######## design 1 ########
design_1/logic_types.png
Bar = 20 um.
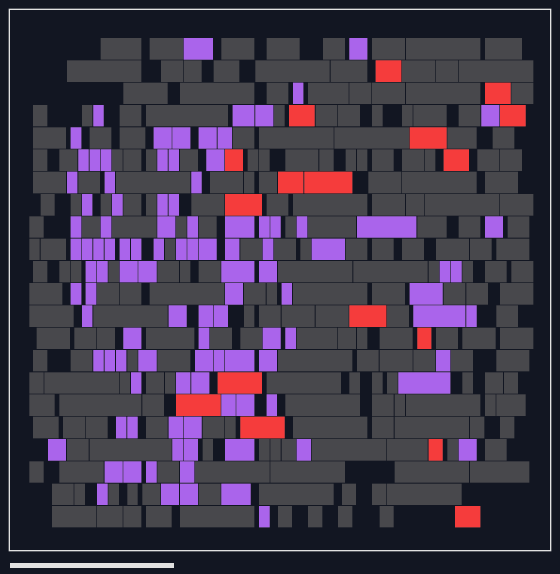

File: src/rtl/uba_intr_arb.sv
// uba_intr_arb: maps NUM_BR bus requests onto 7 PI lines and runs the WRU grant handshake.
// Define UBA_INTR_SYNC_EN to pass devINTR through a 2-flop synchronizer first.
module uba_intr_arb #(
    parameter int NUM_BR  = 4,
    parameter int TIMEOUT = 255
) (
    input  logic                clk,
    input  logic                rst,
    input  logic [2:0]          busPI,
    input  logic                wruREAD,
    input  logic [3*NUM_BR-1:0] statPI,
    input  logic [NUM_BR-1:0]   devINTR,
    output logic [6:0]          busINTR,
    output logic [NUM_BR-1:0]   statINT,
    output logic [NUM_BR-1:0]   devINTA,
    output logic                wruACK,
    output logic                wruNONE,
    output logic                intTMO
);
    localparam int TW = $clog2(TIMEOUT + 1);
    typedef enum logic [1:0] {IDLE, GRANT, NONE, RELEASE} state_t;
    state_t state, nxt;
    logic [NUM_BR-1:0] dev, req, cand, win, gnt;
    logic [6:0] pi_req;
    logic [TW-1:0] timer;
    logic wru_q, start, drop, tmo;
`ifdef UBA_INTR_SYNC_EN
    logic [NUM_BR-1:0] sync1, sync2;
    always_ff @(posedge clk or posedge rst)
        if (rst) {sync2, sync1} <= '0;
        else {sync2, sync1} <= {sync1, devINTR};
    assign dev = sync2;
`else
    assign dev = devINTR;
`endif
    always_comb begin
        req = '0;
        cand = '0;
        pi_req = '0;
        win = '0;
        for (int i = 0; i < NUM_BR; i++) begin
            req[i] = dev[i] & (statPI[3*i +: 3] != 3'd0);
            cand[i] = req[i] & (statPI[3*i +: 3] == busPI);
            pi_req |= 7'(req[i]) << (statPI[3*i +: 3] - 3'd1);
        end
        // later (higher) indices overwrite, so the top candidate wins
        for (int i = 0; i < NUM_BR; i++)
            if (cand[i]) win = NUM_BR'(1) << i;
    end
    assign start = wruREAD & ~wru_q;
    assign drop = ~|(dev & gnt);
    assign tmo = timer == TW'(TIMEOUT - 1);
    assign wruACK = state == GRANT;
    assign wruNONE = state == NONE;
    assign intTMO = wruACK & ~drop & tmo;
    assign devINTA = wruACK ? gnt : '0;
    always_comb begin
        nxt = state;
        case (state)
            IDLE:    if (start) nxt = |cand ? GRANT : NONE;
            GRANT:   if (drop | tmo) nxt = RELEASE;
            default: nxt = IDLE;
        endcase
    end
    always_ff @(posedge clk or posedge rst)
        if (rst) begin
            state <= IDLE;
            wru_q <= 1'b0;
            timer <= '0;
            gnt <= '0;
            busINTR <= '0;
            statINT <= '0;
        end else begin
            state <= nxt;
            wru_q <= wruREAD;
            busINTR <= pi_req;
            statINT <= dev;
            gnt <= state == IDLE && start ? win : gnt;
            timer <= state != GRANT ? '0 : timer + TW'(timer != '1);
        end
endmodule
File: config.mk
export PLATFORM = sky130hd
export DESIGN_NAME = uba_intr_arb
export DESIGN_NICKNAME = d
export VERILOG_FILES = /design/src/rtl/uba_intr_arb.sv
export SDC_FILE = /design/constraint.sdc
export NUM_CORES = 1
export LEC_CHECK = 0
export ABC_AREA = 1
export ABC_CLOCK_PERIOD_IN_PS = 1500
export CORE_MARGIN = 2
export CORE_UTILIZATION = 45
export DETAILED_ROUTE_END_ITERATION = 10
export PLACE_DENSITY = 0.86
export SYNTH_ARGS = -nofsm -noshare
export SYNTH_HDL_FRONTEND = slang
export SYNTH_SLANG_ARGS = --single-unit
File: constraint.sdc
create_clock -name clk -period 1.5 [get_ports clk]
set_clock_uncertainty 0.2 [all_clocks]
set_input_delay 0.45 -clock clk [delete_from_list [all_inputs] [get_ports clk]]
set_output_delay 0.45 -clock clk [all_outputs]
set_load 0.02 [all_outputs]
######## design 2 ########
$ cat src/rtl/pfa_digit_serial_adder.sv
// Digit-serial adder: DIGIT bits per cycle, LSD first, with group propagate/generate accumulation.
// Optional macro PFA_SUB_EN adds a 'sub' port for two's-complement subtraction.
module pfa_digit_serial_adder #(
  parameter int unsigned WIDTH = 16,
  parameter int unsigned DIGIT = 4
) (
  input  logic             clk,
  input  logic             rst,
  input  logic             start,
`ifdef PFA_SUB_EN
  input  logic             sub,
`endif
  input  logic [WIDTH-1:0] a,
  input  logic [WIDTH-1:0] b,
  input  logic             cin,
  output logic             busy,
  output logic             done,
  output logic [WIDTH-1:0] sum,
  output logic             cout,
  output logic             p_grp,
  output logic             g_grp
);

  localparam int unsigned N  = WIDTH / DIGIT;
  localparam int unsigned KW = (N > 1) ? $clog2(N) : 1;

  typedef enum logic [1:0] {StIdle, StRun, StDone} state_e;

  state_e           r_state;
  state_e           w_state_next;
  logic [WIDTH-1:0] r_a;
  logic [WIDTH-1:0] r_b;
  logic [WIDTH-1:0] r_sum;
  logic             r_carry;
  logic             r_p;
  logic             r_g;
  logic [KW-1:0]    r_k;

  logic             w_accept;
  logic             w_last;
  logic [WIDTH-1:0] w_b_in;
  logic             w_c_in;
  logic [DIGIT-1:0] w_ad;
  logic [DIGIT-1:0] w_bd;
  logic [DIGIT:0]   w_full;
  logic             w_dp;
  logic             w_dg;

`ifdef PFA_SUB_EN
  assign w_b_in = sub ? ~b : b;
  assign w_c_in = sub | cin;
`else
  assign w_b_in = b;
  assign w_c_in = cin;
`endif

  assign w_accept = start && ((r_state == StIdle) || (r_state == StDone));
  assign w_last   = (r_k == KW'(N - 1));

  always_ff @(posedge clk or posedge rst) begin
    if (rst) begin
      r_state <= StIdle;
    end else begin
      r_state <= w_state_next;
    end
  end

  always_comb begin
    w_state_next = r_state;
    unique case (r_state)
      StIdle:  if (start) w_state_next = StRun;
      StRun:   if (w_last) w_state_next = StDone;
      StDone:  w_state_next = start ? StRun : StIdle;
      default: w_state_next = StIdle;
    endcase
  end

  // Operands are shifted down so the current digit always sits in the low bits.
  always_comb begin
    w_ad   = r_a[DIGIT-1:0];
    w_bd   = r_b[DIGIT-1:0];
    w_full = {1'b0, w_ad} + {1'b0, w_bd} + {{DIGIT{1'b0}}, r_carry};
    w_dp   = 1'b1;
    w_dg   = 1'b0;
    for (int i = 0; i < DIGIT; i++) begin
      w_dg = (w_ad[i] & w_bd[i]) | ((w_ad[i] | w_bd[i]) & w_dg);
      w_dp = w_dp & (w_ad[i] | w_bd[i]);
    end
  end

  always_ff @(posedge clk or posedge rst) begin
    if (rst) begin
      r_a     <= '0;
      r_b     <= '0;
      r_sum   <= '0;
      r_carry <= 1'b0;
      r_p     <= 1'b0;
      r_g     <= 1'b0;
      r_k     <= '0;
    end else if (w_accept) begin
      r_a     <= a;
      r_b     <= w_b_in;
      r_sum   <= '0;
      r_carry <= w_c_in;
      r_p     <= 1'b1;
      r_g     <= 1'b0;
      r_k     <= '0;
    end else if (r_state == StRun) begin
      r_a     <= r_a >> DIGIT;
      r_b     <= r_b >> DIGIT;
      // New digit enters at the top; after N shifts digit 0 lands at bit 0.
      r_sum   <= (r_sum >> DIGIT) | (WIDTH'(w_full[DIGIT-1:0]) << (WIDTH - DIGIT));
      r_carry <= w_full[DIGIT];
      r_p     <= r_p & w_dp;
      r_g     <= w_dg | (w_dp & r_g);
      r_k     <= r_k + KW'(1);
    end
  end

  assign busy  = (r_state == StRun);
  assign done  = (r_state == StDone);
  assign sum   = r_sum;
  assign cout  = r_carry;
  assign p_grp = r_p;
  assign g_grp = r_g;

endmodule

$ cat config.mk
export PLATFORM = sky130hd
export DESIGN_NAME = pfa_digit_serial_adder
export DESIGN_NICKNAME = d
export VERILOG_FILES = /design/src/rtl/pfa_digit_serial_adder.sv
export SDC_FILE = /design/constraint.sdc
export NUM_CORES = 1
export LEC_CHECK = 0
export CAP_MARGIN = 15
export CORE_MARGIN = 8
export CORE_UTILIZATION = 39
export CTS_BUF_LIST = sky130_fd_sc_hd__clkbuf_16
export DETAILED_ROUTE_END_ITERATION = 10
export GPL_ROUTABILITY_DRIVEN = 0
export GPL_TIMING_DRIVEN = 0
export PLACE_DENSITY_LB_ADDON = 0.12
export REMOVE_ABC_BUFFERS = 1
export SLEW_MARGIN = 20
export SYNTH_ARGS = -nofsm -noshare
export SYNTH_HDL_FRONTEND = slang
export SYNTH_SLANG_ARGS = --single-unit
$ cat constraint.sdc
create_clock -name clk -period 2.9 [get_ports clk]
set_clock_uncertainty 0.15 [all_clocks]
set_input_delay 0.29 -clock clk [delete_from_list [all_inputs] [get_ports clk]]
set_output_delay 0.29 -clock clk [all_outputs]
set_load 0.1 [all_outputs]
######## design 3 ########
### src/rtl/decode_if.sv
// Decode stage bus: fetch handshake, write-back port, flush, execute-side
// handshake with the registered decode result, and the debug register tap.
interface decode_if #(
  parameter int DATA_W = 32,
  parameter int REG_AW = 5
);
  logic              in_valid;
  logic              in_ready;
  logic [31:0]       ins;
  logic [DATA_W-1:0] npc_i;
  logic              wb_en;
  logic [REG_AW-1:0] wb_reg;
  logic [DATA_W-1:0] wb_data;
  logic              flush;
  logic              out_valid;
  logic              out_ready;
  logic [5:0]        op;
  logic [5:0]        func;
  logic [25:0]       jpc;
  logic [DATA_W-1:0] imm;
  logic [DATA_W-1:0] data_a;
  logic [DATA_W-1:0] data_b;
  logic [REG_AW-1:0] dst_reg;
  logic              reg_write;
  logic              mem_read;
  logic              mem_write;
  logic [DATA_W-1:0] npc_o;
  logic [DATA_W-1:0] dbg_reg;

  // Fetch/write-back/execute environment side.
  modport master (
    output in_valid, ins, npc_i, wb_en, wb_reg, wb_data, flush, out_ready,
    input  in_ready, out_valid, op, func, jpc, imm, data_a, data_b, dst_reg,
           reg_write, mem_read, mem_write, npc_o, dbg_reg
  );

  // Decode stage side.
  modport slave (
    input  in_valid, ins, npc_i, wb_en, wb_reg, wb_data, flush, out_ready,
    output in_ready, out_valid, op, func, jpc, imm, data_a, data_b, dst_reg,
           reg_write, mem_read, mem_write, npc_o, dbg_reg
  );
endinterface

### src/rtl/decode_stage.sv
// Decode stage: register file with write-back bypass, instruction decode and
// a registered valid/ready output slot toward execute.
// Optional load-use interlock: define DECODE_LOAD_USE_STALL_EN.
module decode_stage #(
  parameter int DATA_W  = 32,
  parameter int REG_AW  = 5,
  parameter int DBG_IDX = 8
) (
  input logic   clk,
  input logic   rst_n,
  decode_if.slave bus
);
  localparam int NREG = 2 ** REG_AW;

  typedef enum logic [5:0] {
    OP_RTYPE = 6'h00, OP_J    = 6'h02, OP_JAL   = 6'h03, OP_BEQ  = 6'h04,
    OP_BNE   = 6'h05, OP_BGTZ = 6'h07, OP_ADDI  = 6'h08, OP_ADDIU = 6'h09,
    OP_ANDI  = 6'h0c, OP_ORI  = 6'h0d, OP_XORI  = 6'h0e, OP_LUI  = 6'h0f,
    OP_LB    = 6'h20, OP_LW   = 6'h23, OP_SB    = 6'h28, OP_SW   = 6'h2b
  } opcode_e;

  logic [DATA_W-1:0] regs [NREG];
  opcode_e           op_e;
  logic [REG_AW-1:0] rs_idx, rt_idx, rd_idx;
  logic              wb_hit;
  logic              stall;
  logic              accept;
  logic              d_rw, d_mr, d_mw;
  logic [REG_AW-1:0] d_dst;
  logic [DATA_W-1:0] d_imm, d_a, d_b;

  assign op_e   = opcode_e'(bus.ins[31:26]);
  assign rs_idx = REG_AW'(bus.ins[25:21]);
  assign rt_idx = REG_AW'(bus.ins[20:16]);
  assign rd_idx = REG_AW'(bus.ins[15:11]);
  assign wb_hit = bus.wb_en && (bus.wb_reg != '0);

  // Operand read with same-cycle write-back forwarding; register 0 is never
  // written, so reading it always yields zero.
  assign d_a = (wb_hit && bus.wb_reg == rs_idx) ? bus.wb_data : regs[rs_idx];
  assign d_b = (wb_hit && bus.wb_reg == rt_idx) ? bus.wb_data : regs[rt_idx];

  // Logical immediates are zero-extended, everything else sign-extended.
  assign d_imm = (op_e == OP_ANDI || op_e == OP_ORI || op_e == OP_XORI)
               ? DATA_W'(bus.ins[15:0])
               : DATA_W'($signed(bus.ins[15:0]));

  assign bus.dbg_reg = regs[DBG_IDX];

`ifdef DECODE_LOAD_USE_STALL_EN
  logic uses_rt;
  // Only these opcodes actually consume rt as a source operand.
  assign uses_rt = (op_e == OP_RTYPE) || (op_e == OP_BEQ) || (op_e == OP_BNE) ||
                   (op_e == OP_SW)    || (op_e == OP_SB);
  // Hold a consumer back while the held instruction is a load to its source.
  assign stall = bus.out_valid && bus.mem_read && (bus.dst_reg != '0) &&
                 ((bus.dst_reg == rs_idx) || (bus.dst_reg == rt_idx && uses_rt));
`else
  assign stall = 1'b0;
`endif

  assign bus.in_ready = rst_n && !bus.flush && !stall &&
                        (!bus.out_valid || bus.out_ready);
  assign accept       = bus.in_valid && bus.in_ready;

  // Control-bit decode per opcode class.
  always_comb begin
    // NOTE: every output gets a default first so no path infers a latch.
    d_rw  = 1'b0;
    d_mr  = 1'b0;
    d_mw  = 1'b0;
    d_dst = '0;
    case (op_e)
      OP_RTYPE: begin d_rw = 1'b1; d_dst = rd_idx; end
      OP_ADDI, OP_ADDIU, OP_ANDI, OP_ORI, OP_XORI, OP_LUI: begin
        d_rw = 1'b1; d_dst = rt_idx;
      end
      OP_LB, OP_LW: begin d_rw = 1'b1; d_mr = 1'b1; d_dst = rt_idx; end
      OP_SB, OP_SW: d_mw = 1'b1;
      OP_JAL:   begin d_rw = 1'b1; d_dst = '1; end
      default:  ;
    endcase
  end

  // Register file write-back; register 0 stays zero.
  always_ff @(posedge clk or negedge rst_n) begin
    // NOTE: the whole array is reset because reset must clear every register;
    // this forces flops rather than a RAM macro.
    if (!rst_n) begin
      for (int i = 0; i < NREG; i++) regs[i] <= '0;
    end else if (wb_hit) begin
      // NOTE: sequential state always uses non-blocking assignment.
      regs[bus.wb_reg] <= bus.wb_data;
    end
  end

  // Output slot: flush wins, then load on accept, then drain on consume.
  always_ff @(posedge clk or negedge rst_n) begin
    if (!rst_n) begin
      bus.out_valid <= 1'b0;
      bus.op        <= '0;
      bus.func      <= '0;
      bus.jpc       <= '0;
      bus.imm       <= '0;
      bus.data_a    <= '0;
      bus.data_b    <= '0;
      bus.dst_reg   <= '0;
      bus.reg_write <= 1'b0;
      bus.mem_read  <= 1'b0;
      bus.mem_write <= 1'b0;
      bus.npc_o     <= '0;
    end else if (bus.flush) begin
      bus.out_valid <= 1'b0;
    end else if (accept) begin
      bus.out_valid <= 1'b1;
      bus.op        <= bus.ins[31:26];
      bus.func      <= bus.ins[5:0];
      bus.jpc       <= bus.ins[25:0];
      bus.imm       <= d_imm;
      bus.data_a    <= d_a;
      bus.data_b    <= d_b;
      bus.dst_reg   <= d_dst;
      bus.reg_write <= d_rw;
      bus.mem_read  <= d_mr;
      bus.mem_write <= d_mw;
      bus.npc_o     <= bus.npc_i;
    end else if (bus.out_valid && bus.out_ready) begin
      bus.out_valid <= 1'b0;
    end
  end
endmodule

### src/flat_wrapper.sv
// flat-port wrapper written by rule: the top's interface ports become plain ports
module decode_stage_flat 
#(
  parameter int DATA_W  = 32,
  parameter int REG_AW  = 5,
  parameter int DBG_IDX = 8
)
  (clk, rst_n, bus_in_valid, bus_ins, bus_npc_i, bus_wb_en, bus_wb_reg, bus_wb_data, bus_flush, bus_out_ready, bus_in_ready, bus_out_valid, bus_op, bus_func, bus_jpc, bus_imm, bus_data_a, bus_data_b, bus_dst_reg, bus_reg_write, bus_mem_read, bus_mem_write, bus_npc_o, bus_dbg_reg);
  decode_if #(.DATA_W(DATA_W), .REG_AW(REG_AW)) bus_i ();
  input logic clk;
  input logic rst_n;
  input wire logic [$bits(bus_i.in_valid)-1:0] bus_in_valid;
  input wire logic [$bits(bus_i.ins)-1:0] bus_ins;
  input wire logic [$bits(bus_i.npc_i)-1:0] bus_npc_i;
  input wire logic [$bits(bus_i.wb_en)-1:0] bus_wb_en;
  input wire logic [$bits(bus_i.wb_reg)-1:0] bus_wb_reg;
  input wire logic [$bits(bus_i.wb_data)-1:0] bus_wb_data;
  input wire logic [$bits(bus_i.flush)-1:0] bus_flush;
  input wire logic [$bits(bus_i.out_ready)-1:0] bus_out_ready;
  output wire logic [$bits(bus_i.in_ready)-1:0] bus_in_ready;
  output wire logic [$bits(bus_i.out_valid)-1:0] bus_out_valid;
  output wire logic [$bits(bus_i.op)-1:0] bus_op;
  output wire logic [$bits(bus_i.func)-1:0] bus_func;
  output wire logic [$bits(bus_i.jpc)-1:0] bus_jpc;
  output wire logic [$bits(bus_i.imm)-1:0] bus_imm;
  output wire logic [$bits(bus_i.data_a)-1:0] bus_data_a;
  output wire logic [$bits(bus_i.data_b)-1:0] bus_data_b;
  output wire logic [$bits(bus_i.dst_reg)-1:0] bus_dst_reg;
  output wire logic [$bits(bus_i.reg_write)-1:0] bus_reg_write;
  output wire logic [$bits(bus_i.mem_read)-1:0] bus_mem_read;
  output wire logic [$bits(bus_i.mem_write)-1:0] bus_mem_write;
  output wire logic [$bits(bus_i.npc_o)-1:0] bus_npc_o;
  output wire logic [$bits(bus_i.dbg_reg)-1:0] bus_dbg_reg;
  assign bus_i.in_valid = bus_in_valid;
  assign bus_i.ins = bus_ins;
  assign bus_i.npc_i = bus_npc_i;
  assign bus_i.wb_en = bus_wb_en;
  assign bus_i.wb_reg = bus_wb_reg;
  assign bus_i.wb_data = bus_wb_data;
  assign bus_i.flush = bus_flush;
  assign bus_i.out_ready = bus_out_ready;
  assign bus_in_ready = bus_i.in_ready;
  assign bus_out_valid = bus_i.out_valid;
  assign bus_op = bus_i.op;
  assign bus_func = bus_i.func;
  assign bus_jpc = bus_i.jpc;
  assign bus_imm = bus_i.imm;
  assign bus_data_a = bus_i.data_a;
  assign bus_data_b = bus_i.data_b;
  assign bus_dst_reg = bus_i.dst_reg;
  assign bus_reg_write = bus_i.reg_write;
  assign bus_mem_read = bus_i.mem_read;
  assign bus_mem_write = bus_i.mem_write;
  assign bus_npc_o = bus_i.npc_o;
  assign bus_dbg_reg = bus_i.dbg_reg;
  decode_stage #(.DATA_W(DATA_W), .REG_AW(REG_AW), .DBG_IDX(DBG_IDX)) u_core (.clk(clk), .rst_n(rst_n), .bus(bus_i));
endmodule
### config.mk
export PLATFORM = sky130hd
export DESIGN_NAME = decode_stage_flat
export DESIGN_NICKNAME = d
export VERILOG_FILES = /design/src/rtl/decode_if.sv /design/src/rtl/decode_stage.sv /design/src/flat_wrapper.sv
export SDC_FILE = /design/constraint.sdc
export NUM_CORES = 2
export LEC_CHECK = 0
export CAP_MARGIN = 0
export CORE_MARGIN = 10
export CORE_UTILIZATION = 55
export CTS_CLUSTER_SIZE = 28
export DETAILED_ROUTE_END_ITERATION = 12
export PLACE_DENSITY = 0.77
export SLEW_MARGIN = 20
export SYNTH_ARGS = -nofsm -noshare
export SYNTH_HDL_FRONTEND = slang
export SYNTH_SLANG_ARGS = --single-unit
### constraint.sdc
create_clock -name clk -period 1.7 [get_ports clk]
set_input_delay 0.51 -clock clk [delete_from_list [all_inputs] [get_ports clk]]
set_output_delay 0.51 -clock clk [all_outputs]
set_load 0.02 [all_outputs]
######## design 4 ########
==> config.mk <==
export PLATFORM = sky130hd
export DESIGN_NAME = unpool_2x
export DESIGN_NICKNAME = d
export VERILOG_FILES = /design/src/rtl/cnn_pkg.sv /design/src/rtl/line_buffer.sv /design/src/rtl/unpool_2x.sv
export SDC_FILE = /design/constraint.sdc
export NUM_CORES = 1
export LEC_CHECK = 0
export ABC_AREA = 1
export CAP_MARGIN = 20
export CORE_ASPECT_RATIO = 1.5
export CORE_MARGIN = 2
export CORE_UTILIZATION = 45
export CTS_BUF_LIST = sky130_fd_sc_hd__clkbuf_4 sky130_fd_sc_hd__clkbuf_8 sky130_fd_sc_hd__clkbuf_16
export DETAILED_ROUTE_END_ITERATION = 16
export GPL_TIMING_DRIVEN = 0
export RECOVER_POWER = 25
export SYNTH_ARGS = -nofsm -noshare
export SYNTH_HDL_FRONTEND = slang
export SYNTH_SLANG_ARGS = --single-unit
==> constraint.sdc <==
create_clock -name clk -period 2.6 [get_ports clk]
set_input_delay 0.78 -clock clk [delete_from_list [all_inputs] [get_ports clk]]
set_output_delay 0.78 -clock clk [all_outputs]
set_load 0.01 [all_outputs]
==> src/rtl/cnn_pkg.sv <==
// -----------------------------------------------------------------------------
// cnn_pkg
//   Shared definitions for the CNN datapath blocks.
//   PIX_W          : default feature-map pixel width.
//   unpool_state_t : row phase of the 2x unpooling stage.
//                    ROW_A = even output row (input accepted, pixels recorded)
//                    ROW_B = odd output row (replayed from the line buffer)
// -----------------------------------------------------------------------------
package cnn_pkg;

  localparam int PIX_W = 16;

  typedef enum logic {
    ROW_A = 1'b0,
    ROW_B = 1'b1
  } unpool_state_t;

endpackage : cnn_pkg

==> src/rtl/line_buffer.sv <==
// -----------------------------------------------------------------------------
// line_buffer
//   One input row of pixels, written during the even output row and read back
//   during the odd output row of the 2x unpooler.
//   Ports:
//     clk    in   clock, write on rising edge
//     we     in   write enable
//     waddr  in   write column
//     wdata  in   pixel to store
//     raddr  in   read column
//     rdata  out  stored pixel at raddr (combinational)
// -----------------------------------------------------------------------------
module line_buffer #(
  parameter int DATA_W = 16,
  parameter int DEPTH  = 14,
  parameter int ADDR_W = (DEPTH > 1) ? $clog2(DEPTH) : 1
) (
  input  logic              clk,
  input  logic              we,
  input  logic [ADDR_W-1:0] waddr,
  input  logic [DATA_W-1:0] wdata,
  input  logic [ADDR_W-1:0] raddr,
  output logic [DATA_W-1:0] rdata
);

  logic [DATA_W-1:0] mem_q [DEPTH];

  // NOTE: storage arrays carry no reset; every entry is written before it is
  // read back, and leaving reset off keeps this a plain register file.
  always_ff @(posedge clk) begin
    if (we) mem_q[waddr] <= wdata;
  end

  assign rdata = mem_q[raddr];

endmodule : line_buffer

==> src/rtl/unpool_2x.sv <==
// -----------------------------------------------------------------------------
// unpool_2x
//   Nearest-neighbour 2x upsampler. Each raster-order input pixel becomes a
//   2x2 output block: the even output row shows every pixel twice as it
//   arrives, the odd output row replays the same row from a line buffer.
//   Ports:
//     clk        in   clock, rising edge
//     rst        in   synchronous active-high reset
//     in_valid   in   input pixel valid
//     in_ready   out  input pixel accepted this cycle when high with in_valid
//     in_pix     in   input pixel
//     out_valid  out  output pixel valid (registered)
//     out_ready  in   downstream accepts output pixel
//     out_pix    out  output pixel (registered)
//     out_sof    out  first output pixel of a frame
//     out_eol    out  last pixel of an output row
// -----------------------------------------------------------------------------
module unpool_2x
  import cnn_pkg::*;
#(
  parameter int DATA_W = PIX_W,
  parameter int IN_W   = 14,
  parameter int IN_H   = 14
) (
  input  logic              clk,
  input  logic              rst,
  input  logic              in_valid,
  output logic              in_ready,
  input  logic [DATA_W-1:0] in_pix,
  output logic              out_valid,
  input  logic              out_ready,
  output logic [DATA_W-1:0] out_pix,
  output logic              out_sof,
  output logic              out_eol
);

  localparam int COL_W = $clog2(IN_W);
  localparam int ROW_W = (IN_H > 1) ? $clog2(IN_H) : 1;
  localparam logic [COL_W-1:0] COL_LAST = COL_W'(IN_W - 1);
  localparam logic [ROW_W-1:0] ROW_LAST = ROW_W'(IN_H - 1);

  unpool_state_t     state_q, state_d;
  logic [COL_W-1:0]  col_q, col_d;
  logic [ROW_W-1:0]  row_q, row_d;
  logic              rep_q, rep_d;
  logic              out_valid_q, out_valid_d;
  logic [DATA_W-1:0] out_pix_q, out_pix_d;
  logic              out_sof_q, out_sof_d;
  logic              out_eol_q, out_eol_d;

  logic              adv;
  logic              in_fire;
  logic              col_last;
  logic [DATA_W-1:0] buf_rdata;

  // The output slot may be (re)loaded when empty or when being drained.
  assign adv      = !out_valid_q || out_ready;
  assign col_last = (col_q == COL_LAST);

  // New input only fills the first copy of an even-row pixel, so a stalled
  // output or a pending second copy holds off the producer.
  assign in_ready = !rst && adv && (state_q == ROW_A) && !rep_q;
  assign in_fire  = in_valid && in_ready;

  line_buffer #(
    .DATA_W (DATA_W),
    .DEPTH  (IN_W),
    .ADDR_W (COL_W)
  ) u_line_buffer (
    .clk   (clk),
    .we    (in_fire),
    .waddr (col_q),
    .wdata (in_pix),
    .raddr (col_q),
    .rdata (buf_rdata)
  );

  // NOTE: every _d gets its _q as a default first, so no path through the
  // case below leaves a variable unassigned and no latch is inferred.
  always_comb begin
    state_d     = state_q;
    col_d       = col_q;
    row_d       = row_q;
    rep_d       = rep_q;
    out_valid_d = out_valid_q;
    out_pix_d   = out_pix_q;
    out_sof_d   = out_sof_q;
    out_eol_d   = out_eol_q;

    case (state_q)
      ROW_A: begin
        if (!rep_q) begin
          if (in_fire) begin
            out_pix_d   = in_pix;
            out_valid_d = 1'b1;
            rep_d       = 1'b1;
            out_sof_d   = (row_q == '0) && (col_q == '0);
            out_eol_d   = 1'b0;
          end else if (adv) begin
            out_valid_d = 1'b0;
            out_sof_d   = 1'b0;
            out_eol_d   = 1'b0;
          end
        end else if (adv) begin
          // Second copy: pixel register is left as is.
          rep_d     = 1'b0;
          out_sof_d = 1'b0;
          out_eol_d = col_last;
          if (col_last) begin
            col_d   = '0;
            state_d = ROW_B;
          end else begin
            col_d = col_q + COL_W'(1);
          end
        end
      end

      ROW_B: begin
        if (adv) begin
          out_pix_d   = buf_rdata;
          out_valid_d = 1'b1;
          rep_d       = !rep_q;
          out_sof_d   = 1'b0;
          out_eol_d   = rep_q && col_last;
          if (rep_q) begin
            if (col_last) begin
              col_d   = '0;
              state_d = ROW_A;
              row_d   = (row_q == ROW_LAST) ? '0 : row_q + ROW_W'(1);
            end else begin
              col_d = col_q + COL_W'(1);
            end
          end
        end
      end

      default: state_d = ROW_A;
    endcase
  end

  // NOTE: sequential state is written with non-blocking assignments so every
  // register samples the pre-edge values of the others.
  always_ff @(posedge clk) begin
    if (rst) begin
      state_q     <= ROW_A;
      col_q       <= '0;
      row_q       <= '0;
      rep_q       <= 1'b0;
      out_valid_q <= 1'b0;
      out_pix_q   <= '0;
      out_sof_q   <= 1'b0;
      out_eol_q   <= 1'b0;
    end else begin
      state_q     <= state_d;
      col_q       <= col_d;
      row_q       <= row_d;
      rep_q       <= rep_d;
      out_valid_q <= out_valid_d;
      out_pix_q   <= out_pix_d;
      out_sof_q   <= out_sof_d;
      out_eol_q   <= out_eol_d;
    end
  end

  assign out_valid = out_valid_q;
  assign out_pix   = out_pix_q;
  assign out_sof   = out_sof_q;
  assign out_eol   = out_eol_q;

endmodule : unpool_2x


==> screenshots <==
Selected gate families.
panel A
Bar = 50 um.
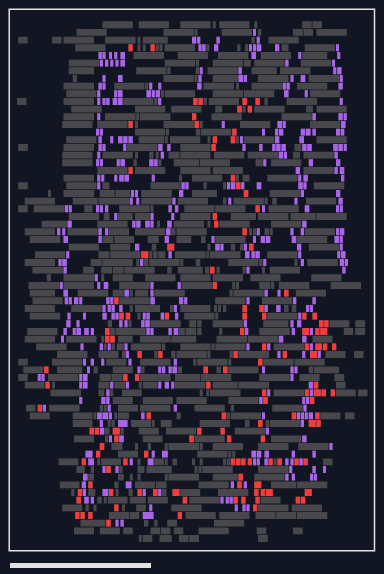
panel B
Bar = 100 um.
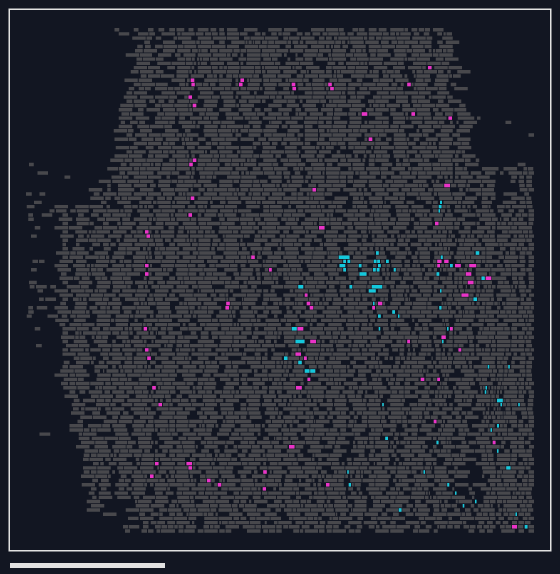
panel C
Bar = 20 um.
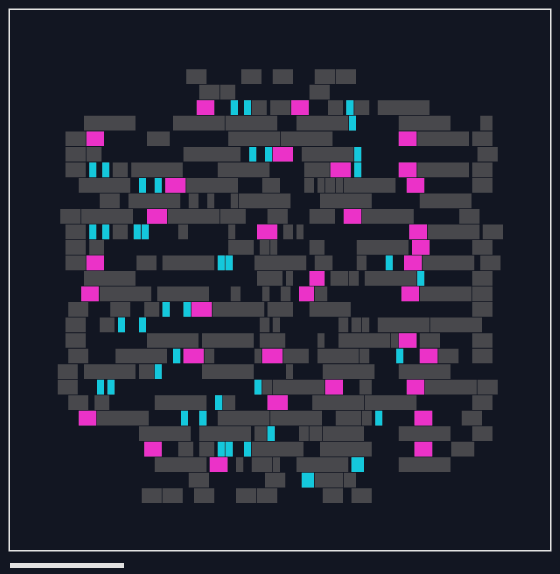
Design 3 is panel B.
Design 4 is panel A.
Design 2 is panel C.
- fewest cells: panel C
- largest die: panel B

Key to panel C:
AND-OR and OR-AND gates -> magenta  # cells 33, most used a22o_1
NAND gates -> cyan  # cells 40, most used nand2_1

design_1/layer_met3.png
Bar = 20 um.
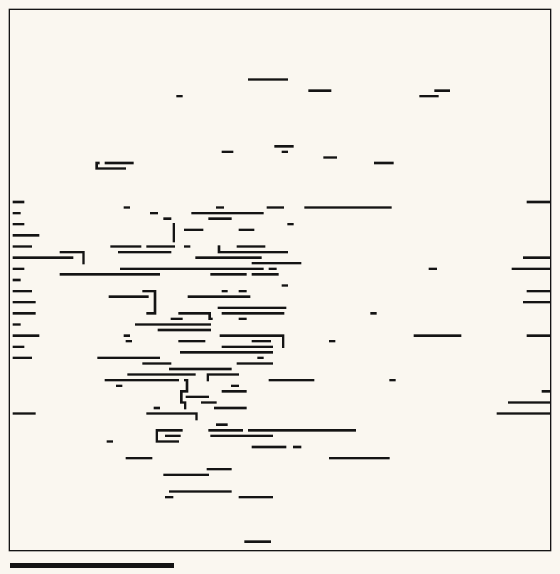
longest straight run = 17.2 um
wire length on this layer = 437 um
share of all routed wire = 6.1%
main direction = horizontal

## Picture notes: design_1/logic_types.png
inverting AOI/OAI gates -> red  # cells 17, most used a21oi_2
NAND gates -> purple  # cells 106, most used nand2_1

==> out/results.ini, design 1 <==
[global_routing]
grt_pass1_wl_mm = 8.80

[synthesis]
ys_area_mm2 = 0.00173
synth_cells = 242

[floorplan]
rows = 22
initial_core_util = 0.468
die_y_um = 65.9

[timing]
hold_viol = 0
setup_viol = 26
slew_headroom = 0.816
timing.fmax_mhz = 508
setup_slack_ns = -0.468

[critical_path]
max_stage_delay_ns = 0.25

[final_layout]
logic_area_mm2 = 0.00137
drive_gt1_frac = 0.591

[clocking]
cts-root-buf = clkbuf_8

[status]
status = finished, violations left
failed_checks = negative setup slack

[drt]
drtIter0Drc = 180

-- design 1: cell usage in the layout (no fill, tap or decap), types with 2 or more instances in the layout --
cell type        count
nor3_2               2
dlygate4sd2_1        7
buf_6               14
nor2_2              12
xnor2_4              2
nor2_4              12
o22ai_2              2
buf_2               15
inv_1               16
inv_2               20
nand3_4              2
ha_4                 5
o21ai_2              2
o2111ai_2            3
nand2_1             54
nor2_1              10
ha_2                 5
inv_4                3
clkbuf_8             4
a21oi_1              2
nand3_2              5
a21oi_2              5
nand3_1             11
nand2_4              3
clkbuf_2             4
buf_4               58
nand4_1             12
clkdlybuf4s15_2      4
dfrtp_1             26
nand2_2             17
-- design 1: worst max-delay path, delay by kind of cell --
family	cells	cell delay, ns
AND/OR/NAND/NOR	4	0.48
buffers and inverters	2	0.39
-- design 1: area by class of cell --
class	count	share of cell area
timing repair buffer	105	0.268
tap	48	0.0192
clock buffer	4	0.0176
multi-input combinational	176	0.437
sequential	26	0.208
inverter	39	0.0493
-- design 1: metal layers --
metal,part of all wire,vias to the layer above,track usage
met1,0.34,1044,0.298
met3,0.060,66,0.0187
li1,-,995,-
met2,0.52,166,0.516
met5,0,-,0
met4,0.083,0,0.120
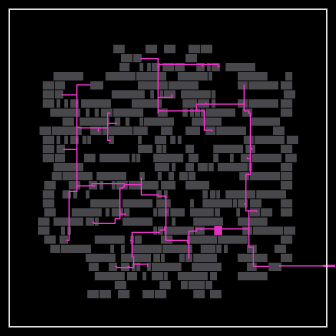
design_2/io_fan.png
busy -> magenta  # bits 1, direction output, edge east, end cells 1, buffers 1, wire 393 um
port bufs: 56
io pins: 57

==> out/results.ini, design 2 <==
[global_routing]
use_met2 = 0.185
grt_util_all_layers = 0.119

[status]
status = complete, no violations

[critical_path]
start_kind = flip-flop
worst-setup-path-type = reg2out

[final_layout]
dominant_cells = registers
final_nets = 312

[clocking]
clock_sinks = 55
cts_tree = built

[drt]
final_antenna_net_count = 0

[timing]
holdWs_ns = 0.303
finalCritPeriodShare = 0.895

## design 2: state kept, by name, indices dropped and copies added (netlist names)
| register | count |
|---|---|
| r_b | 16 |
| sum | 16 |
| r_state | 2 |
| r_a | 16 |
| g_grp | 1 |
| p_grp | 1 |
| cout | 1 |
| r_k | 2 |
## design 2: cell families (layout without fill, tap and decap cells)
kind of cell | Yosys count | in the layout | synth area share
compound gates | 62 | 62 | 0.202
xor+xnor | 2 | 2 | 0.00726
fa+ha+maj | 11 | 11 | 0.0633
buf+inv | 29 | 78 | 0.0591
flops | 55 | 55 | 0.571
simple gates | 56 | 56 | 0.0975
## design 2: cells in the mapped netlist (8+ instances only)
library cell	count
nor3_1	8
nand2_1	38
dfrtp_1	55
a221o_1	8
a22o_1	22
inv_1	13
buf_2	9
a22oi_1	14
ha_1	9
## design 2: critical path, stage by stage (launching register included)
cell,delay (ns)
dfrtp_1,0.37
nand2b_1,0.36
inv_4,0.51
clkdlybuf4s15_2,0.63
## design 2: what timing repair did
| item | in CTS | in global routing |
|---|---|---|
| endpoints found under the setup margin | 1 | 1 |
| endpoints found under the hold margin | 0 | 0 |
| resized | 3 | 2 |
| hold buffers | 0 | 0 |
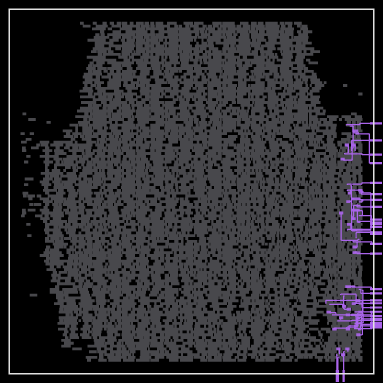
design_3/io_fan.png
bus_npc_i -> purple  # bits 32, direction input, edge 29 east, 3 south, end cells 32, buffers 32, wire 1,280 um
io pins: 315
port bufs: 314

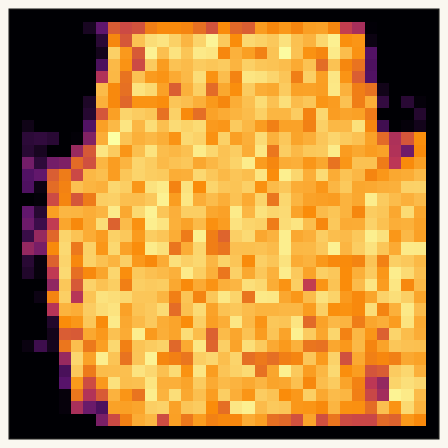
design_3/cell_density.png
35 x 35 tiles, from black (low) to pale yellow (high), 0 to 100% covered.
mean over tiles = 62%
nearly empty tiles = 21%
emptiest ninth of the die = north-west

==> out/results.ini, design 3 <==
[timing]
setup_viol = 421
rsz0062_at_grt = true
tns_ns = -64.83
clock-skew-final_ns = 0.0261
min_period_ns = 2.16
setup_slack_ns = -0.463

[global_routing]
grt_antenna_before_repair = 0
grt_max_degree = 181

[critical_path]
regToRegEndpoint = u_core.bus.data_b[24]
start_kind = flip-flop
cp_cell_sequence = nand2b_1, buf_4, nand4b_1, buf_12, and4b_4, buf_12, buf_16, a22o_1, a211o_1
worstSetupEndpointType = flip-flop
r2r_start = u_core.bus.out_valid
max_stage_delay_ns = 0.41
rr_worst_depth = 9

[drt]
drc_errors = 0
drtIter0Drc = 4641
wl_per_cell_um = 33.7

[min_path]
hold_class = in2async

[synthesis]
synth_area_mm2 = 0.0594
yosys.area.top_type = dfrtp_1
postSynthSeqShare = 0.490
ys_async_sr_fraction = 1.00
synth.avg_cell_area_um2 = 15.1
synth_top_area_share = 0.490
synth-edff-count = 0
floorplan.nets = 4052

[final_layout]
largest_reg_flops = 992

[clocking]
insertion_delay_ns = 0.72
clock_sinks = 1162
postCtsSetupRepairBufs = 81
cts_tree = built
cts_buffers = 117
cts-root-buf = clkbuf_16

[floorplan]
die_w_um = 349
coreArea_mm2 = 0.107
die_y_um = 349

[placed_design]
dp_cells = 5670
hpwl_mm = 127

[status]
failed_checks = negative setup slack
status = finished, violations left

## design 3: logic make-up (layout without fill, tap and decap cells)
group,Yosys count,after routing,share of synthesized area
flops,1162,1162,0.490
compound gates,441,441,0.0493
other cells,0,1,0
simple gates,200,200,0.0189
buf+inv,519,1225,0.0454
mux,1612,1612,0.395
xor+xnor,11,11,0.00162
## design 3: per-layer routing
layer / vias to the layer above / share of wire / wire length [um] / global-route usage
met4: 0 / 0.063 / 12900 / 0.160
li1: 16500 / - / - / -
met5: - / 0 / 0 / 0
met1: 22200 / 0.37 / 75400 / 0.416
met2: 2854 / 0.45 / 91900 / 0.485
met3: 692 / 0.12 / 23800 / 0.0931
## design 3: cell type report
type	count	area (um2)
diodes	1	2.50
clock inverters	70	953
clock buffers	150	3280
inverters	8	31.3
well taps	1403	1760
fillers	6319	30500
flip-flops and latches	1162	29100
repair buffers	997	11800
multi-input cells	2264	29700
## design 3: placed cells by master (no fill, tap or decap), drive strengths merged, types with 51 or more instances in the layout
master	netlist	final
mux2	1053	1053
clkdlybuf4s50	0	91
or4	51	51
dfrtp	1162	1162
mux2i	78	78
buf	314	880
clkbuf	197	169
a22oi	70	70
mux4	481	481
o21ai	77	77
o22ai	196	196
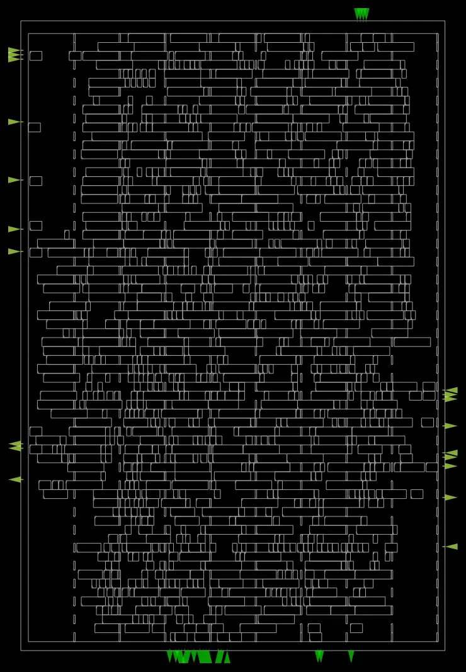
design_4/placement.png
FF+latch count: 257
filler instances: 2,008

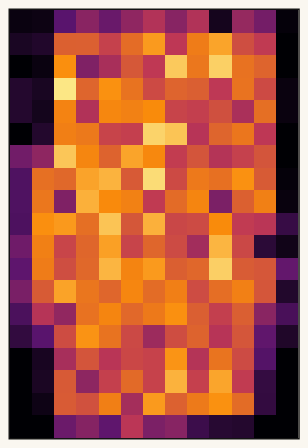
design_4/cell_density.png
13 x 19 tiles, from black (low) to pale yellow (high), 0 to 100% covered.
densest ninth of the die = centre
fullest tile = 95%
mean over tiles = 49%

==> out/results.ini, design 4 <==
[status]
status = complete, no violations

[drt]
vias = 7320
highest_layer = met4
met2_length_mm = 14.1
drc_errors = 0
wl_met1_mm = 10.6
drtIter0Drc = 592
final_antenna_net_count = 0

[timing]
min_period_ns = 2.30
slew_headroom = 0.505
rsz0062_at_grt = false

[clocking]
cts_buffers = 25
ctsHoldBuffers = 0
path_clk_slew_ns = 0.06

[global_routing]
grt_antenna_before_repair = 0
grtUsageMet1 = 0.272

[floorplan]
initial_core_util = 0.458

[synthesis]
floorplan.nets = 990
top_cells_by_count = nand2_1 (279), edfxtp_1 (224), nand3_1 (109)
yosys.area_share.aoi = 0.0657
flop_cell = edfxtp_1
area_leaders = edfxtp_1 (64%), nand2_1 (9.9%), dfxtp_1 (6.3%)
topCombFamilyByArea = simple AND/OR/NAND/NOR gates
ys_seq_elements = 257
synth.avg_cell_area_um2 = 10.9

[min_path]
hold_class = reg2reg

[placed_design]
place_ws_ns = -0.812
dp_cells = 1332
place.gp.congestion = 0.840

[critical_path]
r2r_start = out_valid
start_kind = input pin
r2r_slack_ns = 0.35
crit_buf_inv = 4
crit_family = simple AND/OR/NAND/NOR gates
cp_max_fo = 10
regToRegEndpoint = u_line_buffer.mem_q[4][11]

[final_layout]
utilization = 0.542
lay_top_cells = nand2_1 (279), edfxtp_1 (224), nand3_1 (109)

## design 4: state kept, by name, summed over array words and instances (netlist names), named ones only
name	flops
rep_q	1
out_valid	1
out_sof	1
state_q	1
u_line_buffer.mem_q	224
out_pix	16
col_q	4
out_eol	1
row_q	4
## design 4: area by class of cell
class                   instances  area, um2
clock inverters                18        144
flip-flops and latches        257       7390
fillers                      2008      10600
repair buffers                 58        672
plain buffers                  52        283
multi-input cells             602       2750
inverters                      59        225
well taps                     315        394
clock buffers                  27        647
## design 4: worst max path at each step
stage,end,slack [ns],cells past startpoint
after floorplan,u_line_buffer.mem_q[10][0],-0.07,6
after global placement,u_line_buffer.mem_q[7][13],-1.38,9
after detailed placement,u_line_buffer.mem_q[10][5],-0.81,9
after CTS,u_line_buffer.mem_q[1][15],-0.24,9
after global routing,u_line_buffer.mem_q[4][11],0.19,10
final,u_line_buffer.mem_q[4][11],0.30,10
## design 4: what timing repair did
action	in CTS	in global routing
pin swaps	4	5
resized	12	8
setup endpoints to repair	170	150
setup buffers	5	6
## design 4: worst min-delay path, stage by stage, from the launching register on
cell and delay (ns):
dfxtp_1 0.31, nand2_1 0.06, a21oi_1 0.05

######## design 5 ########
design_5/layer_met3.png
Bar = 20 um.
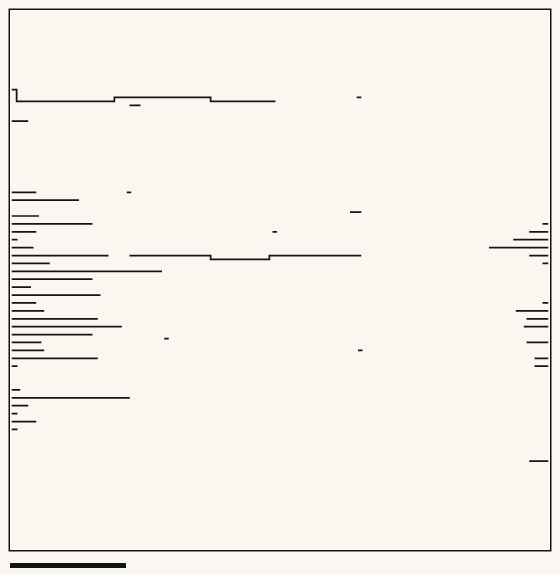

==> src/rtl/pp_wr_fifo_reader_if.sv <==
// Write-FIFO read port plus decoded-command valid/ready handshake used by pp_wr_fifo_reader.
// master = the reader (pops the FIFO, drives commands); slave = FIFO and peripheral fabric side.
interface pp_wr_fifo_reader_if #(
    parameter int unsigned WIDTH = 48
);
    logic             fifo_empty;
    logic [WIDTH-1:0] fifo_rd_data;
    logic             fifo_rd_en;
    logic             cmd_valid;
    logic             cmd_ready;
    logic [1:0]       cmd_type;
    logic [5:0]       cmd_chan;
    logic [7:0]       cmd_addr;
    logic [31:0]      cmd_data;

    modport master (
        input  fifo_empty,
        input  fifo_rd_data,
        input  cmd_ready,
        output fifo_rd_en,
        output cmd_valid,
        output cmd_type,
        output cmd_chan,
        output cmd_addr,
        output cmd_data
    );

    modport slave (
        output fifo_empty,
        output fifo_rd_data,
        output cmd_ready,
        input  fifo_rd_en,
        input  cmd_valid,
        input  cmd_type,
        input  cmd_chan,
        input  cmd_addr,
        input  cmd_data
    );
endinterface

==> src/rtl/pp_wr_fifo_reader.sv <==
// Pops 48-bit commands from the write FIFO, decodes and issues them over valid/ready; type-11
// words are dropped and counted. Optional handshake timeout: define PP_WR_READER_TIMEOUT_EN.
module pp_wr_fifo_reader #(
    parameter int unsigned WIDTH   = 48,
    parameter int unsigned TIMEOUT = 256
) (
    input  logic                clk,
    input  logic                rst_n,
    input  logic                enable,
    pp_wr_fifo_reader_if.master bus,
    output logic                busy,
    output logic [7:0]          err_cnt,
    output logic                timeout
);
    typedef enum logic [1:0] {
        StIdle,
        StPop,
        StWait,
        StIssue
    } state_e;

    localparam logic [1:0] TypeRsvd = 2'b11;

    state_e           state_q, state_d;
    logic [WIDTH-1:0] hold_q, hold_d;
    logic [7:0]       err_q, err_d;
    logic             busy_q;
    logic             timeout_q, timeout_d;
    logic             start_pop;
    logic             rsvd_word;
    logic             expire;
    logic [7:0]       err_inc;

    assign start_pop = enable && !bus.fifo_empty;
    assign rsvd_word = (bus.fifo_rd_data[47:46] == TypeRsvd);
    assign err_inc   = (err_q == 8'hFF) ? err_q : err_q + 8'd1;

`ifdef PP_WR_READER_TIMEOUT_EN
    localparam int unsigned    CntW    = (TIMEOUT > 1) ? $clog2(TIMEOUT) : 1;
    localparam logic [CntW-1:0] CntLast = CntW'(TIMEOUT - 1);

    logic [CntW-1:0] cnt_q, cnt_d;

    // Counts ISSUE cycles already spent on the current word; zero on the first one.
    always_comb begin
        cnt_d = '0;
        if (state_q == StIssue && state_d == StIssue) begin
            cnt_d = cnt_q + 1'b1;
        end
    end

    // A handshake on the expiry cycle wins, so expiry requires cmd_ready low.
    assign expire = (state_q == StIssue) && !bus.cmd_ready && (cnt_q == CntLast);

    always_ff @(posedge clk or negedge rst_n) begin
        if (!rst_n) begin
            cnt_q <= '0;
        end else begin
            cnt_q <= cnt_d;
        end
    end
`else
    logic unused_timeout_cfg;
    assign unused_timeout_cfg = (TIMEOUT == 0);
    assign expire             = 1'b0;
`endif

    always_comb begin
        state_d   = state_q;
        hold_d    = hold_q;
        err_d     = err_q;
        timeout_d = 1'b0;
        unique case (state_q)
            StIdle: begin
                if (start_pop) begin
                    state_d = StPop;
                end
            end
            StPop: begin
                state_d = StWait;
            end
            StWait: begin
                if (rsvd_word) begin
                    err_d   = err_inc;
                    state_d = StIdle;
                end else begin
                    hold_d  = bus.fifo_rd_data;
                    state_d = StIssue;
                end
            end
            StIssue: begin
                if (bus.cmd_ready) begin
                    state_d = start_pop ? StPop : StIdle;
                end else if (expire) begin
                    err_d     = err_inc;
                    timeout_d = 1'b1;
                    state_d   = StIdle;
                end
            end
        endcase
    end

    always_ff @(posedge clk or negedge rst_n) begin
        if (!rst_n) begin
            state_q   <= StIdle;
            hold_q    <= '0;
            err_q     <= '0;
            busy_q    <= 1'b0;
            timeout_q <= 1'b0;
        end else begin
            state_q   <= state_d;
            hold_q    <= hold_d;
            err_q     <= err_d;
            busy_q    <= (state_d != StIdle);
            timeout_q <= timeout_d;
        end
    end

    assign bus.fifo_rd_en = (state_q == StPop);
    assign bus.cmd_valid  = (state_q == StIssue);
    assign bus.cmd_type   = hold_q[47:46];
    assign bus.cmd_chan   = hold_q[45:40];
    assign bus.cmd_addr   = hold_q[39:32];
    assign bus.cmd_data   = hold_q[31:0];
    assign busy           = busy_q;
    assign err_cnt        = err_q;
    assign timeout        = timeout_q;
endmodule

==> src/flat_wrapper.sv <==
// flat-port wrapper written by rule: the top's interface ports become plain ports
module pp_wr_fifo_reader_flat 
#(
    parameter int unsigned WIDTH   = 48,
    parameter int unsigned TIMEOUT = 256
)
  (clk, rst_n, enable, busy, err_cnt, timeout, bus_fifo_empty, bus_fifo_rd_data, bus_cmd_ready, bus_fifo_rd_en, bus_cmd_valid, bus_cmd_type, bus_cmd_chan, bus_cmd_addr, bus_cmd_data);
  pp_wr_fifo_reader_if #(.WIDTH(WIDTH)) bus_i ();
  input  logic clk;
  input  logic rst_n;
  input  logic enable;
  output logic busy;
  output logic [7:0] err_cnt;
  output logic timeout;
  input wire logic [$bits(bus_i.fifo_empty)-1:0] bus_fifo_empty;
  input wire logic [$bits(bus_i.fifo_rd_data)-1:0] bus_fifo_rd_data;
  input wire logic [$bits(bus_i.cmd_ready)-1:0] bus_cmd_ready;
  output wire logic [$bits(bus_i.fifo_rd_en)-1:0] bus_fifo_rd_en;
  output wire logic [$bits(bus_i.cmd_valid)-1:0] bus_cmd_valid;
  output wire logic [$bits(bus_i.cmd_type)-1:0] bus_cmd_type;
  output wire logic [$bits(bus_i.cmd_chan)-1:0] bus_cmd_chan;
  output wire logic [$bits(bus_i.cmd_addr)-1:0] bus_cmd_addr;
  output wire logic [$bits(bus_i.cmd_data)-1:0] bus_cmd_data;
  assign bus_i.fifo_empty = bus_fifo_empty;
  assign bus_i.fifo_rd_data = bus_fifo_rd_data;
  assign bus_i.cmd_ready = bus_cmd_ready;
  assign bus_fifo_rd_en = bus_i.fifo_rd_en;
  assign bus_cmd_valid = bus_i.cmd_valid;
  assign bus_cmd_type = bus_i.cmd_type;
  assign bus_cmd_chan = bus_i.cmd_chan;
  assign bus_cmd_addr = bus_i.cmd_addr;
  assign bus_cmd_data = bus_i.cmd_data;
  pp_wr_fifo_reader #(.WIDTH(WIDTH), .TIMEOUT(TIMEOUT)) u_core (.clk(clk), .rst_n(rst_n), .enable(enable), .bus(bus_i), .busy(busy), .err_cnt(err_cnt), .timeout(timeout));
endmodule
==> config.mk <==
export PLATFORM = sky130hd
export DESIGN_NAME = pp_wr_fifo_reader_flat
export DESIGN_NICKNAME = d
export VERILOG_FILES = /design/src/rtl/pp_wr_fifo_reader_if.sv /design/src/rtl/pp_wr_fifo_reader.sv /design/src/flat_wrapper.sv
export SDC_FILE = /design/constraint.sdc
export NUM_CORES = 1
export LEC_CHECK = 0
export CORE_MARGIN = 2
export CORE_UTILIZATION = 30
export CTS_BUF_LIST = sky130_fd_sc_hd__clkbuf_16
export DETAILED_ROUTE_END_ITERATION = 10
export GPL_ROUTABILITY_DRIVEN = 0
export GPL_TIMING_DRIVEN = 0
export PLACE_DENSITY_LB_ADDON = 0.08
export SYNTH_ARGS = -nofsm -noshare
export SYNTH_HDL_FRONTEND = slang
export SYNTH_SLANG_ARGS = --single-unit
==> constraint.sdc <==
create_clock -name clk -period 2.2 [get_ports clk]
set_clock_uncertainty 0.05 [all_clocks]
set_input_delay 0.22 -clock clk [delete_from_list [all_inputs] [get_ports clk]]
set_output_delay 0.22 -clock clk [all_outputs]
set_load 0.02 [all_outputs]
######## design 6 ########
[config.mk]
export PLATFORM = sky130hd
export DESIGN_NAME = board_mem_arbiter_flat
export DESIGN_NICKNAME = d
export VERILOG_FILES = /design/src/rtl/board_mem_arbiter_if.sv /design/src/rtl/board_mem_arbiter.sv /design/src/flat_wrapper.sv
export SDC_FILE = /design/constraint.sdc
export NUM_CORES = 1
export LEC_CHECK = 0
export ABC_AREA = 1
export CAP_MARGIN = 5
export CORE_MARGIN = 2
export CORE_UTILIZATION = 35
export DETAILED_ROUTE_END_ITERATION = 16
export PLACE_DENSITY = 0.67
export SLEW_MARGIN = 20
export SYNTH_ARGS = -nofsm -noshare
export SYNTH_HDL_FRONTEND = slang
export SYNTH_SLANG_ARGS = --single-unit
[constraint.sdc]
create_clock -name clk -period 2 [get_ports clk]
set_input_delay 0.4 -clock clk [delete_from_list [all_inputs] [get_ports clk]]
set_output_delay 0.4 -clock clk [all_outputs]
set_load 0.01 [all_outputs]
[src/rtl/board_mem_arbiter_if.sv]
// ----------------------------------------------------------------------------
// board_mem_arbiter_if
// Bundles every bus that meets the board-RAM arbiter: the renderer read
// port, the game-controller read/write port, the clear handshake and the
// single RAM port.
//   slave  modport : the arbiter's view (requests and RAM read data in;
//                    grants, read data and RAM controls out)
//   master modport : the users' and RAM's view (the mirror image)
// Parameters: ADDR_W board address width, DATA_W cell width.
// ----------------------------------------------------------------------------
interface board_mem_arbiter_if #(
    parameter int ADDR_W = 7,
    parameter int DATA_W = 2
);
    // renderer port
    logic              disp_req;
    logic [ADDR_W-1:0] disp_addr;
    logic              disp_gnt;
    logic              disp_valid;
    logic [DATA_W-1:0] disp_data;
    // game-controller port
    logic              game_req;
    logic              game_we;
    logic [ADDR_W-1:0] game_addr;
    logic [DATA_W-1:0] game_wdata;
    logic              game_gnt;
    logic              game_rvalid;
    logic [DATA_W-1:0] game_rdata;
    // clear handshake
    logic              clr_start;
    logic              clr_busy;
    logic              clr_done;
    // RAM port
    logic [ADDR_W-1:0] mem_addr;
    logic              mem_we;
    logic [DATA_W-1:0] mem_wdata;
    logic [DATA_W-1:0] mem_rdata;

    modport slave (
        input  disp_req, disp_addr, game_req, game_we, game_addr, game_wdata,
               clr_start, mem_rdata,
        output disp_gnt, disp_valid, disp_data, game_gnt, game_rvalid,
               game_rdata, clr_busy, clr_done, mem_addr, mem_we, mem_wdata
    );

    modport master (
        output disp_req, disp_addr, game_req, game_we, game_addr, game_wdata,
               clr_start, mem_rdata,
        input  disp_gnt, disp_valid, disp_data, game_gnt, game_rvalid,
               game_rdata, clr_busy, clr_done, mem_addr, mem_we, mem_wdata
    );
endinterface

[src/rtl/board_mem_arbiter.sv]
// ----------------------------------------------------------------------------
// board_mem_arbiter
// Shares the single port of the 2-bit-per-cell game-board RAM between the
// VGA renderer (reads), the game controller (reads/writes) and an internal
// clear sequencer that zeroes cells 0..DEPTH-1. One RAM access per cycle.
// Ports:
//   clk  - system clock
//   rst  - synchronous active-high reset
//   bus  - board_mem_arbiter_if.slave (renderer, controller, clear, RAM)
// Grants and RAM controls are combinational in the grant cycle; read
// valids follow one cycle later, aligned with the RAM's registered data.
// ----------------------------------------------------------------------------
module board_mem_arbiter #(
    parameter int ADDR_W        = 7,
    parameter int DATA_W        = 2,
    parameter int DEPTH         = 100,
    parameter int GAME_MAX_WAIT = 4
) (
    input  logic                clk,
    input  logic                rst,
    board_mem_arbiter_if.slave  bus
);
    localparam int WAIT_W = $clog2(GAME_MAX_WAIT + 1);
    localparam logic [ADDR_W-1:0] DEPTH_A  = ADDR_W'(DEPTH);
    localparam logic [ADDR_W-1:0] LAST_A   = ADDR_W'(DEPTH - 1);
    localparam logic [WAIT_W-1:0] WAIT_MAX = WAIT_W'(GAME_MAX_WAIT);

    typedef enum logic [0:0] {ARB = 1'b0, CLEAR = 1'b1} state_t;

    state_t            state_r, state_s;
    logic [ADDR_W-1:0] clr_cnt_r, clr_cnt_s;
    logic [WAIT_W-1:0] wait_cnt_r, wait_cnt_s;
    logic              disp_gnt_s, game_gnt_s, clr_done_s;
    logic [ADDR_W-1:0] mem_addr_s;
    logic              mem_we_s;
    logic [DATA_W-1:0] mem_wdata_s;
    logic              game_in_range_s;
    logic              disp_valid_r, game_rvalid_r, game_oor_r, clr_done_r;

    assign game_in_range_s = (bus.game_addr < DEPTH_A);

    // Next-state, grant selection and RAM port drive.
    always_comb begin
        state_s     = state_r;
        clr_cnt_s   = clr_cnt_r;
        wait_cnt_s  = wait_cnt_r;
        disp_gnt_s  = 1'b0;
        game_gnt_s  = 1'b0;
        clr_done_s  = 1'b0;
        mem_addr_s  = {ADDR_W{1'b0}};
        mem_we_s    = 1'b0;
        mem_wdata_s = {DATA_W{1'b0}};
        if (rst) begin
            // Outputs stay quiet while reset is held; state reloads.
            state_s    = ARB;
            clr_cnt_s  = {ADDR_W{1'b0}};
            wait_cnt_s = {WAIT_W{1'b0}};
        end else begin
            case (state_r)
                ARB: begin
                    if (bus.clr_start) begin
                        state_s   = CLEAR;
                        clr_cnt_s = {ADDR_W{1'b0}};
                    end else if (bus.game_req && (wait_cnt_r == WAIT_MAX)) begin
                        game_gnt_s = 1'b1;   // starved controller pre-empts the display
                    end else if (bus.disp_req) begin
                        disp_gnt_s = 1'b1;
                    end else if (bus.game_req) begin
                        game_gnt_s = 1'b1;
                    end else begin
                        game_gnt_s = 1'b0;
                    end

                    if (game_gnt_s) begin
                        mem_addr_s = bus.game_addr;
                        // Out-of-range writes are granted but never reach the RAM.
                        mem_we_s    = bus.game_we & game_in_range_s;
                        mem_wdata_s = bus.game_we ? bus.game_wdata : {DATA_W{1'b0}};
                    end else if (disp_gnt_s) begin
                        mem_addr_s = bus.disp_addr;
                    end else begin
                        mem_addr_s = {ADDR_W{1'b0}};
                    end

                    if (bus.game_req && !game_gnt_s) begin
                        wait_cnt_s = (wait_cnt_r == WAIT_MAX) ? WAIT_MAX
                                                              : wait_cnt_r + {{(WAIT_W-1){1'b0}}, 1'b1};
                    end else begin
                        wait_cnt_s = {WAIT_W{1'b0}};
                    end
                end
                CLEAR: begin
                    // wait_cnt is frozen and clr_start ignored while clearing.
                    mem_addr_s = clr_cnt_r;
                    mem_we_s   = 1'b1;
                    if (clr_cnt_r == LAST_A) begin
                        state_s    = ARB;
                        clr_cnt_s  = {ADDR_W{1'b0}};
                        clr_done_s = 1'b1;
                    end else begin
                        clr_cnt_s = clr_cnt_r + {{(ADDR_W-1){1'b0}}, 1'b1};
                    end
                end
                default: begin
                    state_s = ARB;
                end
            endcase
        end
    end

    // State, counters and one-cycle-delayed read/done flags.
    always_ff @(posedge clk) begin
        if (rst) begin
            state_r       <= ARB;
            clr_cnt_r     <= {ADDR_W{1'b0}};
            wait_cnt_r    <= {WAIT_W{1'b0}};
            disp_valid_r  <= 1'b0;
            game_rvalid_r <= 1'b0;
            game_oor_r    <= 1'b0;
            clr_done_r    <= 1'b0;
        end else begin
            state_r       <= state_s;
            clr_cnt_r     <= clr_cnt_s;
            wait_cnt_r    <= wait_cnt_s;
            disp_valid_r  <= disp_gnt_s;
            game_rvalid_r <= game_gnt_s & ~bus.game_we;
            game_oor_r    <= game_gnt_s & ~bus.game_we & ~game_in_range_s;
            clr_done_r    <= clr_done_s;
        end
    end

    // Flags are masked during reset so every output reads 0 in the reset cycle.
    assign bus.disp_gnt    = disp_gnt_s;
    assign bus.game_gnt    = game_gnt_s;
    assign bus.mem_addr    = mem_addr_s;
    assign bus.mem_we      = mem_we_s;
    assign bus.mem_wdata   = mem_wdata_s;
    assign bus.disp_valid  = disp_valid_r & ~rst;
    assign bus.disp_data   = (disp_valid_r && !rst) ? bus.mem_rdata : {DATA_W{1'b0}};
    assign bus.game_rvalid = game_rvalid_r & ~rst;
    assign bus.game_rdata  = (game_rvalid_r && !game_oor_r && !rst) ? bus.mem_rdata
                                                                     : {DATA_W{1'b0}};
    assign bus.clr_busy    = (state_r == CLEAR) & ~rst;
    assign bus.clr_done    = clr_done_r & ~rst;
endmodule

[src/flat_wrapper.sv]
// flat-port wrapper written by rule: the top's interface ports become plain ports
module board_mem_arbiter_flat 
#(
    parameter int ADDR_W        = 7,
    parameter int DATA_W        = 2,
    parameter int DEPTH         = 100,
    parameter int GAME_MAX_WAIT = 4
)
  (clk, rst, bus_disp_req, bus_disp_addr, bus_game_req, bus_game_we, bus_game_addr, bus_game_wdata, bus_clr_start, bus_mem_rdata, bus_disp_gnt, bus_disp_valid, bus_disp_data, bus_game_gnt, bus_game_rvalid, bus_game_rdata, bus_clr_busy, bus_clr_done, bus_mem_addr, bus_mem_we, bus_mem_wdata);
  board_mem_arbiter_if #(.ADDR_W(ADDR_W), .DATA_W(DATA_W)) bus_i ();
  input  logic clk;
  input  logic rst;
  input wire logic [$bits(bus_i.disp_req)-1:0] bus_disp_req;
  input wire logic [$bits(bus_i.disp_addr)-1:0] bus_disp_addr;
  input wire logic [$bits(bus_i.game_req)-1:0] bus_game_req;
  input wire logic [$bits(bus_i.game_we)-1:0] bus_game_we;
  input wire logic [$bits(bus_i.game_addr)-1:0] bus_game_addr;
  input wire logic [$bits(bus_i.game_wdata)-1:0] bus_game_wdata;
  input wire logic [$bits(bus_i.clr_start)-1:0] bus_clr_start;
  input wire logic [$bits(bus_i.mem_rdata)-1:0] bus_mem_rdata;
  output wire logic [$bits(bus_i.disp_gnt)-1:0] bus_disp_gnt;
  output wire logic [$bits(bus_i.disp_valid)-1:0] bus_disp_valid;
  output wire logic [$bits(bus_i.disp_data)-1:0] bus_disp_data;
  output wire logic [$bits(bus_i.game_gnt)-1:0] bus_game_gnt;
  output wire logic [$bits(bus_i.game_rvalid)-1:0] bus_game_rvalid;
  output wire logic [$bits(bus_i.game_rdata)-1:0] bus_game_rdata;
  output wire logic [$bits(bus_i.clr_busy)-1:0] bus_clr_busy;
  output wire logic [$bits(bus_i.clr_done)-1:0] bus_clr_done;
  output wire logic [$bits(bus_i.mem_addr)-1:0] bus_mem_addr;
  output wire logic [$bits(bus_i.mem_we)-1:0] bus_mem_we;
  output wire logic [$bits(bus_i.mem_wdata)-1:0] bus_mem_wdata;
  assign bus_i.disp_req = bus_disp_req;
  assign bus_i.disp_addr = bus_disp_addr;
  assign bus_i.game_req = bus_game_req;
  assign bus_i.game_we = bus_game_we;
  assign bus_i.game_addr = bus_game_addr;
  assign bus_i.game_wdata = bus_game_wdata;
  assign bus_i.clr_start = bus_clr_start;
  assign bus_i.mem_rdata = bus_mem_rdata;
  assign bus_disp_gnt = bus_i.disp_gnt;
  assign bus_disp_valid = bus_i.disp_valid;
  assign bus_disp_data = bus_i.disp_data;
  assign bus_game_gnt = bus_i.game_gnt;
  assign bus_game_rvalid = bus_i.game_rvalid;
  assign bus_game_rdata = bus_i.game_rdata;
  assign bus_clr_busy = bus_i.clr_busy;
  assign bus_clr_done = bus_i.clr_done;
  assign bus_mem_addr = bus_i.mem_addr;
  assign bus_mem_we = bus_i.mem_we;
  assign bus_mem_wdata = bus_i.mem_wdata;
  board_mem_arbiter #(.ADDR_W(ADDR_W), .DATA_W(DATA_W), .DEPTH(DEPTH), .GAME_MAX_WAIT(GAME_MAX_WAIT)) u_core (.clk(clk), .rst(rst), .bus(bus_i));
endmodule
######## design 7 ########
==> src/rtl/clk_period_monitor.sv <==
// clk_period_monitor
// Measures the period and high time (in clk cycles) of a slow periodic
// signal for every rising-to-rising interval and hands each result over a
// valid/ready handshake. Raises a timeout level when no rising edge arrives
// within TIMEOUT cycles and a sticky overrun flag when an unconsumed result
// is overwritten by a newer one.
module clk_period_monitor #(
  parameter int CNT_W       = 16,
  parameter int SYNC_STAGES = 0,
  parameter int TIMEOUT     = 1000
) (
  input  logic             clk,
  input  logic             rst,
  input  logic             en,
  input  logic             sig_in,
  output logic [CNT_W-1:0] period,
  output logic [CNT_W-1:0] high_time,
  output logic             meas_valid,
  input  logic             meas_ready,
  output logic             timeout,
  output logic             overrun
);

  // ---------------------------------------------------------------------------
  // Elaboration-time parameter checks
  // ---------------------------------------------------------------------------
  localparam longint MAX_CNT = (longint'(1) << CNT_W) - 1;

  generate
    if (SYNC_STAGES < 0 || SYNC_STAGES > 3) begin : g_bad_sync
      $error("clk_period_monitor: SYNC_STAGES must be in 0..3");
    end
    if (TIMEOUT < 2 || longint'(TIMEOUT) > MAX_CNT) begin : g_bad_timeout
      $error("clk_period_monitor: TIMEOUT must be in 2..2^CNT_W-1");
    end
  endgenerate

  localparam logic [CNT_W-1:0] TIMEOUT_CNT = CNT_W'(TIMEOUT);
  localparam logic [CNT_W-1:0] CNT_ONE     = CNT_W'(1);

  typedef enum logic [1:0] {
    IDLE = 2'd0,
    ARM  = 2'd1,
    MEAS = 2'd2
  } state_t;

  // ---------------------------------------------------------------------------
  // Input path: optional synchroniser, then a one-cycle history for edges
  // ---------------------------------------------------------------------------
  logic sig_s;
  logic prev;
  logic rise;
  logic fall;

  generate
    if (SYNC_STAGES == 0) begin : g_nosync
      assign sig_s = sig_in;
    end else begin : g_sync
      logic [SYNC_STAGES-1:0] sync_q;

      // Shift sig_in through SYNC_STAGES flops; cleared on reset.
      always_ff @(posedge clk) begin
        // NOTE: clocked state always uses non-blocking (<=) so every flop
        // samples its inputs from before the edge, regardless of statement order.
        if (rst) begin
          sync_q <= '0;
        end else begin
          sync_q[0] <= sig_in;
          for (int i = 1; i < SYNC_STAGES; i++) begin
            sync_q[i] <= sync_q[i-1];
          end
        end
      end

      assign sig_s = sync_q[SYNC_STAGES-1];
    end
  endgenerate

  // Previous synchronised sample; resets high so a signal that is already
  // high when reset releases is not mistaken for a fresh rising edge.
  always_ff @(posedge clk) begin
    if (rst) prev <= 1'b1;
    else     prev <= sig_s;
  end

  assign rise = sig_s & ~prev;
  assign fall = ~sig_s & prev;

  // ---------------------------------------------------------------------------
  // Control FSM
  // ---------------------------------------------------------------------------
  state_t           state;
  state_t           state_next;
  logic [CNT_W-1:0] cnt;
  logic [CNT_W-1:0] cnt_next;
  logic [CNT_W-1:0] high_cnt;
  logic             at_limit;
  logic             capture_high;
  logic             load_result;
  logic             set_timeout;
  logic             clr_timeout;

  assign at_limit = (cnt == TIMEOUT_CNT);

  // State and interval counter registers.
  always_ff @(posedge clk) begin
    if (rst) begin
      state <= IDLE;
      cnt   <= '0;
    end else begin
      state <= state_next;
      cnt   <= cnt_next;
    end
  end

  // Next-state, counter and event decode; en=0 overrides everything.
  always_comb begin
    // NOTE: every output of this block gets a default first, so no path
    // can leave one unassigned and infer a latch.
    state_next   = state;
    cnt_next     = cnt;
    capture_high = 1'b0;
    load_result  = 1'b0;
    set_timeout  = 1'b0;
    clr_timeout  = 1'b0;

    if (!en) begin
      state_next = IDLE;
      cnt_next   = '0;
    end else begin
      case (state)
        IDLE: begin
          state_next = ARM;
          cnt_next   = '0;
        end

        ARM: begin
          if (rise) begin
            state_next  = MEAS;
            cnt_next    = CNT_ONE;
            clr_timeout = 1'b1;
          end else if (at_limit) begin
            set_timeout = 1'b1;
            cnt_next    = '0;
          end else begin
            cnt_next = cnt + CNT_ONE;
          end
        end

        MEAS: begin
          capture_high = fall;
          if (rise) begin
            // Back-to-back: this rise closes one interval and opens the next.
            load_result = 1'b1;
            cnt_next    = CNT_ONE;
            clr_timeout = 1'b1;
          end else if (at_limit) begin
            set_timeout = 1'b1;
            state_next  = ARM;
            cnt_next    = '0;
          end else begin
            cnt_next = cnt + CNT_ONE;
          end
        end

        default: begin
          state_next = IDLE;
          cnt_next   = '0;
        end
      endcase
    end
  end

  // ---------------------------------------------------------------------------
  // Datapath
  // ---------------------------------------------------------------------------

  // Counter value at the falling edge = high time of the current interval.
  always_ff @(posedge clk) begin
    if (rst)               high_cnt <= '0;
    else if (capture_high) high_cnt <= cnt;
  end

  // Result registers and handshake; a new result always wins over an
  // acceptance in the same cycle, and overwriting an unconsumed result
  // marks overrun. period/high_time hold their values across en=0.
  always_ff @(posedge clk) begin
    if (rst) begin
      period     <= '0;
      high_time  <= '0;
      meas_valid <= 1'b0;
      overrun    <= 1'b0;
    end else if (!en) begin
      meas_valid <= 1'b0;
      overrun    <= 1'b0;
    end else if (load_result) begin
      period     <= cnt;
      high_time  <= high_cnt;
      meas_valid <= 1'b1;
      if (meas_valid && !meas_ready) overrun <= 1'b1;
    end else if (meas_valid && meas_ready) begin
      meas_valid <= 1'b0;
    end
  end

  // Timeout level: set when the counter reaches TIMEOUT, cleared by a rise.
  always_ff @(posedge clk) begin
    if (rst)              timeout <= 1'b0;
    else if (!en)         timeout <= 1'b0;
    else if (set_timeout) timeout <= 1'b1;
    else if (clr_timeout) timeout <= 1'b0;
  end

endmodule

==> config.mk <==
export PLATFORM = sky130hd
export DESIGN_NAME = clk_period_monitor
export DESIGN_NICKNAME = d
export VERILOG_FILES = /design/src/rtl/clk_period_monitor.sv
export SDC_FILE = /design/constraint.sdc
export NUM_CORES = 1
export LEC_CHECK = 0
export ABC_AREA = 1
export CAP_MARGIN = 20
export CORE_ASPECT_RATIO = 0.75
export CORE_UTILIZATION = 56
export CTS_BUF_LIST = sky130_fd_sc_hd__clkbuf_16
export CTS_CLUSTER_DIAMETER = 30
export DETAILED_ROUTE_END_ITERATION = 6
export DONT_BUFFER_PORTS = 1
export PLACE_DENSITY = 0.76
export SLEW_MARGIN = 20
export SYNTH_ARGS = -nofsm -noshare
export SYNTH_HDL_FRONTEND = slang
export SYNTH_SLANG_ARGS = --single-unit
==> constraint.sdc <==
create_clock -name clk -period 1.3 [get_ports clk]
set_input_delay 0.13 -clock clk [delete_from_list [all_inputs] [get_ports clk]]
set_output_delay 0.13 -clock clk [all_outputs]
set_load 0.005 [all_outputs]
design_7/placement.png
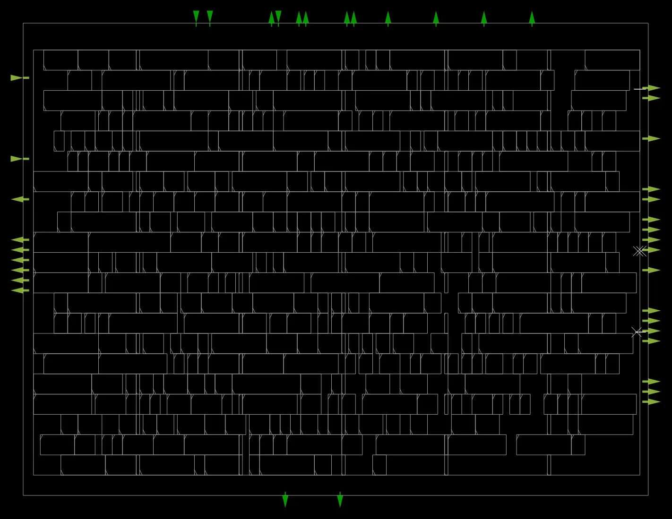
row count: 21
core box area: 0.00465 mm2
Final Non-Filler Cells: 465
FF+latch count: 70
Seq area share: 0.368

==> out/results.ini, design 7 <==
[status]
status = finished, violations left
failed_checks = design-rule violations, negative setup slack

[timing]
finalCritPeriodShare = 1.10
slew_headroom = 0.697
setup_slack_ns = -0.134
tns_ns = -3.07
tightest_slew_ns = 0.454
setup_viol = 53
maxSlewViolCount = 0

[critical_path]
start_kind = flip-flop
cp_max_fo = 7
cp.arrival_ns = 1.70

[final_layout]
antenna_cells = 0
drive_gt1_frac = 0.321
area_delta_synth_final_pct = 36.5
n_clock_buffer = 9
register_area_mm2 = 0.00142
final_nets = 414

[synthesis]
ys_async_sr_fraction = 0
topCombFamilyByArea = simple AND/OR/NAND/NOR gates
synth_cells = 359
floorplan.nets = 370

[pwr]
switching_power_mw = 1.07
ir_drop_uv = 1180
pg_clk_mw = 2.44
p_comb_frac = 0.040

[clocking]
ctsHoldBuffers = 4
insertion_delay_ns = 0.33
htree_levels = 3

[drt]
drc_errors = 5

[min_path]
whs_path_depth = 3

-- design 7: cell usage after synthesis, drive strengths merged (2+ instances only) --
master / number
nor2: 82
dfxtp: 70
o21ai: 52
nand2: 41
a21oi: 31
inv: 31
nand3: 11
buf: 10
clkbuf: 6
ha: 6
nand4: 4
xor2: 3
nand3b: 2
nor3: 2
or2: 2
-- design 7: critical path, cell delays in order (launching register included) --
cell	delay, ns
dfxtp_2	0.36
buf_6	0.11
ha_4	0.14
nand2_4	0.07
nor2_4	0.15
buf_8	0.17
clkbuf_16	0.15
o21ai_1	0.07
nor2_1	0.14
-- design 7: routing by layer --
| layer | part of all wire | up-vias | global-route usage |
|---|---|---|---|
| met2 | 0.49 | 140 | 0.452 |
| met5 | 0 | - | 0 |
| met3 | 0.086 | 29 | 0.0996 |
| met4 | 0.030 | 0 | 0.134 |
| li1 | - | 1260 | - |
| met1 | 0.40 | 1259 | 0.333 |
-- design 7: state kept, by name, indices dropped and copies added, names as in the netlist --
register / count
high_cnt: 16
period: 16
prev: 1
high_time: 16
overrun: 1
timeout: 1
meas_valid: 1
cnt: 16
state: 2
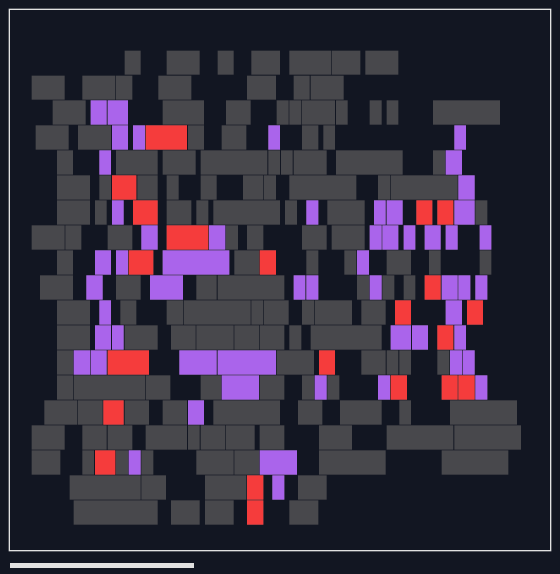
design_6/logic_types.png
Bar = 20 um.
NAND gates -> purple  # cells 55, most used nand2_1
inverting AOI/OAI gates -> red  # cells 21, most used a21oi_1

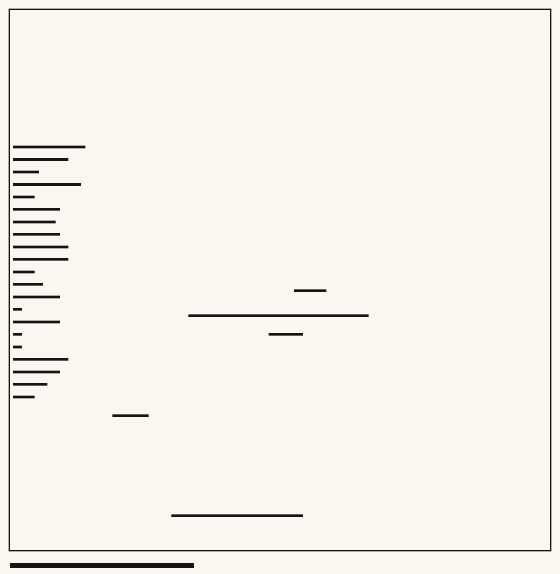
design_6/layer_met3.png
Bar = 20 um.
share of all routed wire = 4.2%
wire length on this layer = 127 um

==> out/results.ini, design 6 <==
[status]
status = complete, no violations

[drt]
highest_layer = met4
drc_errors = 0
met2_length_mm = 1.59

[global_routing]
grt.met3_usage = 0.0374
grt_util_all_layers = 0.195

[timing]
tightest_slew_ns = 0.459
holdWs_ns = 0.527

[critical_path]
start_kind = flip-flop
cp_slowest_cell = dfxtp_2
regToRegEndpoint = u_core.state_r
cp_max_fo = 6
cp.required_ns = 1.60
r2r_start = u_core.clr_cnt_r[0]

[clocking]
cts-root-buf = clkbuf_4
clock_sinks = 15
ctsHoldBuffers = 0

[floorplan]
die_w_um = 58.8
die_y_um = 58.8

[pwr]
p_clk_frac = 0.258
combinationalPower_uw = 194

[min_path]
whs_path_depth = 2

[placed_design]
hpwl_mm = 2.54
port_buffers = 43

[synthesis]
ys_types = 27

==> design 6: what timing repair did <==
item / 4_1_cts / 5_1_grt
setup endpoints to repair: 20 / 12
gates resized: 66 / 9
buffers inserted: 2 / 3
pin swaps: 4 / 5
==> design 6: kinds of logic (layout without fill, tap and decap cells) <==
kind of cell	after synthesis	in the layout	share of synthesized area
xor+xnor	1	1	0.00834
flops	15	15	0.286
fa+ha+maj	3	3	0.0358
compound gates	22	22	0.141
simple gates	81	81	0.423
buf+inv	29	98	0.106
==> design 6: flip-flops by register name, summed over array words and instances (netlist names) <==
| register | flops |
|---|---|
| u_core.clr_cnt_r | 7 |
| u_core.game_rvalid_r | 1 |
| u_core.disp_valid_r | 1 |
| u_core.game_oor_r | 1 |
| u_core.wait_cnt_r | 3 |
| u_core.state_r | 1 |
| u_core.clr_done_r | 1 |
==> design 6: layout make-up <==
class,count,area (um2)
clock buffers,3,22.5
well taps,31,38.8
repair buffers,67,556
multi-input cells,107,687
flip-flops and latches,15,304
inverters,27,106
clock inverters,1,5.00
fillers,276,1090
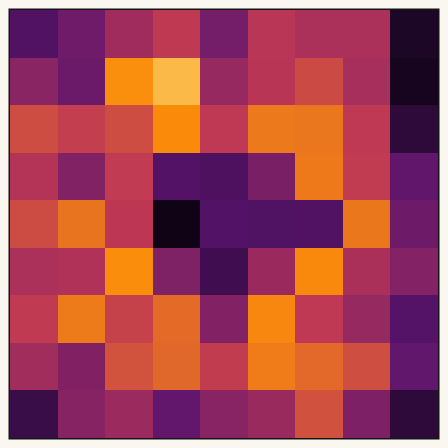
design_5/cell_density.png
9 x 9 tiles, from black (low) to pale yellow (high), 0 to 100% covered.
mean over tiles = 44%
tiles over 75% full = 3.7%
fullest tile = 85%
emptiest ninth of the die = centre

Notes on design_5/layer_met3.png above:
nets with wire on the layer = 45
main direction = horizontal

==> out/results.ini, design 5 <==
[final_layout]
register_area_mm2 = 0.00148
signal_buffers = 118
antenna_cells = 0

[clocking]
cts-root-buf = clkbuf_16
htree_levels = 3

[placed_design]
hpwl_mm = 3.85

[drt]
drc_errors = 0
vias = 1675

[pwr]
p_seq_frac = 0.302
p_comb_frac = 0.452
total_power_mw = 6.35
p_sw_frac = 0.321

[timing]
setup_viol = 0

[status]
status = complete, no violations

[flow_run]
warnings = 26
maxCapViolCount = 0

[global_routing]
grtUsageMet1 = 0.160
grt-ovfl-total = 0

[min_path]
min-delay-start = u_core.hold_q[43]

[synthesis]
top_cells_by_count = dfrtp_1 (59), mux2_2 (41), nor2_1 (8)
yosys.area.top_type = dfrtp_1

[critical_path]
worst-setup-path-type = reg2out
r2r_start = u_core.err_cnt[0]

[floorplan]
initial_core_util = 0.308

[design 5: stage by stage]
step	instance area [um2]	setup TNS, ns	util	hold slack (ns)
after floorplan	2370	0	-	-0.126
after global placement	3610	-73.28	0.470	0.436
after detailed placement	3610	0	0.469	0.302
after CTS	3950	0	0.514	0.447
after global routing	3950	0	0.514	0.458
final	3950	0	0.514	0.450
[design 5: repair_timing]
item / in CTS / in global routing
hold buffers: 1 / 0
endpoints found under the hold margin: 59 / 0
setup buffers: 0 / 0
[design 5: sequential cells by signal, summed over array words and instances (netlist names)]
register	flops
u_core.hold_q	48
u_core.err_cnt	8
u_core.state_q	2
u_core.busy	1
[design 5: worst max-delay path by stage]
| stage | start | to | depth (start not counted) |
|---|---|---|---|
| finish | u_core.state_q[1] | bus_fifo_rd_en | 2 |
| global route | u_core.state_q[1] | bus_fifo_rd_en | 2 |
| CTS | u_core.state_q[1] | bus_fifo_rd_en | 2 |
| detailed placement | bus_fifo_rd_data[46] | u_core.hold_q[28] | 5 |
| global placement | rst_n | u_core.hold_q[3] | 1 |
| floorplan | u_core.err_cnt[0] | u_core.err_cnt[1] | 4 |

######## design 8 ########
design_8/layer_met3.png
Bar = 20 um.
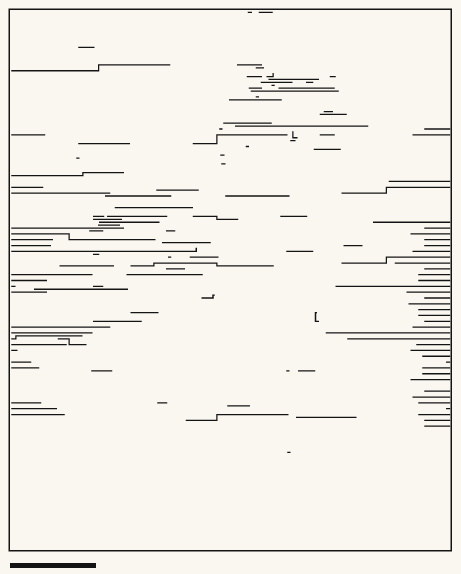

<file path="config.mk">
export PLATFORM = sky130hd
export DESIGN_NAME = ir_queue
export DESIGN_NICKNAME = d
export VERILOG_FILES = /design/src/rtl/ir_queue.sv
export SDC_FILE = /design/constraint.sdc
export NUM_CORES = 1
export LEC_CHECK = 0
export ABC_AREA = 1
export CAP_MARGIN = 10
export CORE_ASPECT_RATIO = 1.25
export CORE_MARGIN = 5
export CORE_UTILIZATION = 55
export DETAILED_ROUTE_END_ITERATION = 7
export DONT_BUFFER_PORTS = 1
export GPL_TIMING_DRIVEN = 0
export PLACE_DENSITY = 0.8
export SLEW_MARGIN = 10
export SYNTH_ARGS = -nofsm -noshare
export SYNTH_HDL_FRONTEND = slang
export SYNTH_SLANG_ARGS = --single-unit
</file>
<file path="constraint.sdc">
create_clock -name clk -period 2.6 [get_ports clk]
set_input_delay 0.39 -clock clk [delete_from_list [all_inputs] [get_ports clk]]
set_output_delay 0.39 -clock clk [all_outputs]
set_load 0.03 [all_outputs]
</file>
<file path="src/rtl/ir_queue.sv">
// Instruction queue between fetch and decode: DEPTH-entry FIFO of {word, pc} with
// the head pre-split into LC-3b decode fields. Define IRQ_BYPASS_EN for an empty-queue bypass.
module ir_queue #(
  parameter int DEPTH = 4,
  parameter int PCW   = 16
) (
  input  logic                         clk,
  input  logic                         rst_n,
  input  logic                         flush,
  input  logic                         in_valid,
  output logic                         in_ready,
  input  logic [15:0]                  in_word,
  input  logic [PCW-1:0]               in_pc,
  output logic                         out_valid,
  input  logic                         out_ready,
  output logic [15:0]                  out_word,
  output logic [PCW-1:0]               out_pc,
  output logic [3:0]                   opcode,
  output logic [2:0]                   dest,
  output logic [2:0]                   src1,
  output logic [2:0]                   src2,
  output logic [5:0]                   offset6,
  output logic [8:0]                   offset9,
  output logic [10:0]                  offset11,
  output logic [7:0]                   trapvect8,
  output logic [4:0]                   imm5,
  output logic [3:0]                   imm4,
  output logic                         imm5_sel,
  output logic                         ir11,
  output logic                         abit,
  output logic                         dbit,
  output logic [$clog2(DEPTH+1)-1:0]   count
);

  localparam int AW = $clog2(DEPTH);
  localparam int CW = $clog2(DEPTH+1);

  logic [15:0]    mem_word [DEPTH];
  logic [PCW-1:0] mem_pc   [DEPTH];
  logic [AW-1:0]  rd_ptr, wr_ptr;
  logic           enq, deq, bypass_take;
  logic [15:0]    head_word;
  logic [PCW-1:0] head_pc;

  always_comb begin
    in_ready    = (count != CW'(DEPTH));
    out_valid   = (count != '0);
    head_word   = mem_word[rd_ptr];
    head_pc     = mem_pc[rd_ptr];
    bypass_take = 1'b0;
`ifdef IRQ_BYPASS_EN
    // Empty queue: present the incoming word directly; if decode takes it now, it is never stored.
    if ((count == '0) && in_valid && !flush) begin
      head_word   = in_word;
      head_pc     = in_pc;
      out_valid   = 1'b1;
      bypass_take = out_ready;
    end
`endif
    enq = in_valid && in_ready && !bypass_take;
    deq = out_valid && out_ready && !bypass_take;
  end

  always_ff @(posedge clk or negedge rst_n) begin
    if (!rst_n) begin
      rd_ptr <= '0;
      wr_ptr <= '0;
      count  <= '0;
    end else if (flush) begin
      rd_ptr <= '0;
      wr_ptr <= '0;
      count  <= '0;
    end else begin
      if (enq) wr_ptr <= wr_ptr + AW'(1);
      if (deq) rd_ptr <= rd_ptr + AW'(1);
      case ({enq, deq})
        2'b10:   count <= count + CW'(1);
        2'b01:   count <= count - CW'(1);
        default: count <= count;
      endcase
    end
  end

  always_ff @(posedge clk) begin
    if (enq && !flush) begin
      mem_word[wr_ptr] <= in_word;
      mem_pc[wr_ptr]   <= in_pc;
    end
  end

  // Masking keeps never-written storage from leaking X into decode.
  assign out_word  = out_valid ? head_word : '0;
  assign out_pc    = out_valid ? head_pc   : '0;

  assign opcode    = out_word[15:12];
  assign dest      = out_word[11:9];
  assign src1      = out_word[8:6];
  assign src2      = out_word[2:0];
  assign offset6   = out_word[5:0];
  assign offset9   = out_word[8:0];
  assign offset11  = out_word[10:0];
  assign trapvect8 = out_word[7:0];
  assign imm5      = out_word[4:0];
  assign imm4      = out_word[3:0];
  assign imm5_sel  = out_word[5];
  assign ir11      = out_word[11];
  assign abit      = out_word[5];
  assign dbit      = out_word[4];

endmodule

</file>
######## design 9 ########
===== config.mk =====
export PLATFORM = sky130hd
export DESIGN_NAME = ampel_sequencer_flat
export DESIGN_NICKNAME = d
export VERILOG_FILES = /design/src/rtl/ampel_pkg.sv /design/src/rtl/ampel_sequencer_if.sv /design/src/rtl/ampel_knopf_sync.sv /design/src/rtl/ampel_sequencer.sv /design/src/flat_wrapper.sv
export SDC_FILE = /design/constraint.sdc
export NUM_CORES = 1
export LEC_CHECK = 0
export CAP_MARGIN = 20
export CELL_PAD_IN_SITES_DETAIL_PLACEMENT = 0
export CELL_PAD_IN_SITES_GLOBAL_PLACEMENT = 1
export CORE_MARGIN = 1
export CORE_UTILIZATION = 42
export DETAILED_ROUTE_END_ITERATION = 16
export PLACE_DENSITY_LB_ADDON = 0.1
export REMOVE_ABC_BUFFERS = 1
export SLEW_MARGIN = 20
export SYNTH_ARGS = -nofsm -noshare
export SYNTH_HDL_FRONTEND = slang
export SYNTH_SLANG_ARGS = --single-unit

===== constraint.sdc =====
create_clock -name clk -period 1.85 [get_ports clk]
set_input_delay 0.37 -clock clk [delete_from_list [all_inputs] [get_ports clk]]
set_output_delay 0.37 -clock clk [all_outputs]
set_load 0.05 [all_outputs]

===== src/rtl/ampel_pkg.sv =====
// Shared types and the fixed step-to-colour map for the traffic light.
package ampel_pkg;

    localparam int unsigned STEP_W  = 3;
    localparam int unsigned FARBE_W = 2;

    localparam logic [FARBE_W-1:0] GRUEN    = 2'b00;
    localparam logic [FARBE_W-1:0] GELB     = 2'b01;
    localparam logic [FARBE_W-1:0] ROT      = 2'b10;
    localparam logic [FARBE_W-1:0] ROT_GELB = 2'b11;

    typedef enum logic {
        RUN    = 1'b0,
        EXTEND = 1'b1
    } state_t;

    function automatic logic [FARBE_W-1:0] farbe_of(input logic [STEP_W-1:0] counter);
        logic [FARBE_W-1:0] farbe;
        case (counter)
            3'd0:          farbe = ROT_GELB;
            3'd1, 3'd2:    farbe = GRUEN;
            3'd3, 3'd4:    farbe = GELB;
            default:       farbe = ROT;
        endcase
        return farbe;
    endfunction

endpackage


===== src/rtl/ampel_sequencer_if.sv =====
// Counter/colour interface between the sequencer (master) and its consumers.
interface ampel_sequencer_if;
    import ampel_pkg::*;

    logic [STEP_W-1:0]  counter;
    logic [FARBE_W-1:0] ampelfarbe;
    logic               req_pending;
    logic               ext_active;
    logic               knopf_ack;

    modport master (
        output counter,
        output ampelfarbe,
        output req_pending,
        output ext_active,
        output knopf_ack
    );

    modport slave (
        input counter,
        input ampelfarbe,
        input req_pending,
        input ext_active,
        input knopf_ack
    );
endinterface


===== src/rtl/ampel_knopf_sync.sv =====
// Two-stage synchronizer for the asynchronous button plus a rising-edge detector.
module ampel_knopf_sync (
    input  logic clk,
    input  logic rst_n,
    input  logic knopf,
    output logic knopf_edge
);

    logic meta_q;
    logic sync_q;
    logic sync_dly_q;

    always_ff @(posedge clk or negedge rst_n) begin
        if (!rst_n) begin
            meta_q     <= 1'b0;
            sync_q     <= 1'b0;
            sync_dly_q <= 1'b0;
        end else begin
            meta_q     <= knopf;
            sync_q     <= meta_q;
            sync_dly_q <= sync_q;
        end
    end

    assign knopf_edge = sync_q & ~sync_dly_q;

endmodule


===== src/rtl/ampel_sequencer.sv =====
// Timed traffic-light step sequencer with a latched pedestrian request that
// stretches the red phase by EXT_STEPS step durations.
module ampel_sequencer
    import ampel_pkg::*;
#(
    parameter int unsigned CLK_PER_STEP = 50,
    parameter int unsigned EXT_STEPS    = 8
) (
    input  logic               clk,
    input  logic               rst_n,
    input  logic               knopf,
    ampel_sequencer_if.master  bus
);

    localparam int unsigned TMR_W = (CLK_PER_STEP > 1) ? $clog2(CLK_PER_STEP) : 1;
    localparam int unsigned EXT_W = $clog2(EXT_STEPS + 1);

    localparam logic [TMR_W-1:0]  TMR_LAST  = TMR_W'(CLK_PER_STEP - 1);
    localparam logic [EXT_W-1:0]  EXT_LOAD  = EXT_W'(EXT_STEPS);
    localparam logic [STEP_W-1:0] STEP_PRE  = STEP_W'(4);
    localparam logic [STEP_W-1:0] STEP_HOLD = STEP_W'(5);

    state_t             state_q,    state_d;
    logic [TMR_W-1:0]   tmr_q,      tmr_d;
    logic [EXT_W-1:0]   ext_left_q, ext_left_d;
    logic [STEP_W-1:0]  counter_q,  counter_d;
    logic [FARBE_W-1:0] farbe_q,    farbe_d;
    logic               req_q,      req_d;
    logic               ext_q,      ext_d;
    logic               ack_q,      ack_d;
    logic               knopf_edge;
    logic               tick;

    ampel_knopf_sync u_knopf_sync (
        .clk        (clk),
        .rst_n      (rst_n),
        .knopf      (knopf),
        .knopf_edge (knopf_edge)
    );

    assign tick = (tmr_q == TMR_LAST);

    // Next-state: step timer, request latch and RUN/EXTEND control.
    always_comb begin
        state_d    = state_q;
        tmr_d      = tick ? '0 : tmr_q + TMR_W'(1);
        ext_left_d = ext_left_q;
        counter_d  = counter_q;
        req_d      = req_q;
        ack_d      = 1'b0;

        case (state_q)
            RUN: begin
                if (tick && (counter_q == STEP_PRE) && (req_q || knopf_edge)) begin
                    state_d    = EXTEND;
                    ext_left_d = EXT_LOAD;
                    ack_d      = 1'b1;
                    req_d      = 1'b0;
                    counter_d  = STEP_HOLD;
                end else begin
                    if (tick) begin
                        counter_d = counter_q + STEP_W'(1);
                    end
                    if (knopf_edge) begin
                        req_d = 1'b1;
                    end
                end
            end
            // Step 5 is frozen; button edges are deliberately dropped here.
            EXTEND: begin
                if (tick) begin
                    ext_left_d = ext_left_q - EXT_W'(1);
                    if (ext_left_q == EXT_W'(1)) begin
                        state_d = RUN;
                    end
                end
            end
            default: begin
                state_d = RUN;
            end
        endcase

        ext_d   = (state_d == EXTEND);
        farbe_d = farbe_of(counter_d);
    end

    always_ff @(posedge clk or negedge rst_n) begin
        if (!rst_n) begin
            state_q    <= RUN;
            tmr_q      <= '0;
            ext_left_q <= '0;
            counter_q  <= '0;
            farbe_q    <= ROT_GELB;
            req_q      <= 1'b0;
            ext_q      <= 1'b0;
            ack_q      <= 1'b0;
        end else begin
            state_q    <= state_d;
            tmr_q      <= tmr_d;
            ext_left_q <= ext_left_d;
            counter_q  <= counter_d;
            farbe_q    <= farbe_d;
            req_q      <= req_d;
            ext_q      <= ext_d;
            ack_q      <= ack_d;
        end
    end

    assign bus.counter     = counter_q;
    assign bus.ampelfarbe  = farbe_q;
    assign bus.req_pending = req_q;
    assign bus.ext_active  = ext_q;
    assign bus.knopf_ack   = ack_q;

endmodule

===== src/flat_wrapper.sv =====
// flat-port wrapper written by rule: the top's interface ports become plain ports
module ampel_sequencer_flat import ampel_pkg::*;
#(
    parameter int unsigned CLK_PER_STEP = 50,
    parameter int unsigned EXT_STEPS    = 8
)
  (clk, rst_n, knopf, bus_counter, bus_ampelfarbe, bus_req_pending, bus_ext_active, bus_knopf_ack);
  ampel_sequencer_if bus_i ();
  input  logic clk;
  input  logic rst_n;
  input  logic knopf;
  output wire logic [$bits(bus_i.counter)-1:0] bus_counter;
  output wire logic [$bits(bus_i.ampelfarbe)-1:0] bus_ampelfarbe;
  output wire logic [$bits(bus_i.req_pending)-1:0] bus_req_pending;
  output wire logic [$bits(bus_i.ext_active)-1:0] bus_ext_active;
  output wire logic [$bits(bus_i.knopf_ack)-1:0] bus_knopf_ack;
  assign bus_counter = bus_i.counter;
  assign bus_ampelfarbe = bus_i.ampelfarbe;
  assign bus_req_pending = bus_i.req_pending;
  assign bus_ext_active = bus_i.ext_active;
  assign bus_knopf_ack = bus_i.knopf_ack;
  ampel_sequencer #(.CLK_PER_STEP(CLK_PER_STEP), .EXT_STEPS(EXT_STEPS)) u_core (.clk(clk), .rst_n(rst_n), .knopf(knopf), .bus(bus_i));
endmodule

design_9/placement.png
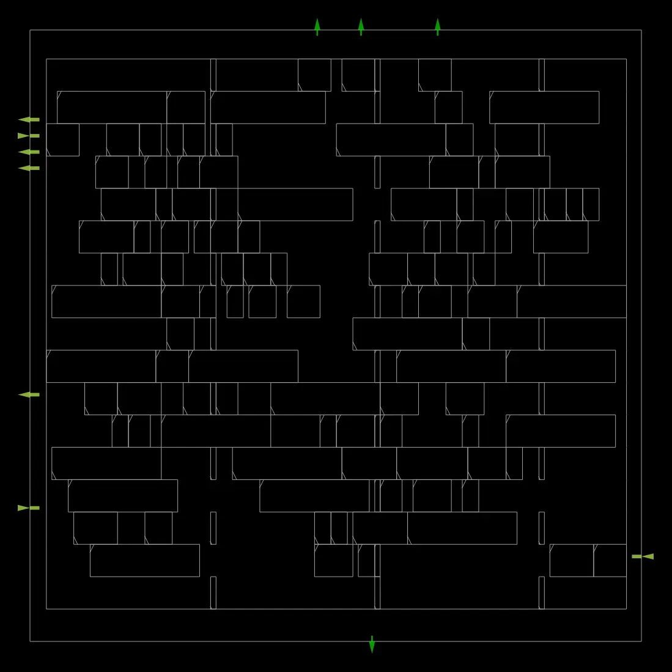
filler instances: 226
core box area: 0.00225 mm2
Core Util, Final: 0.516

==> out/results.ini, design 9 <==
[synthesis]
postSynthSeqShare = 0.515
synth_top_area_share = 0.464
top_cell = dfrtp_1
ys_area_mm2 = 0.00102
synth-edff-count = 0

[final_layout]
drive_gt1_frac = 0.174
area_delta_synth_final_pct = 13.6
seq_area_frac = 0.454
combAreaFraction = 0.388
dominant_cells = registers
register_area_um2 = 528

[clocking]
cts_tree = built
path_clk_slew_ns = 0.13

[pwr]
leakage_nw = 0.506
power_leader = registers
p_comb_frac = 0.021
combinationalPower_uw = 15.0
pg_seq_uw = 464
p_seq_frac = 0.652
p_int_uw = 551

[floorplan]
rows = 17

[timing]
tns_ns = 0
slew_headroom = 0.676
rsz0062_at_grt = false
tightest_slew_ns = 0.488

[drt]
drt_pass1_iterations = 4

[critical_path]
r2r_start = u_core.bus.counter[0]
cp_slowest_cell = dfrtp_1

[global_routing]
grt-ovfl-total = 0
grt_antenna_before_repair = 0
first_global_vias = 721

[status]
status = complete, no violations

[design 9: layer usage]
metal	track usage	share of wire	vias to the layer above
met1	0.206	0.45	364
met5	0	0	-
met2	0.281	0.49	17
met3	0.0655	0.048	2
li1	-	-	352
met4	0.0405	0.0073	0
[design 9: cells by family after synthesis]
| family | after synthesis | synth area share |
|---|---|---|
| AND-OR/OR-AND | 19 | 0.131 |
| XOR/XNOR | 7 | 0.0598 |
| adder cells (fa/ha/maj) | 6 | 0.0733 |
| buffers and inverters | 10 | 0.0440 |
| flip-flops | 21 | 0.515 |
| multiplexers | 2 | 0.0208 |
| AND/OR/NAND/NOR | 31 | 0.156 |
[design 9: worst paths after layout]
kind	end	slack (ns)	cells after the start
worst max-delay path	u_core.bus.ampelfarbe[1]	0.28	6
worst min-delay path	u_core.tmr_q[2]	0.38	2
worst max register to register	u_core.bus.ampelfarbe[1]	0.28	6
worst min register to register	u_core.u_knopf_sync.sync_q	0.38	0
max in group asynchronous	u_core.bus.ampelfarbe[0]	1.20	2
min in group clk	u_core.u_knopf_sync.sync_q	0.38	0
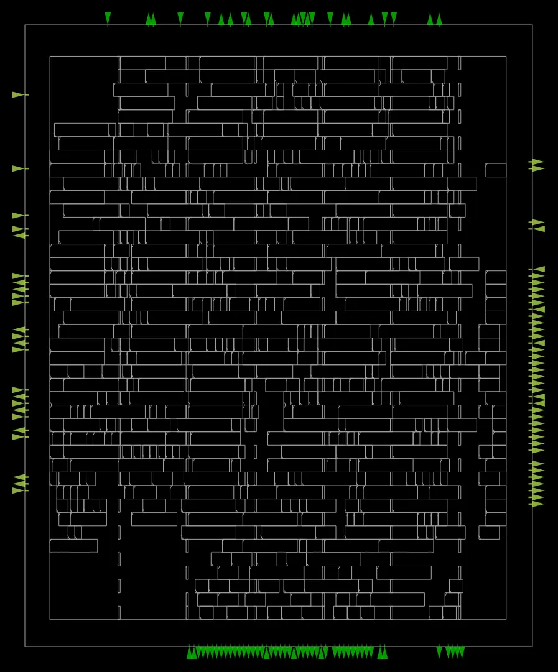
design_8/placement.png
filler instances: 663
n_taps: 132
Core Util, Final: 0.700
FF+latch count: 135
row count: 42

About design_8/layer_met3.png:
longest straight run = 43.0 um
share of all routed wire = 9.4%

==> out/results.ini, design 8 <==
[final_layout]
register_area_mm2 = 0.00402
antenna_cells = 0
final_nets = 579

[global_routing]
grt_antenna_before_repair = 0

[synthesis]
yosys_cells = 505
flop_cell = edfxtp_1
ys_sh_simple = 0.106
topCombFamilyByArea = buffers and inverters
synth_top_area_share = 0.649
yosys_warnings = 0
postSynthSeqShare = 0.678
top_cell = nor2_1
synth.avg_cell_area_um2 = 11.7
synth-edff-count = 128
ys_types = 23

[placed_design]
hpwl_mm = 8.21
port_buffers = 0

[timing]
min_period_ns = 2.61
setup_viol = 10
timing.fmax_mhz = 383
rsz0062_at_grt = true
maxSlewViolCount = 0
hold_viol = 0
setup_slack_ns = -0.0115

[critical_path]
crit_family = buffers and inverters
worst-setup-path-type = reg2out
crit_buf_inv = 5
start_kind = flip-flop
regToRegEndpoint = mem_pc[2][7]

[flow_run]
maxCapViolCount = 0
warnings = 32

[drt]
final_antenna_net_count = 0
vias = 3854
drt_pass1_iterations = 5
routed_wl_mm = 13.5

[clocking]
cts_tree = built
cts_buffer_depth = 2

[status]
status = finished, violations left
failed_checks = negative setup slack

[min_path]
holdPathEnd = mem_word[2][2]

[floorplan]
die_area_mm2 = 0.0130
coreArea_mm2 = 0.0106

-- design 8: metal layers --
metal  global-route usage  vias up  wire [um]
met5                    0        -          0
met3               0.0680       33       1270
met2                0.372      198       7340
met4               0.0869        0        252
met1                0.227     1879       4670
li1                     -     1744          -
-- design 8: final cells by class --
cell class	count	share of cell area
tap	132	0.0223
buffer	86	0.109
clock inverter	15	0.0269
timing repair buffer	13	0.0264
multi-input combinational	269	0.205
sequential	135	0.544
inverter	15	0.00880
clock buffer	17	0.0576
-- design 8: what timing repair did --
action                                  in CTS  in global routing
pin swaps                                    1                  3
resized                                     73                 33
endpoints found under the hold margin        7                  0
hold buffers                                 1                  0
buffers inserted                             1                  6
endpoints found under the setup margin      91                 55
cloned                                       0                  1
-- design 8: power by group --
group / internal, mW / switching (mW) / leakage (nW) / total (mW)
Combinational: 1.85 / 3.72 / 1.14 / 5.57
Clock: 1.61 / 0.902 / 0.294 / 2.51
Sequential: 2.53 / 0.113 / 1.25 / 2.65
-- design 8: state kept, by name, indices dropped and copies added (netlist names) --
| register | count |
|---|---|
| count | 3 |
| rd_ptr | 2 |
| wr_ptr | 2 |
| mem_word | 64 |
| mem_pc | 64 |

######## design 10 ########
==> src/rtl/dac_wavegen.sv <==
// Ladder DAC code source: static, sawtooth, triangle (`DAC_WAVEGEN_TRIANGLE_EN`) or hold; outputs registered, 1-cycle latency.
// No backpressure: samples are produced every div+1 cycles unconditionally.
module dac_wavegen #(
  parameter int WIDTH = 5,
  parameter int DIV_W = 16
) (
  input  logic             clk,
  input  logic             rst,
  input  logic [1:0]       mode,
  input  logic [WIDTH-1:0] code,
  input  logic [WIDTH-1:0] step,
  input  logic [DIV_W-1:0] div,
  input  logic             load,
  output logic [WIDTH-1:0] dac_out,
  output logic             tick,
  output logic             wrap
);

  localparam logic [1:0] MODE_STATIC = 2'b00;
  localparam logic [1:0] MODE_SAW    = 2'b01;
`ifdef DAC_WAVEGEN_TRIANGLE_EN
  localparam logic [1:0] MODE_TRI    = 2'b10;
  localparam logic [WIDTH:0] MAX_EXT = {1'b0, {WIDTH{1'b1}}};

  typedef enum logic {
    UP   = 1'b0,
    DOWN = 1'b1
  } dir_e;

  dir_e dir, dir_nxt;
`endif

  logic [DIV_W-1:0] cnt, cnt_nxt;
  logic             sample;
  logic [WIDTH-1:0] acc_nxt;
  logic             tick_nxt;
  logic             wrap_nxt;
  logic [WIDTH:0]   sum;

  // div is compared live, so lowering it below cnt fires on the next edge
  assign sample = (cnt >= div);
  assign sum    = {1'b0, dac_out} + {1'b0, step};

  always_comb begin
    cnt_nxt  = sample ? '0 : cnt + DIV_W'(1);
    acc_nxt  = dac_out;
    tick_nxt = sample;
    wrap_nxt = 1'b0;
`ifdef DAC_WAVEGEN_TRIANGLE_EN
    dir_nxt  = dir;
`endif
    if (load) begin
      // a coinciding sample event is swallowed by the preload
      cnt_nxt  = '0;
      acc_nxt  = code;
      tick_nxt = 1'b1;
`ifdef DAC_WAVEGEN_TRIANGLE_EN
      dir_nxt  = UP;
`endif
    end else begin
      case (mode)
        MODE_STATIC: acc_nxt = code;
        MODE_SAW: begin
          if (sample) begin
            acc_nxt  = sum[WIDTH-1:0];
            wrap_nxt = sum[WIDTH];
          end
        end
`ifdef DAC_WAVEGEN_TRIANGLE_EN
        MODE_TRI: begin
          if (sample) begin
            if (dir == UP) begin
              if ({1'b0, dac_out} > (MAX_EXT - {1'b0, step})) begin
                acc_nxt  = MAX_EXT[WIDTH-1:0];
                dir_nxt  = DOWN;
                wrap_nxt = 1'b1;
              end else begin
                acc_nxt = sum[WIDTH-1:0];
              end
            end else begin
              if ({1'b0, dac_out} < {1'b0, step}) begin
                acc_nxt = '0;
                dir_nxt = UP;
              end else begin
                acc_nxt = dac_out - step;
              end
            end
          end
        end
`endif
        default: acc_nxt = dac_out;
      endcase
    end
  end

  always_ff @(posedge clk) begin
    if (rst) begin
      cnt     <= '0;
      dac_out <= '0;
      tick    <= 1'b0;
      wrap    <= 1'b0;
`ifdef DAC_WAVEGEN_TRIANGLE_EN
      dir     <= UP;
`endif
    end else begin
      cnt     <= cnt_nxt;
      dac_out <= acc_nxt;
      tick    <= tick_nxt;
      wrap    <= wrap_nxt;
`ifdef DAC_WAVEGEN_TRIANGLE_EN
      dir     <= dir_nxt;
`endif
    end
  end

endmodule

==> config.mk <==
export PLATFORM = sky130hd
export DESIGN_NAME = dac_wavegen
export DESIGN_NICKNAME = d
export VERILOG_FILES = /design/src/rtl/dac_wavegen.sv
export SDC_FILE = /design/constraint.sdc
export NUM_CORES = 1
export LEC_CHECK = 0
export CAP_MARGIN = 20
export CORE_AREA = 3 3 63 65
export CTS_BUF_LIST = sky130_fd_sc_hd__clkbuf_4
export CTS_CLUSTER_DIAMETER = 150
export DETAILED_ROUTE_END_ITERATION = 16
export DIE_AREA = 0 0 66 68
export GPL_ROUTABILITY_DRIVEN = 0
export PLACE_DENSITY = 0.77
export SLEW_MARGIN = 10
export SYNTH_ARGS = -nofsm -noshare
export SYNTH_HDL_FRONTEND = slang
export SYNTH_SLANG_ARGS = --single-unit
export TNS_END_PERCENT = 100
==> constraint.sdc <==
create_clock -name clk -period 2.25 [get_ports clk]
set_input_delay 0.225 -clock clk [delete_from_list [all_inputs] [get_ports clk]]
set_output_delay 0.225 -clock clk [all_outputs]
set_load 0.005 [all_outputs]
######## design 11 ########
**config.mk**
```make
export PLATFORM = sky130hd
export DESIGN_NAME = axil_arbiter_2x1
export DESIGN_NICKNAME = d
export VERILOG_FILES = /design/src/rtl/axil_arbiter_2x1.sv
export SDC_FILE = /design/constraint.sdc
export NUM_CORES = 1
export LEC_CHECK = 0
export CAP_MARGIN = 20
export CORE_AREA = 4 4 138 140
export DETAILED_ROUTE_END_ITERATION = 8
export DIE_AREA = 0 0 142 144
export PLACE_DENSITY_LB_ADDON = 0.25
export SETUP_SLACK_MARGIN = 0.05
export SYNTH_ARGS = -nofsm -noshare
export SYNTH_HDL_FRONTEND = slang
export SYNTH_SLANG_ARGS = --single-unit
```
**constraint.sdc**
```tcl
create_clock -name clk -period 2.38 [get_ports clk]
set_input_delay 0.714 -clock clk [delete_from_list [all_inputs] [get_ports clk]]
set_output_delay 0.714 -clock clk [all_outputs]
set_load 0.03 [all_outputs]
```
**src/rtl/axil_arbiter_2x1.sv**
```systemverilog
`default_nettype none
// ============================================================================
// Module   : axil_arbiter_2x1
// Purpose  : Two-master / one-slave AXI-Lite arbiter. Read and write paths
//            are arbitrated independently, each with round-robin grant and a
//            single outstanding transaction. The granted requester's payload
//            is forwarded combinationally. Handshakes are gated per channel,
//            so each of AW, W, B (and AR, R) completes exactly once.
// Ports    : clk, rst (synchronous, active-low)
//            s0_*/s1_* : requester-side AW/W/B/AR/R channels
//            m_*       : shared channels toward the downstream slave
// Revision : 1.0 - initial release
// ============================================================================
module axil_arbiter_2x1 #(
  parameter int DATA_WIDTH = 32,
  parameter int ADDR_WIDTH = 16,
  parameter int STRB_WIDTH = DATA_WIDTH / 8
) (
  input  logic                  clk,
  input  logic                  rst,
  // requester 0
  input  logic [ADDR_WIDTH-1:0] s0_awaddr,
  input  logic [2:0]            s0_awprot,
  input  logic                  s0_awvalid,
  output logic                  s0_awready,
  input  logic [DATA_WIDTH-1:0] s0_wdata,
  input  logic [STRB_WIDTH-1:0] s0_wstrb,
  input  logic                  s0_wvalid,
  output logic                  s0_wready,
  output logic [1:0]            s0_bresp,
  output logic                  s0_bvalid,
  input  logic                  s0_bready,
  input  logic [ADDR_WIDTH-1:0] s0_araddr,
  input  logic [2:0]            s0_arprot,
  input  logic                  s0_arvalid,
  output logic                  s0_arready,
  output logic [DATA_WIDTH-1:0] s0_rdata,
  output logic [1:0]            s0_rresp,
  output logic                  s0_rvalid,
  input  logic                  s0_rready,
  // requester 1
  input  logic [ADDR_WIDTH-1:0] s1_awaddr,
  input  logic [2:0]            s1_awprot,
  input  logic                  s1_awvalid,
  output logic                  s1_awready,
  input  logic [DATA_WIDTH-1:0] s1_wdata,
  input  logic [STRB_WIDTH-1:0] s1_wstrb,
  input  logic                  s1_wvalid,
  output logic                  s1_wready,
  output logic [1:0]            s1_bresp,
  output logic                  s1_bvalid,
  input  logic                  s1_bready,
  input  logic [ADDR_WIDTH-1:0] s1_araddr,
  input  logic [2:0]            s1_arprot,
  input  logic                  s1_arvalid,
  output logic                  s1_arready,
  output logic [DATA_WIDTH-1:0] s1_rdata,
  output logic [1:0]            s1_rresp,
  output logic                  s1_rvalid,
  input  logic                  s1_rready,
  // shared downstream port
  output logic [ADDR_WIDTH-1:0] m_awaddr,
  output logic [2:0]            m_awprot,
  output logic                  m_awvalid,
  input  logic                  m_awready,
  output logic [DATA_WIDTH-1:0] m_wdata,
  output logic [STRB_WIDTH-1:0] m_wstrb,
  output logic                  m_wvalid,
  input  logic                  m_wready,
  input  logic [1:0]            m_bresp,
  input  logic                  m_bvalid,
  output logic                  m_bready,
  output logic [ADDR_WIDTH-1:0] m_araddr,
  output logic [2:0]            m_arprot,
  output logic                  m_arvalid,
  input  logic                  m_arready,
  input  logic [DATA_WIDTH-1:0] m_rdata,
  input  logic [1:0]            m_rresp,
  input  logic                  m_rvalid,
  output logic                  m_rready
);

  typedef enum logic {
    W_IDLE = 1'b0,
    W_BUSY = 1'b1
  } wstate_t;

  typedef enum logic {
    R_IDLE = 1'b0,
    R_BUSY = 1'b1
  } rstate_t;

  // write path state
  wstate_t r_wstate;
  logic    r_wg;        // write grant: 0 = s0, 1 = s1
  logic    r_w_last;    // last requester served on the write path
  logic    r_aw_done;
  logic    r_w_done;

  // read path state
  rstate_t r_rstate;
  logic    r_rg;
  logic    r_r_last;
  logic    r_ar_done;

  // --------------------------------------------------------------------------
  // Write path routing
  // --------------------------------------------------------------------------
  logic w_wg0, w_wg1;
  logic w_awvalid_sel, w_wvalid_sel, w_bready_sel;
  logic w_wboth;
  logic w_aw_hs, w_w_hs, w_b_hs;
  logic w_wpend0, w_wpend1, w_wpick;

  // Everything is qualified by BUSY so that outputs are all-zero in IDLE,
  // including right after reset.
  assign w_wg0 = (r_wstate == W_BUSY) & ~r_wg;
  assign w_wg1 = (r_wstate == W_BUSY) &  r_wg;

  assign w_awvalid_sel = (w_wg0 & s0_awvalid) | (w_wg1 & s1_awvalid);
  assign w_wvalid_sel  = (w_wg0 & s0_wvalid)  | (w_wg1 & s1_wvalid);
  assign w_bready_sel  = (w_wg0 & s0_bready)  | (w_wg1 & s1_bready);
  assign w_wboth       = r_aw_done & r_w_done;

  assign m_awaddr  = w_wg1 ? s1_awaddr : (w_wg0 ? s0_awaddr : {ADDR_WIDTH{1'b0}});
  assign m_awprot  = w_wg1 ? s1_awprot : (w_wg0 ? s0_awprot : 3'b000);
  assign m_awvalid = w_awvalid_sel & ~r_aw_done;
  assign s0_awready = w_wg0 & m_awready & ~r_aw_done;
  assign s1_awready = w_wg1 & m_awready & ~r_aw_done;

  assign m_wdata  = w_wg1 ? s1_wdata : (w_wg0 ? s0_wdata : {DATA_WIDTH{1'b0}});
  assign m_wstrb  = w_wg1 ? s1_wstrb : (w_wg0 ? s0_wstrb : {STRB_WIDTH{1'b0}});
  assign m_wvalid = w_wvalid_sel & ~r_w_done;
  assign s0_wready = w_wg0 & m_wready & ~r_w_done;
  assign s1_wready = w_wg1 & m_wready & ~r_w_done;

  // The response is only accepted once both AW and W have gone through; the
  // requester-side bvalid is qualified the same way so that what it sees as
  // a handshake is always the downstream handshake.
  assign m_bready  = w_bready_sel & w_wboth;
  assign s0_bvalid = w_wg0 & w_wboth & m_bvalid;
  assign s1_bvalid = w_wg1 & w_wboth & m_bvalid;
  assign s0_bresp  = w_wg0 ? m_bresp : 2'b00;
  assign s1_bresp  = w_wg1 ? m_bresp : 2'b00;

  assign w_aw_hs = m_awvalid & m_awready;
  assign w_w_hs  = m_wvalid & m_wready;
  assign w_b_hs  = m_bvalid & m_bready;

  // A write is pending as soon as either of its address or data shows up.
  assign w_wpend0 = s0_awvalid | s0_wvalid;
  assign w_wpend1 = s1_awvalid | s1_wvalid;
  assign w_wpick  = (w_wpend0 & w_wpend1) ? ~r_w_last : w_wpend1;

  // --------------------------------------------------------------------------
  // Read path routing
  // --------------------------------------------------------------------------
  logic w_rg0, w_rg1;
  logic w_arvalid_sel, w_rready_sel;
  logic w_ar_hs, w_r_hs;
  logic w_rpick;

  assign w_rg0 = (r_rstate == R_BUSY) & ~r_rg;
  assign w_rg1 = (r_rstate == R_BUSY) &  r_rg;

  assign w_arvalid_sel = (w_rg0 & s0_arvalid) | (w_rg1 & s1_arvalid);
  assign w_rready_sel  = (w_rg0 & s0_rready)  | (w_rg1 & s1_rready);

  assign m_araddr  = w_rg1 ? s1_araddr : (w_rg0 ? s0_araddr : {ADDR_WIDTH{1'b0}});
  assign m_arprot  = w_rg1 ? s1_arprot : (w_rg0 ? s0_arprot : 3'b000);
  assign m_arvalid = w_arvalid_sel & ~r_ar_done;
  assign s0_arready = w_rg0 & m_arready & ~r_ar_done;
  assign s1_arready = w_rg1 & m_arready & ~r_ar_done;

  assign m_rready  = w_rready_sel & r_ar_done;
  assign s0_rvalid = w_rg0 & r_ar_done & m_rvalid;
  assign s1_rvalid = w_rg1 & r_ar_done & m_rvalid;
  assign s0_rdata  = w_rg0 ? m_rdata : {DATA_WIDTH{1'b0}};
  assign s1_rdata  = w_rg1 ? m_rdata : {DATA_WIDTH{1'b0}};
  assign s0_rresp  = w_rg0 ? m_rresp : 2'b00;
  assign s1_rresp  = w_rg1 ? m_rresp : 2'b00;

  assign w_ar_hs = m_arvalid & m_arready;
  assign w_r_hs  = m_rvalid & m_rready;

  assign w_rpick = (s0_arvalid & s1_arvalid) ? ~r_r_last : s1_arvalid;

  // --------------------------------------------------------------------------
  // Write FSM
  // --------------------------------------------------------------------------
  always_ff @(posedge clk) begin
    if (!rst) begin
      r_wstate  <= W_IDLE;
      r_wg      <= 1'b0;
      r_w_last  <= 1'b1;   // s0 wins the first tie
      r_aw_done <= 1'b0;
      r_w_done  <= 1'b0;
    end else begin
      case (r_wstate)
        W_IDLE: begin
          // Grant cycle: nothing is forwarded until the next cycle.
          if (w_wpend0 | w_wpend1) begin
            r_wstate  <= W_BUSY;
            r_wg      <= w_wpick;
            r_aw_done <= 1'b0;
            r_w_done  <= 1'b0;
          end
        end
        W_BUSY: begin
          if (w_aw_hs) r_aw_done <= 1'b1;
          if (w_w_hs)  r_w_done  <= 1'b1;
          if (w_b_hs) begin
            r_w_last <= r_wg;
            r_wstate <= W_IDLE;
          end
        end
        default: r_wstate <= W_IDLE;
      endcase
    end
  end

  // --------------------------------------------------------------------------
  // Read FSM
  // --------------------------------------------------------------------------
  always_ff @(posedge clk) begin
    if (!rst) begin
      r_rstate  <= R_IDLE;
      r_rg      <= 1'b0;
      r_r_last  <= 1'b1;
      r_ar_done <= 1'b0;
    end else begin
      case (r_rstate)
        R_IDLE: begin
          if (s0_arvalid | s1_arvalid) begin
            r_rstate  <= R_BUSY;
            r_rg      <= w_rpick;
            r_ar_done <= 1'b0;
          end
        end
        R_BUSY: begin
          if (w_ar_hs) r_ar_done <= 1'b1;
          if (w_r_hs) begin
            r_r_last <= r_rg;
            r_rstate <= R_IDLE;
          end
        end
        default: r_rstate <= R_IDLE;
      endcase
    end
  end

endmodule
`default_nettype wire

```
design_11/logic_types.png
Bar = 50 um.
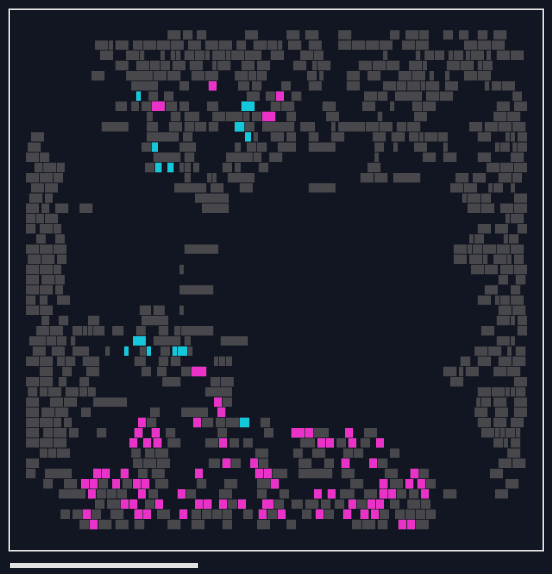
AND and OR gates -> magenta  # cells 74, most used and3_1
NAND gates -> cyan  # cells 13
Final Non-Filler Cells: 918
most numerous logic cell after layout: clkdlybuf4s50_1
Comb area share: 0.319

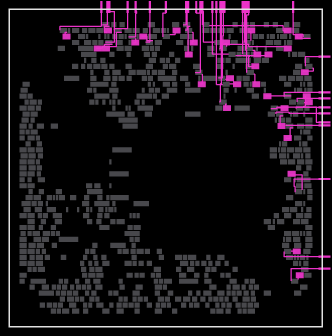
design_11/io_fan.png
s1_wdata -> magenta  # bits 32, direction input, edge 22 north, 10 east, end cells 32, buffers 32, wire 877 um
io pins: 362
port bufs: 361

==> out/results.ini, design 11 <==
[timing]
slew_headroom = 0.613
setup_slack_ns = 0.0764
timing.fmax_mhz = 434
tightest_slew_ns = 0.579
rsz0062_at_grt = true
holdWs_ns = 0.522
finalCritPeriodShare = 0.968

[critical_path]
critPathCapture = s0_arready
cp_num_cells = 3
crit_family = buffers and inverters
cp.arrival_ns = 1.59
r2r_start = r_rstate
cp_slowest_cell = buf_4
start_kind = flip-flop

[floorplan]
die_y_um = 144
coreArea_mm2 = 0.0178
rows = 49

[min_path]
hold_class = reg2reg

[clocking]
clock_sinks = 9
insertion_delay_ns = 0.23
cts_buffers = 3

[final_layout]
logic_area_mm2 = 0.00198
dominant_cells = non-clock buffers
utilization = 0.347
fillCellCount = 1872
final_nets = 891
comb_cells = 277

[synthesis]
ys_area_mm2 = 0.00230
area_leaders = mux2i_1 (34%), nor2_1 (10%), and3_1 (10%)
synth_area_mm2 = 0.00230
synth_cells = 324
ys_sh_simple = 0.440
floorplan.nets = 525

[pwr]
ir_drop_uv = 143

[flow_run]
maxCapViolCount = 0

[drt]
vias = 3766
drtIter0Drc = 61
routed_wl_mm = 13.8

[status]
status = complete, no violations

[design 11: power by group]
part	internal (mW)	switching [mW]	total, mW
logic	0.633	0.582	1.21
registers	0.157	0.0170	0.174
clock network	0.224	0.0723	0.296
total	1.01	0.671	1.68
[design 11: layer usage]
metal  GRT usage  share of wire
met2       0.223           0.54
met4      0.0268          0.021
met5           0              0
met1       0.122           0.35
met3      0.0351          0.090
[design 11: worst min path at each step]
stage	start	end	slack [ns]	depth (start not counted)
3_5_place_dp	r_r_last	r_r_last	0.51	2
4_1_cts	r_r_last	r_r_last	0.52	2
3_3_place_gp	r_r_last	r_r_last	0.49	2
6_report	r_w_last	r_w_last	0.52	2
2_1_floorplan	r_r_last	r_r_last	0.46	2
5_1_grt	r_w_last	r_w_last	0.54	2
[design 11: sequential cells by signal, summed over array words and instances, names as in the netlist]
register,cells
r_ar_done,1
r_aw_done,1
r_r_last,1
r_rg,1
r_rstate,1
r_w_done,1
r_w_last,1
r_wg,1
r_wstate,1
[design 11: logic make-up (layout without fill, tap and decap cells)]
kind of cell	after synthesis	after routing
mux	79	79
buf+inv	38	403
simple gates	181	181
flops	9	9
compound gates	17	17
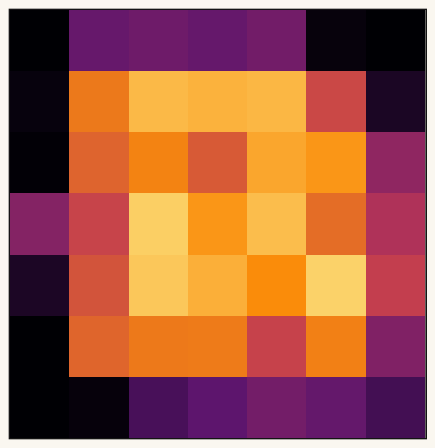
design_10/cell_density.png
7 x 7 tiles, from black (low) to pale yellow (high), 0 to 100% covered.
fullest tile = 90%
nearly empty tiles = 14%
emptiest ninth of the die = south-west
tiles over 75% full = 25%
mean over tiles = 47%

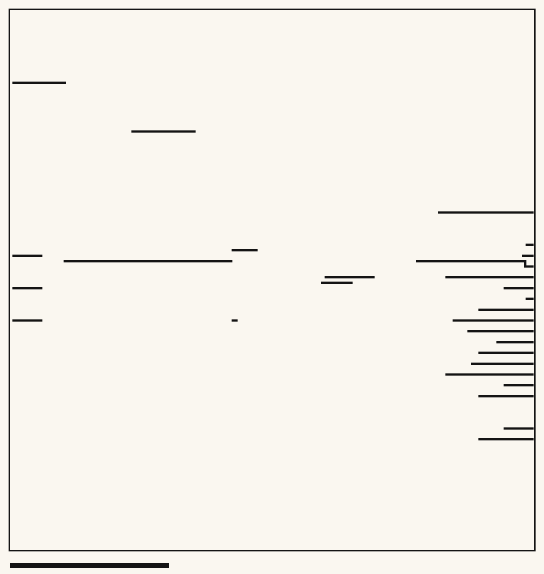
design_10/layer_met3.png
Bar = 20 um.
main direction = horizontal
longest straight run = 20.9 um
wire length on this layer = 176 um
met3 Resource Use GR: 0.0263
drt total wl: 3.38 mm

==> out/results.ini, design 10 <==
[final_layout]
stdcell_area_mm2 = 0.00216
reg.largest.list = cnt (16), dac_out (5)
final_cells = 275

[drt]
vias_per_cell = 5.08
drt_pass1_iterations = 4
wl_met3_um = 176
drtIter0Drc = 40
met2_length_mm = 1.70

[clocking]
htree_levels = 1
ctsHoldBuffers = 0
path_clk_slew_ns = 0.12

[global_routing]
first_global_vias = 1417

[placed_design]
place_ws_ns = -0.311
dpl_cell_area_mm2 = 0.00211

[timing]
tns_ns = 0
maxSlewViolCount = 0
timing.fmax_mhz = 468

[min_path]
hold_class = reg2reg

[status]
status = complete, no violations

[critical_path]
r2r_start = cnt[0]
cp.arrival_ns = 2.34
worst-setup-path-type = in2reg
cp_slowest_cell = or4_1
cp_max_fo = 17

[floorplan]
die_y_um = 68
ios = 38
coreArea_mm2 = 0.00339

[synthesis]
top_cells_by_count = inv_1 (28), dfxtp_1 (23), ha_1 (22)
flop_cell = dfxtp_1

design 10: where the power goes:
part	total [mW]	switching, mW	internal (mW)
clock network	0.204	0.123	0.0813
logic	0.199	0.0815	0.117
registers	0.425	0.00717	0.417
total	0.827	0.211	0.616
design 10: final timing paths:
| check | end | slack [ns] | cells after the start |
|---|---|---|---|
| worst max-delay path | tick | 0.11 | 8 |
| worst min-delay path | dac_out[4] | 0.49 | 2 |
| worst max register to register | tick | 0.12 | 8 |
| worst min register to register | dac_out[4] | 0.49 | 2 |
design 10: cell families (layout without fill, tap and decap cells):
logic type / count (synthesis) / count (layout) / share of synthesized area
and+or+nand+nor: 59 / 59 / 0.229
DFF: 23 / 23 / 0.284
xor gates and xnor gates: 17 / 17 / 0.0919
AOI/OAI and AO/OA: 27 / 27 / 0.134
adders and majority gates: 23 / 23 / 0.182
buffers and inverters: 32 / 80 / 0.0795
design 10: final cells by class:
class                   instances  area (um2)
well taps                      46        57.6
flip-flops and latches         23         462
repair buffers                 48         460
inverters                      28         105
multi-input cells             126        1040
fillers                       287        1230
clock buffers                   4        30.0


==> layout pictures side by side <==
Cell density map.
Plate I
10 x 10 tiles, from black (low) to pale yellow (high), 0 to 100% covered.
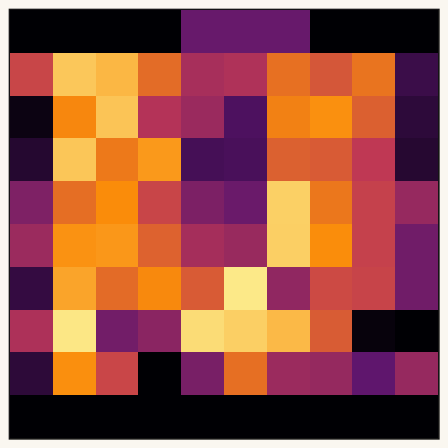
Plate II
9 x 9 tiles, from black (low) to pale yellow (high), 0 to 100% covered.
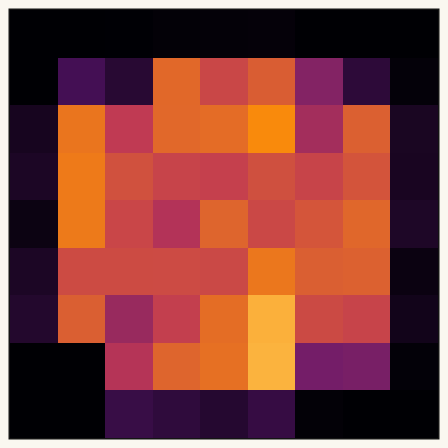
Plate III
12 x 12 tiles, from black (low) to pale yellow (high), 0 to 100% covered.
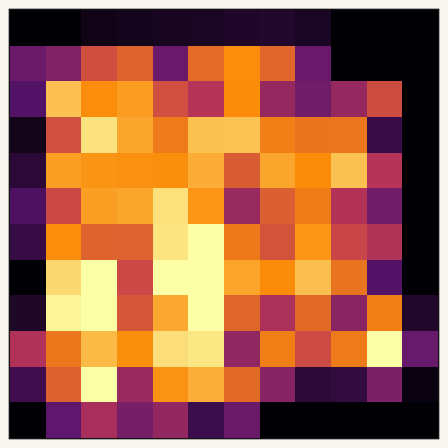
Plate IV
7 x 7 tiles, from black (low) to pale yellow (high), 0 to 100% covered.
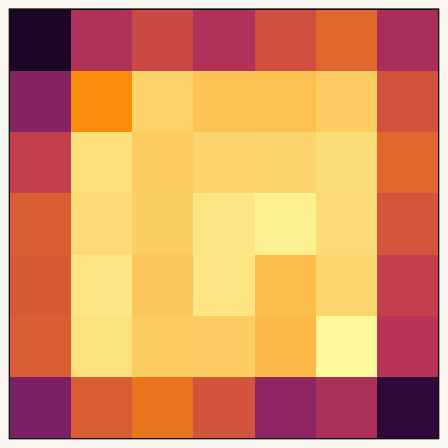
Plate V
14 x 14 tiles, from black (low) to pale yellow (high), 0 to 100% covered.
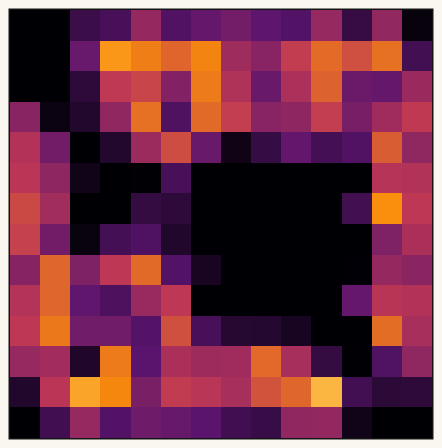
Plate VI
10 x 13 tiles, from black (low) to pale yellow (high), 0 to 100% covered.
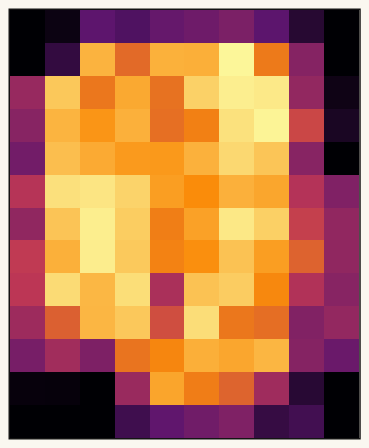
Of these, lowest utilization: Plate V
For design 11, see Plate V.
For design 1, see Plate IV.
For design 6, see Plate III.
For design 2, see Plate II.
For design 9, see Plate I.
For design 8, see Plate VI.

Key to Plate I:
emptiest ninth of the die = south-east
fullest tile = 95%
tiles over 75% full = 19%
densest ninth of the die = west
mean over tiles = 43%
nearly empty tiles = 20%


## Gallery

Port wiring.
picture 1
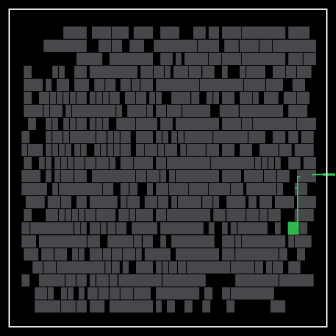
picture 2
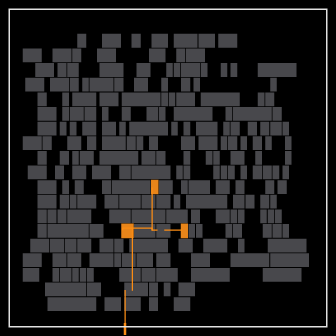
picture 3
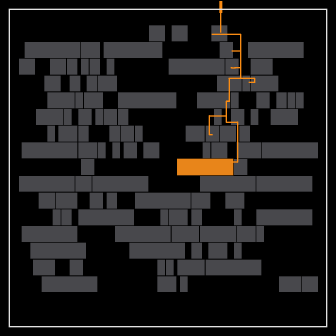
picture 4
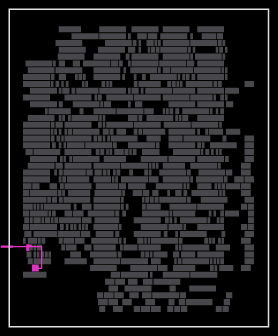
picture 5
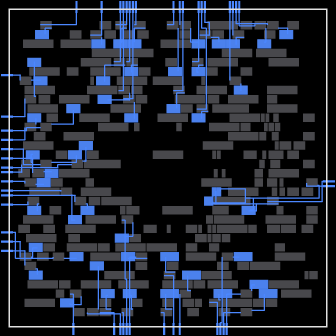
picture 6
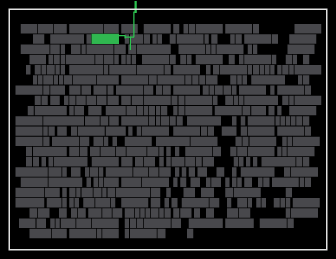
- most cells: picture 4
- fewest cells: picture 3
Design 9 is picture 3.
Design 6 is picture 2.
Design 5 is picture 5.
Design 7 is picture 6.
Design 8 is picture 4.
Design 1 is picture 1.

Key to picture 4:
flush -> magenta  # bits 1, direction input, edge west, end cells 3, buffers 0, wire 25.7 um

Power figures rest on the tool's default switching activity, not on a simulated workload.
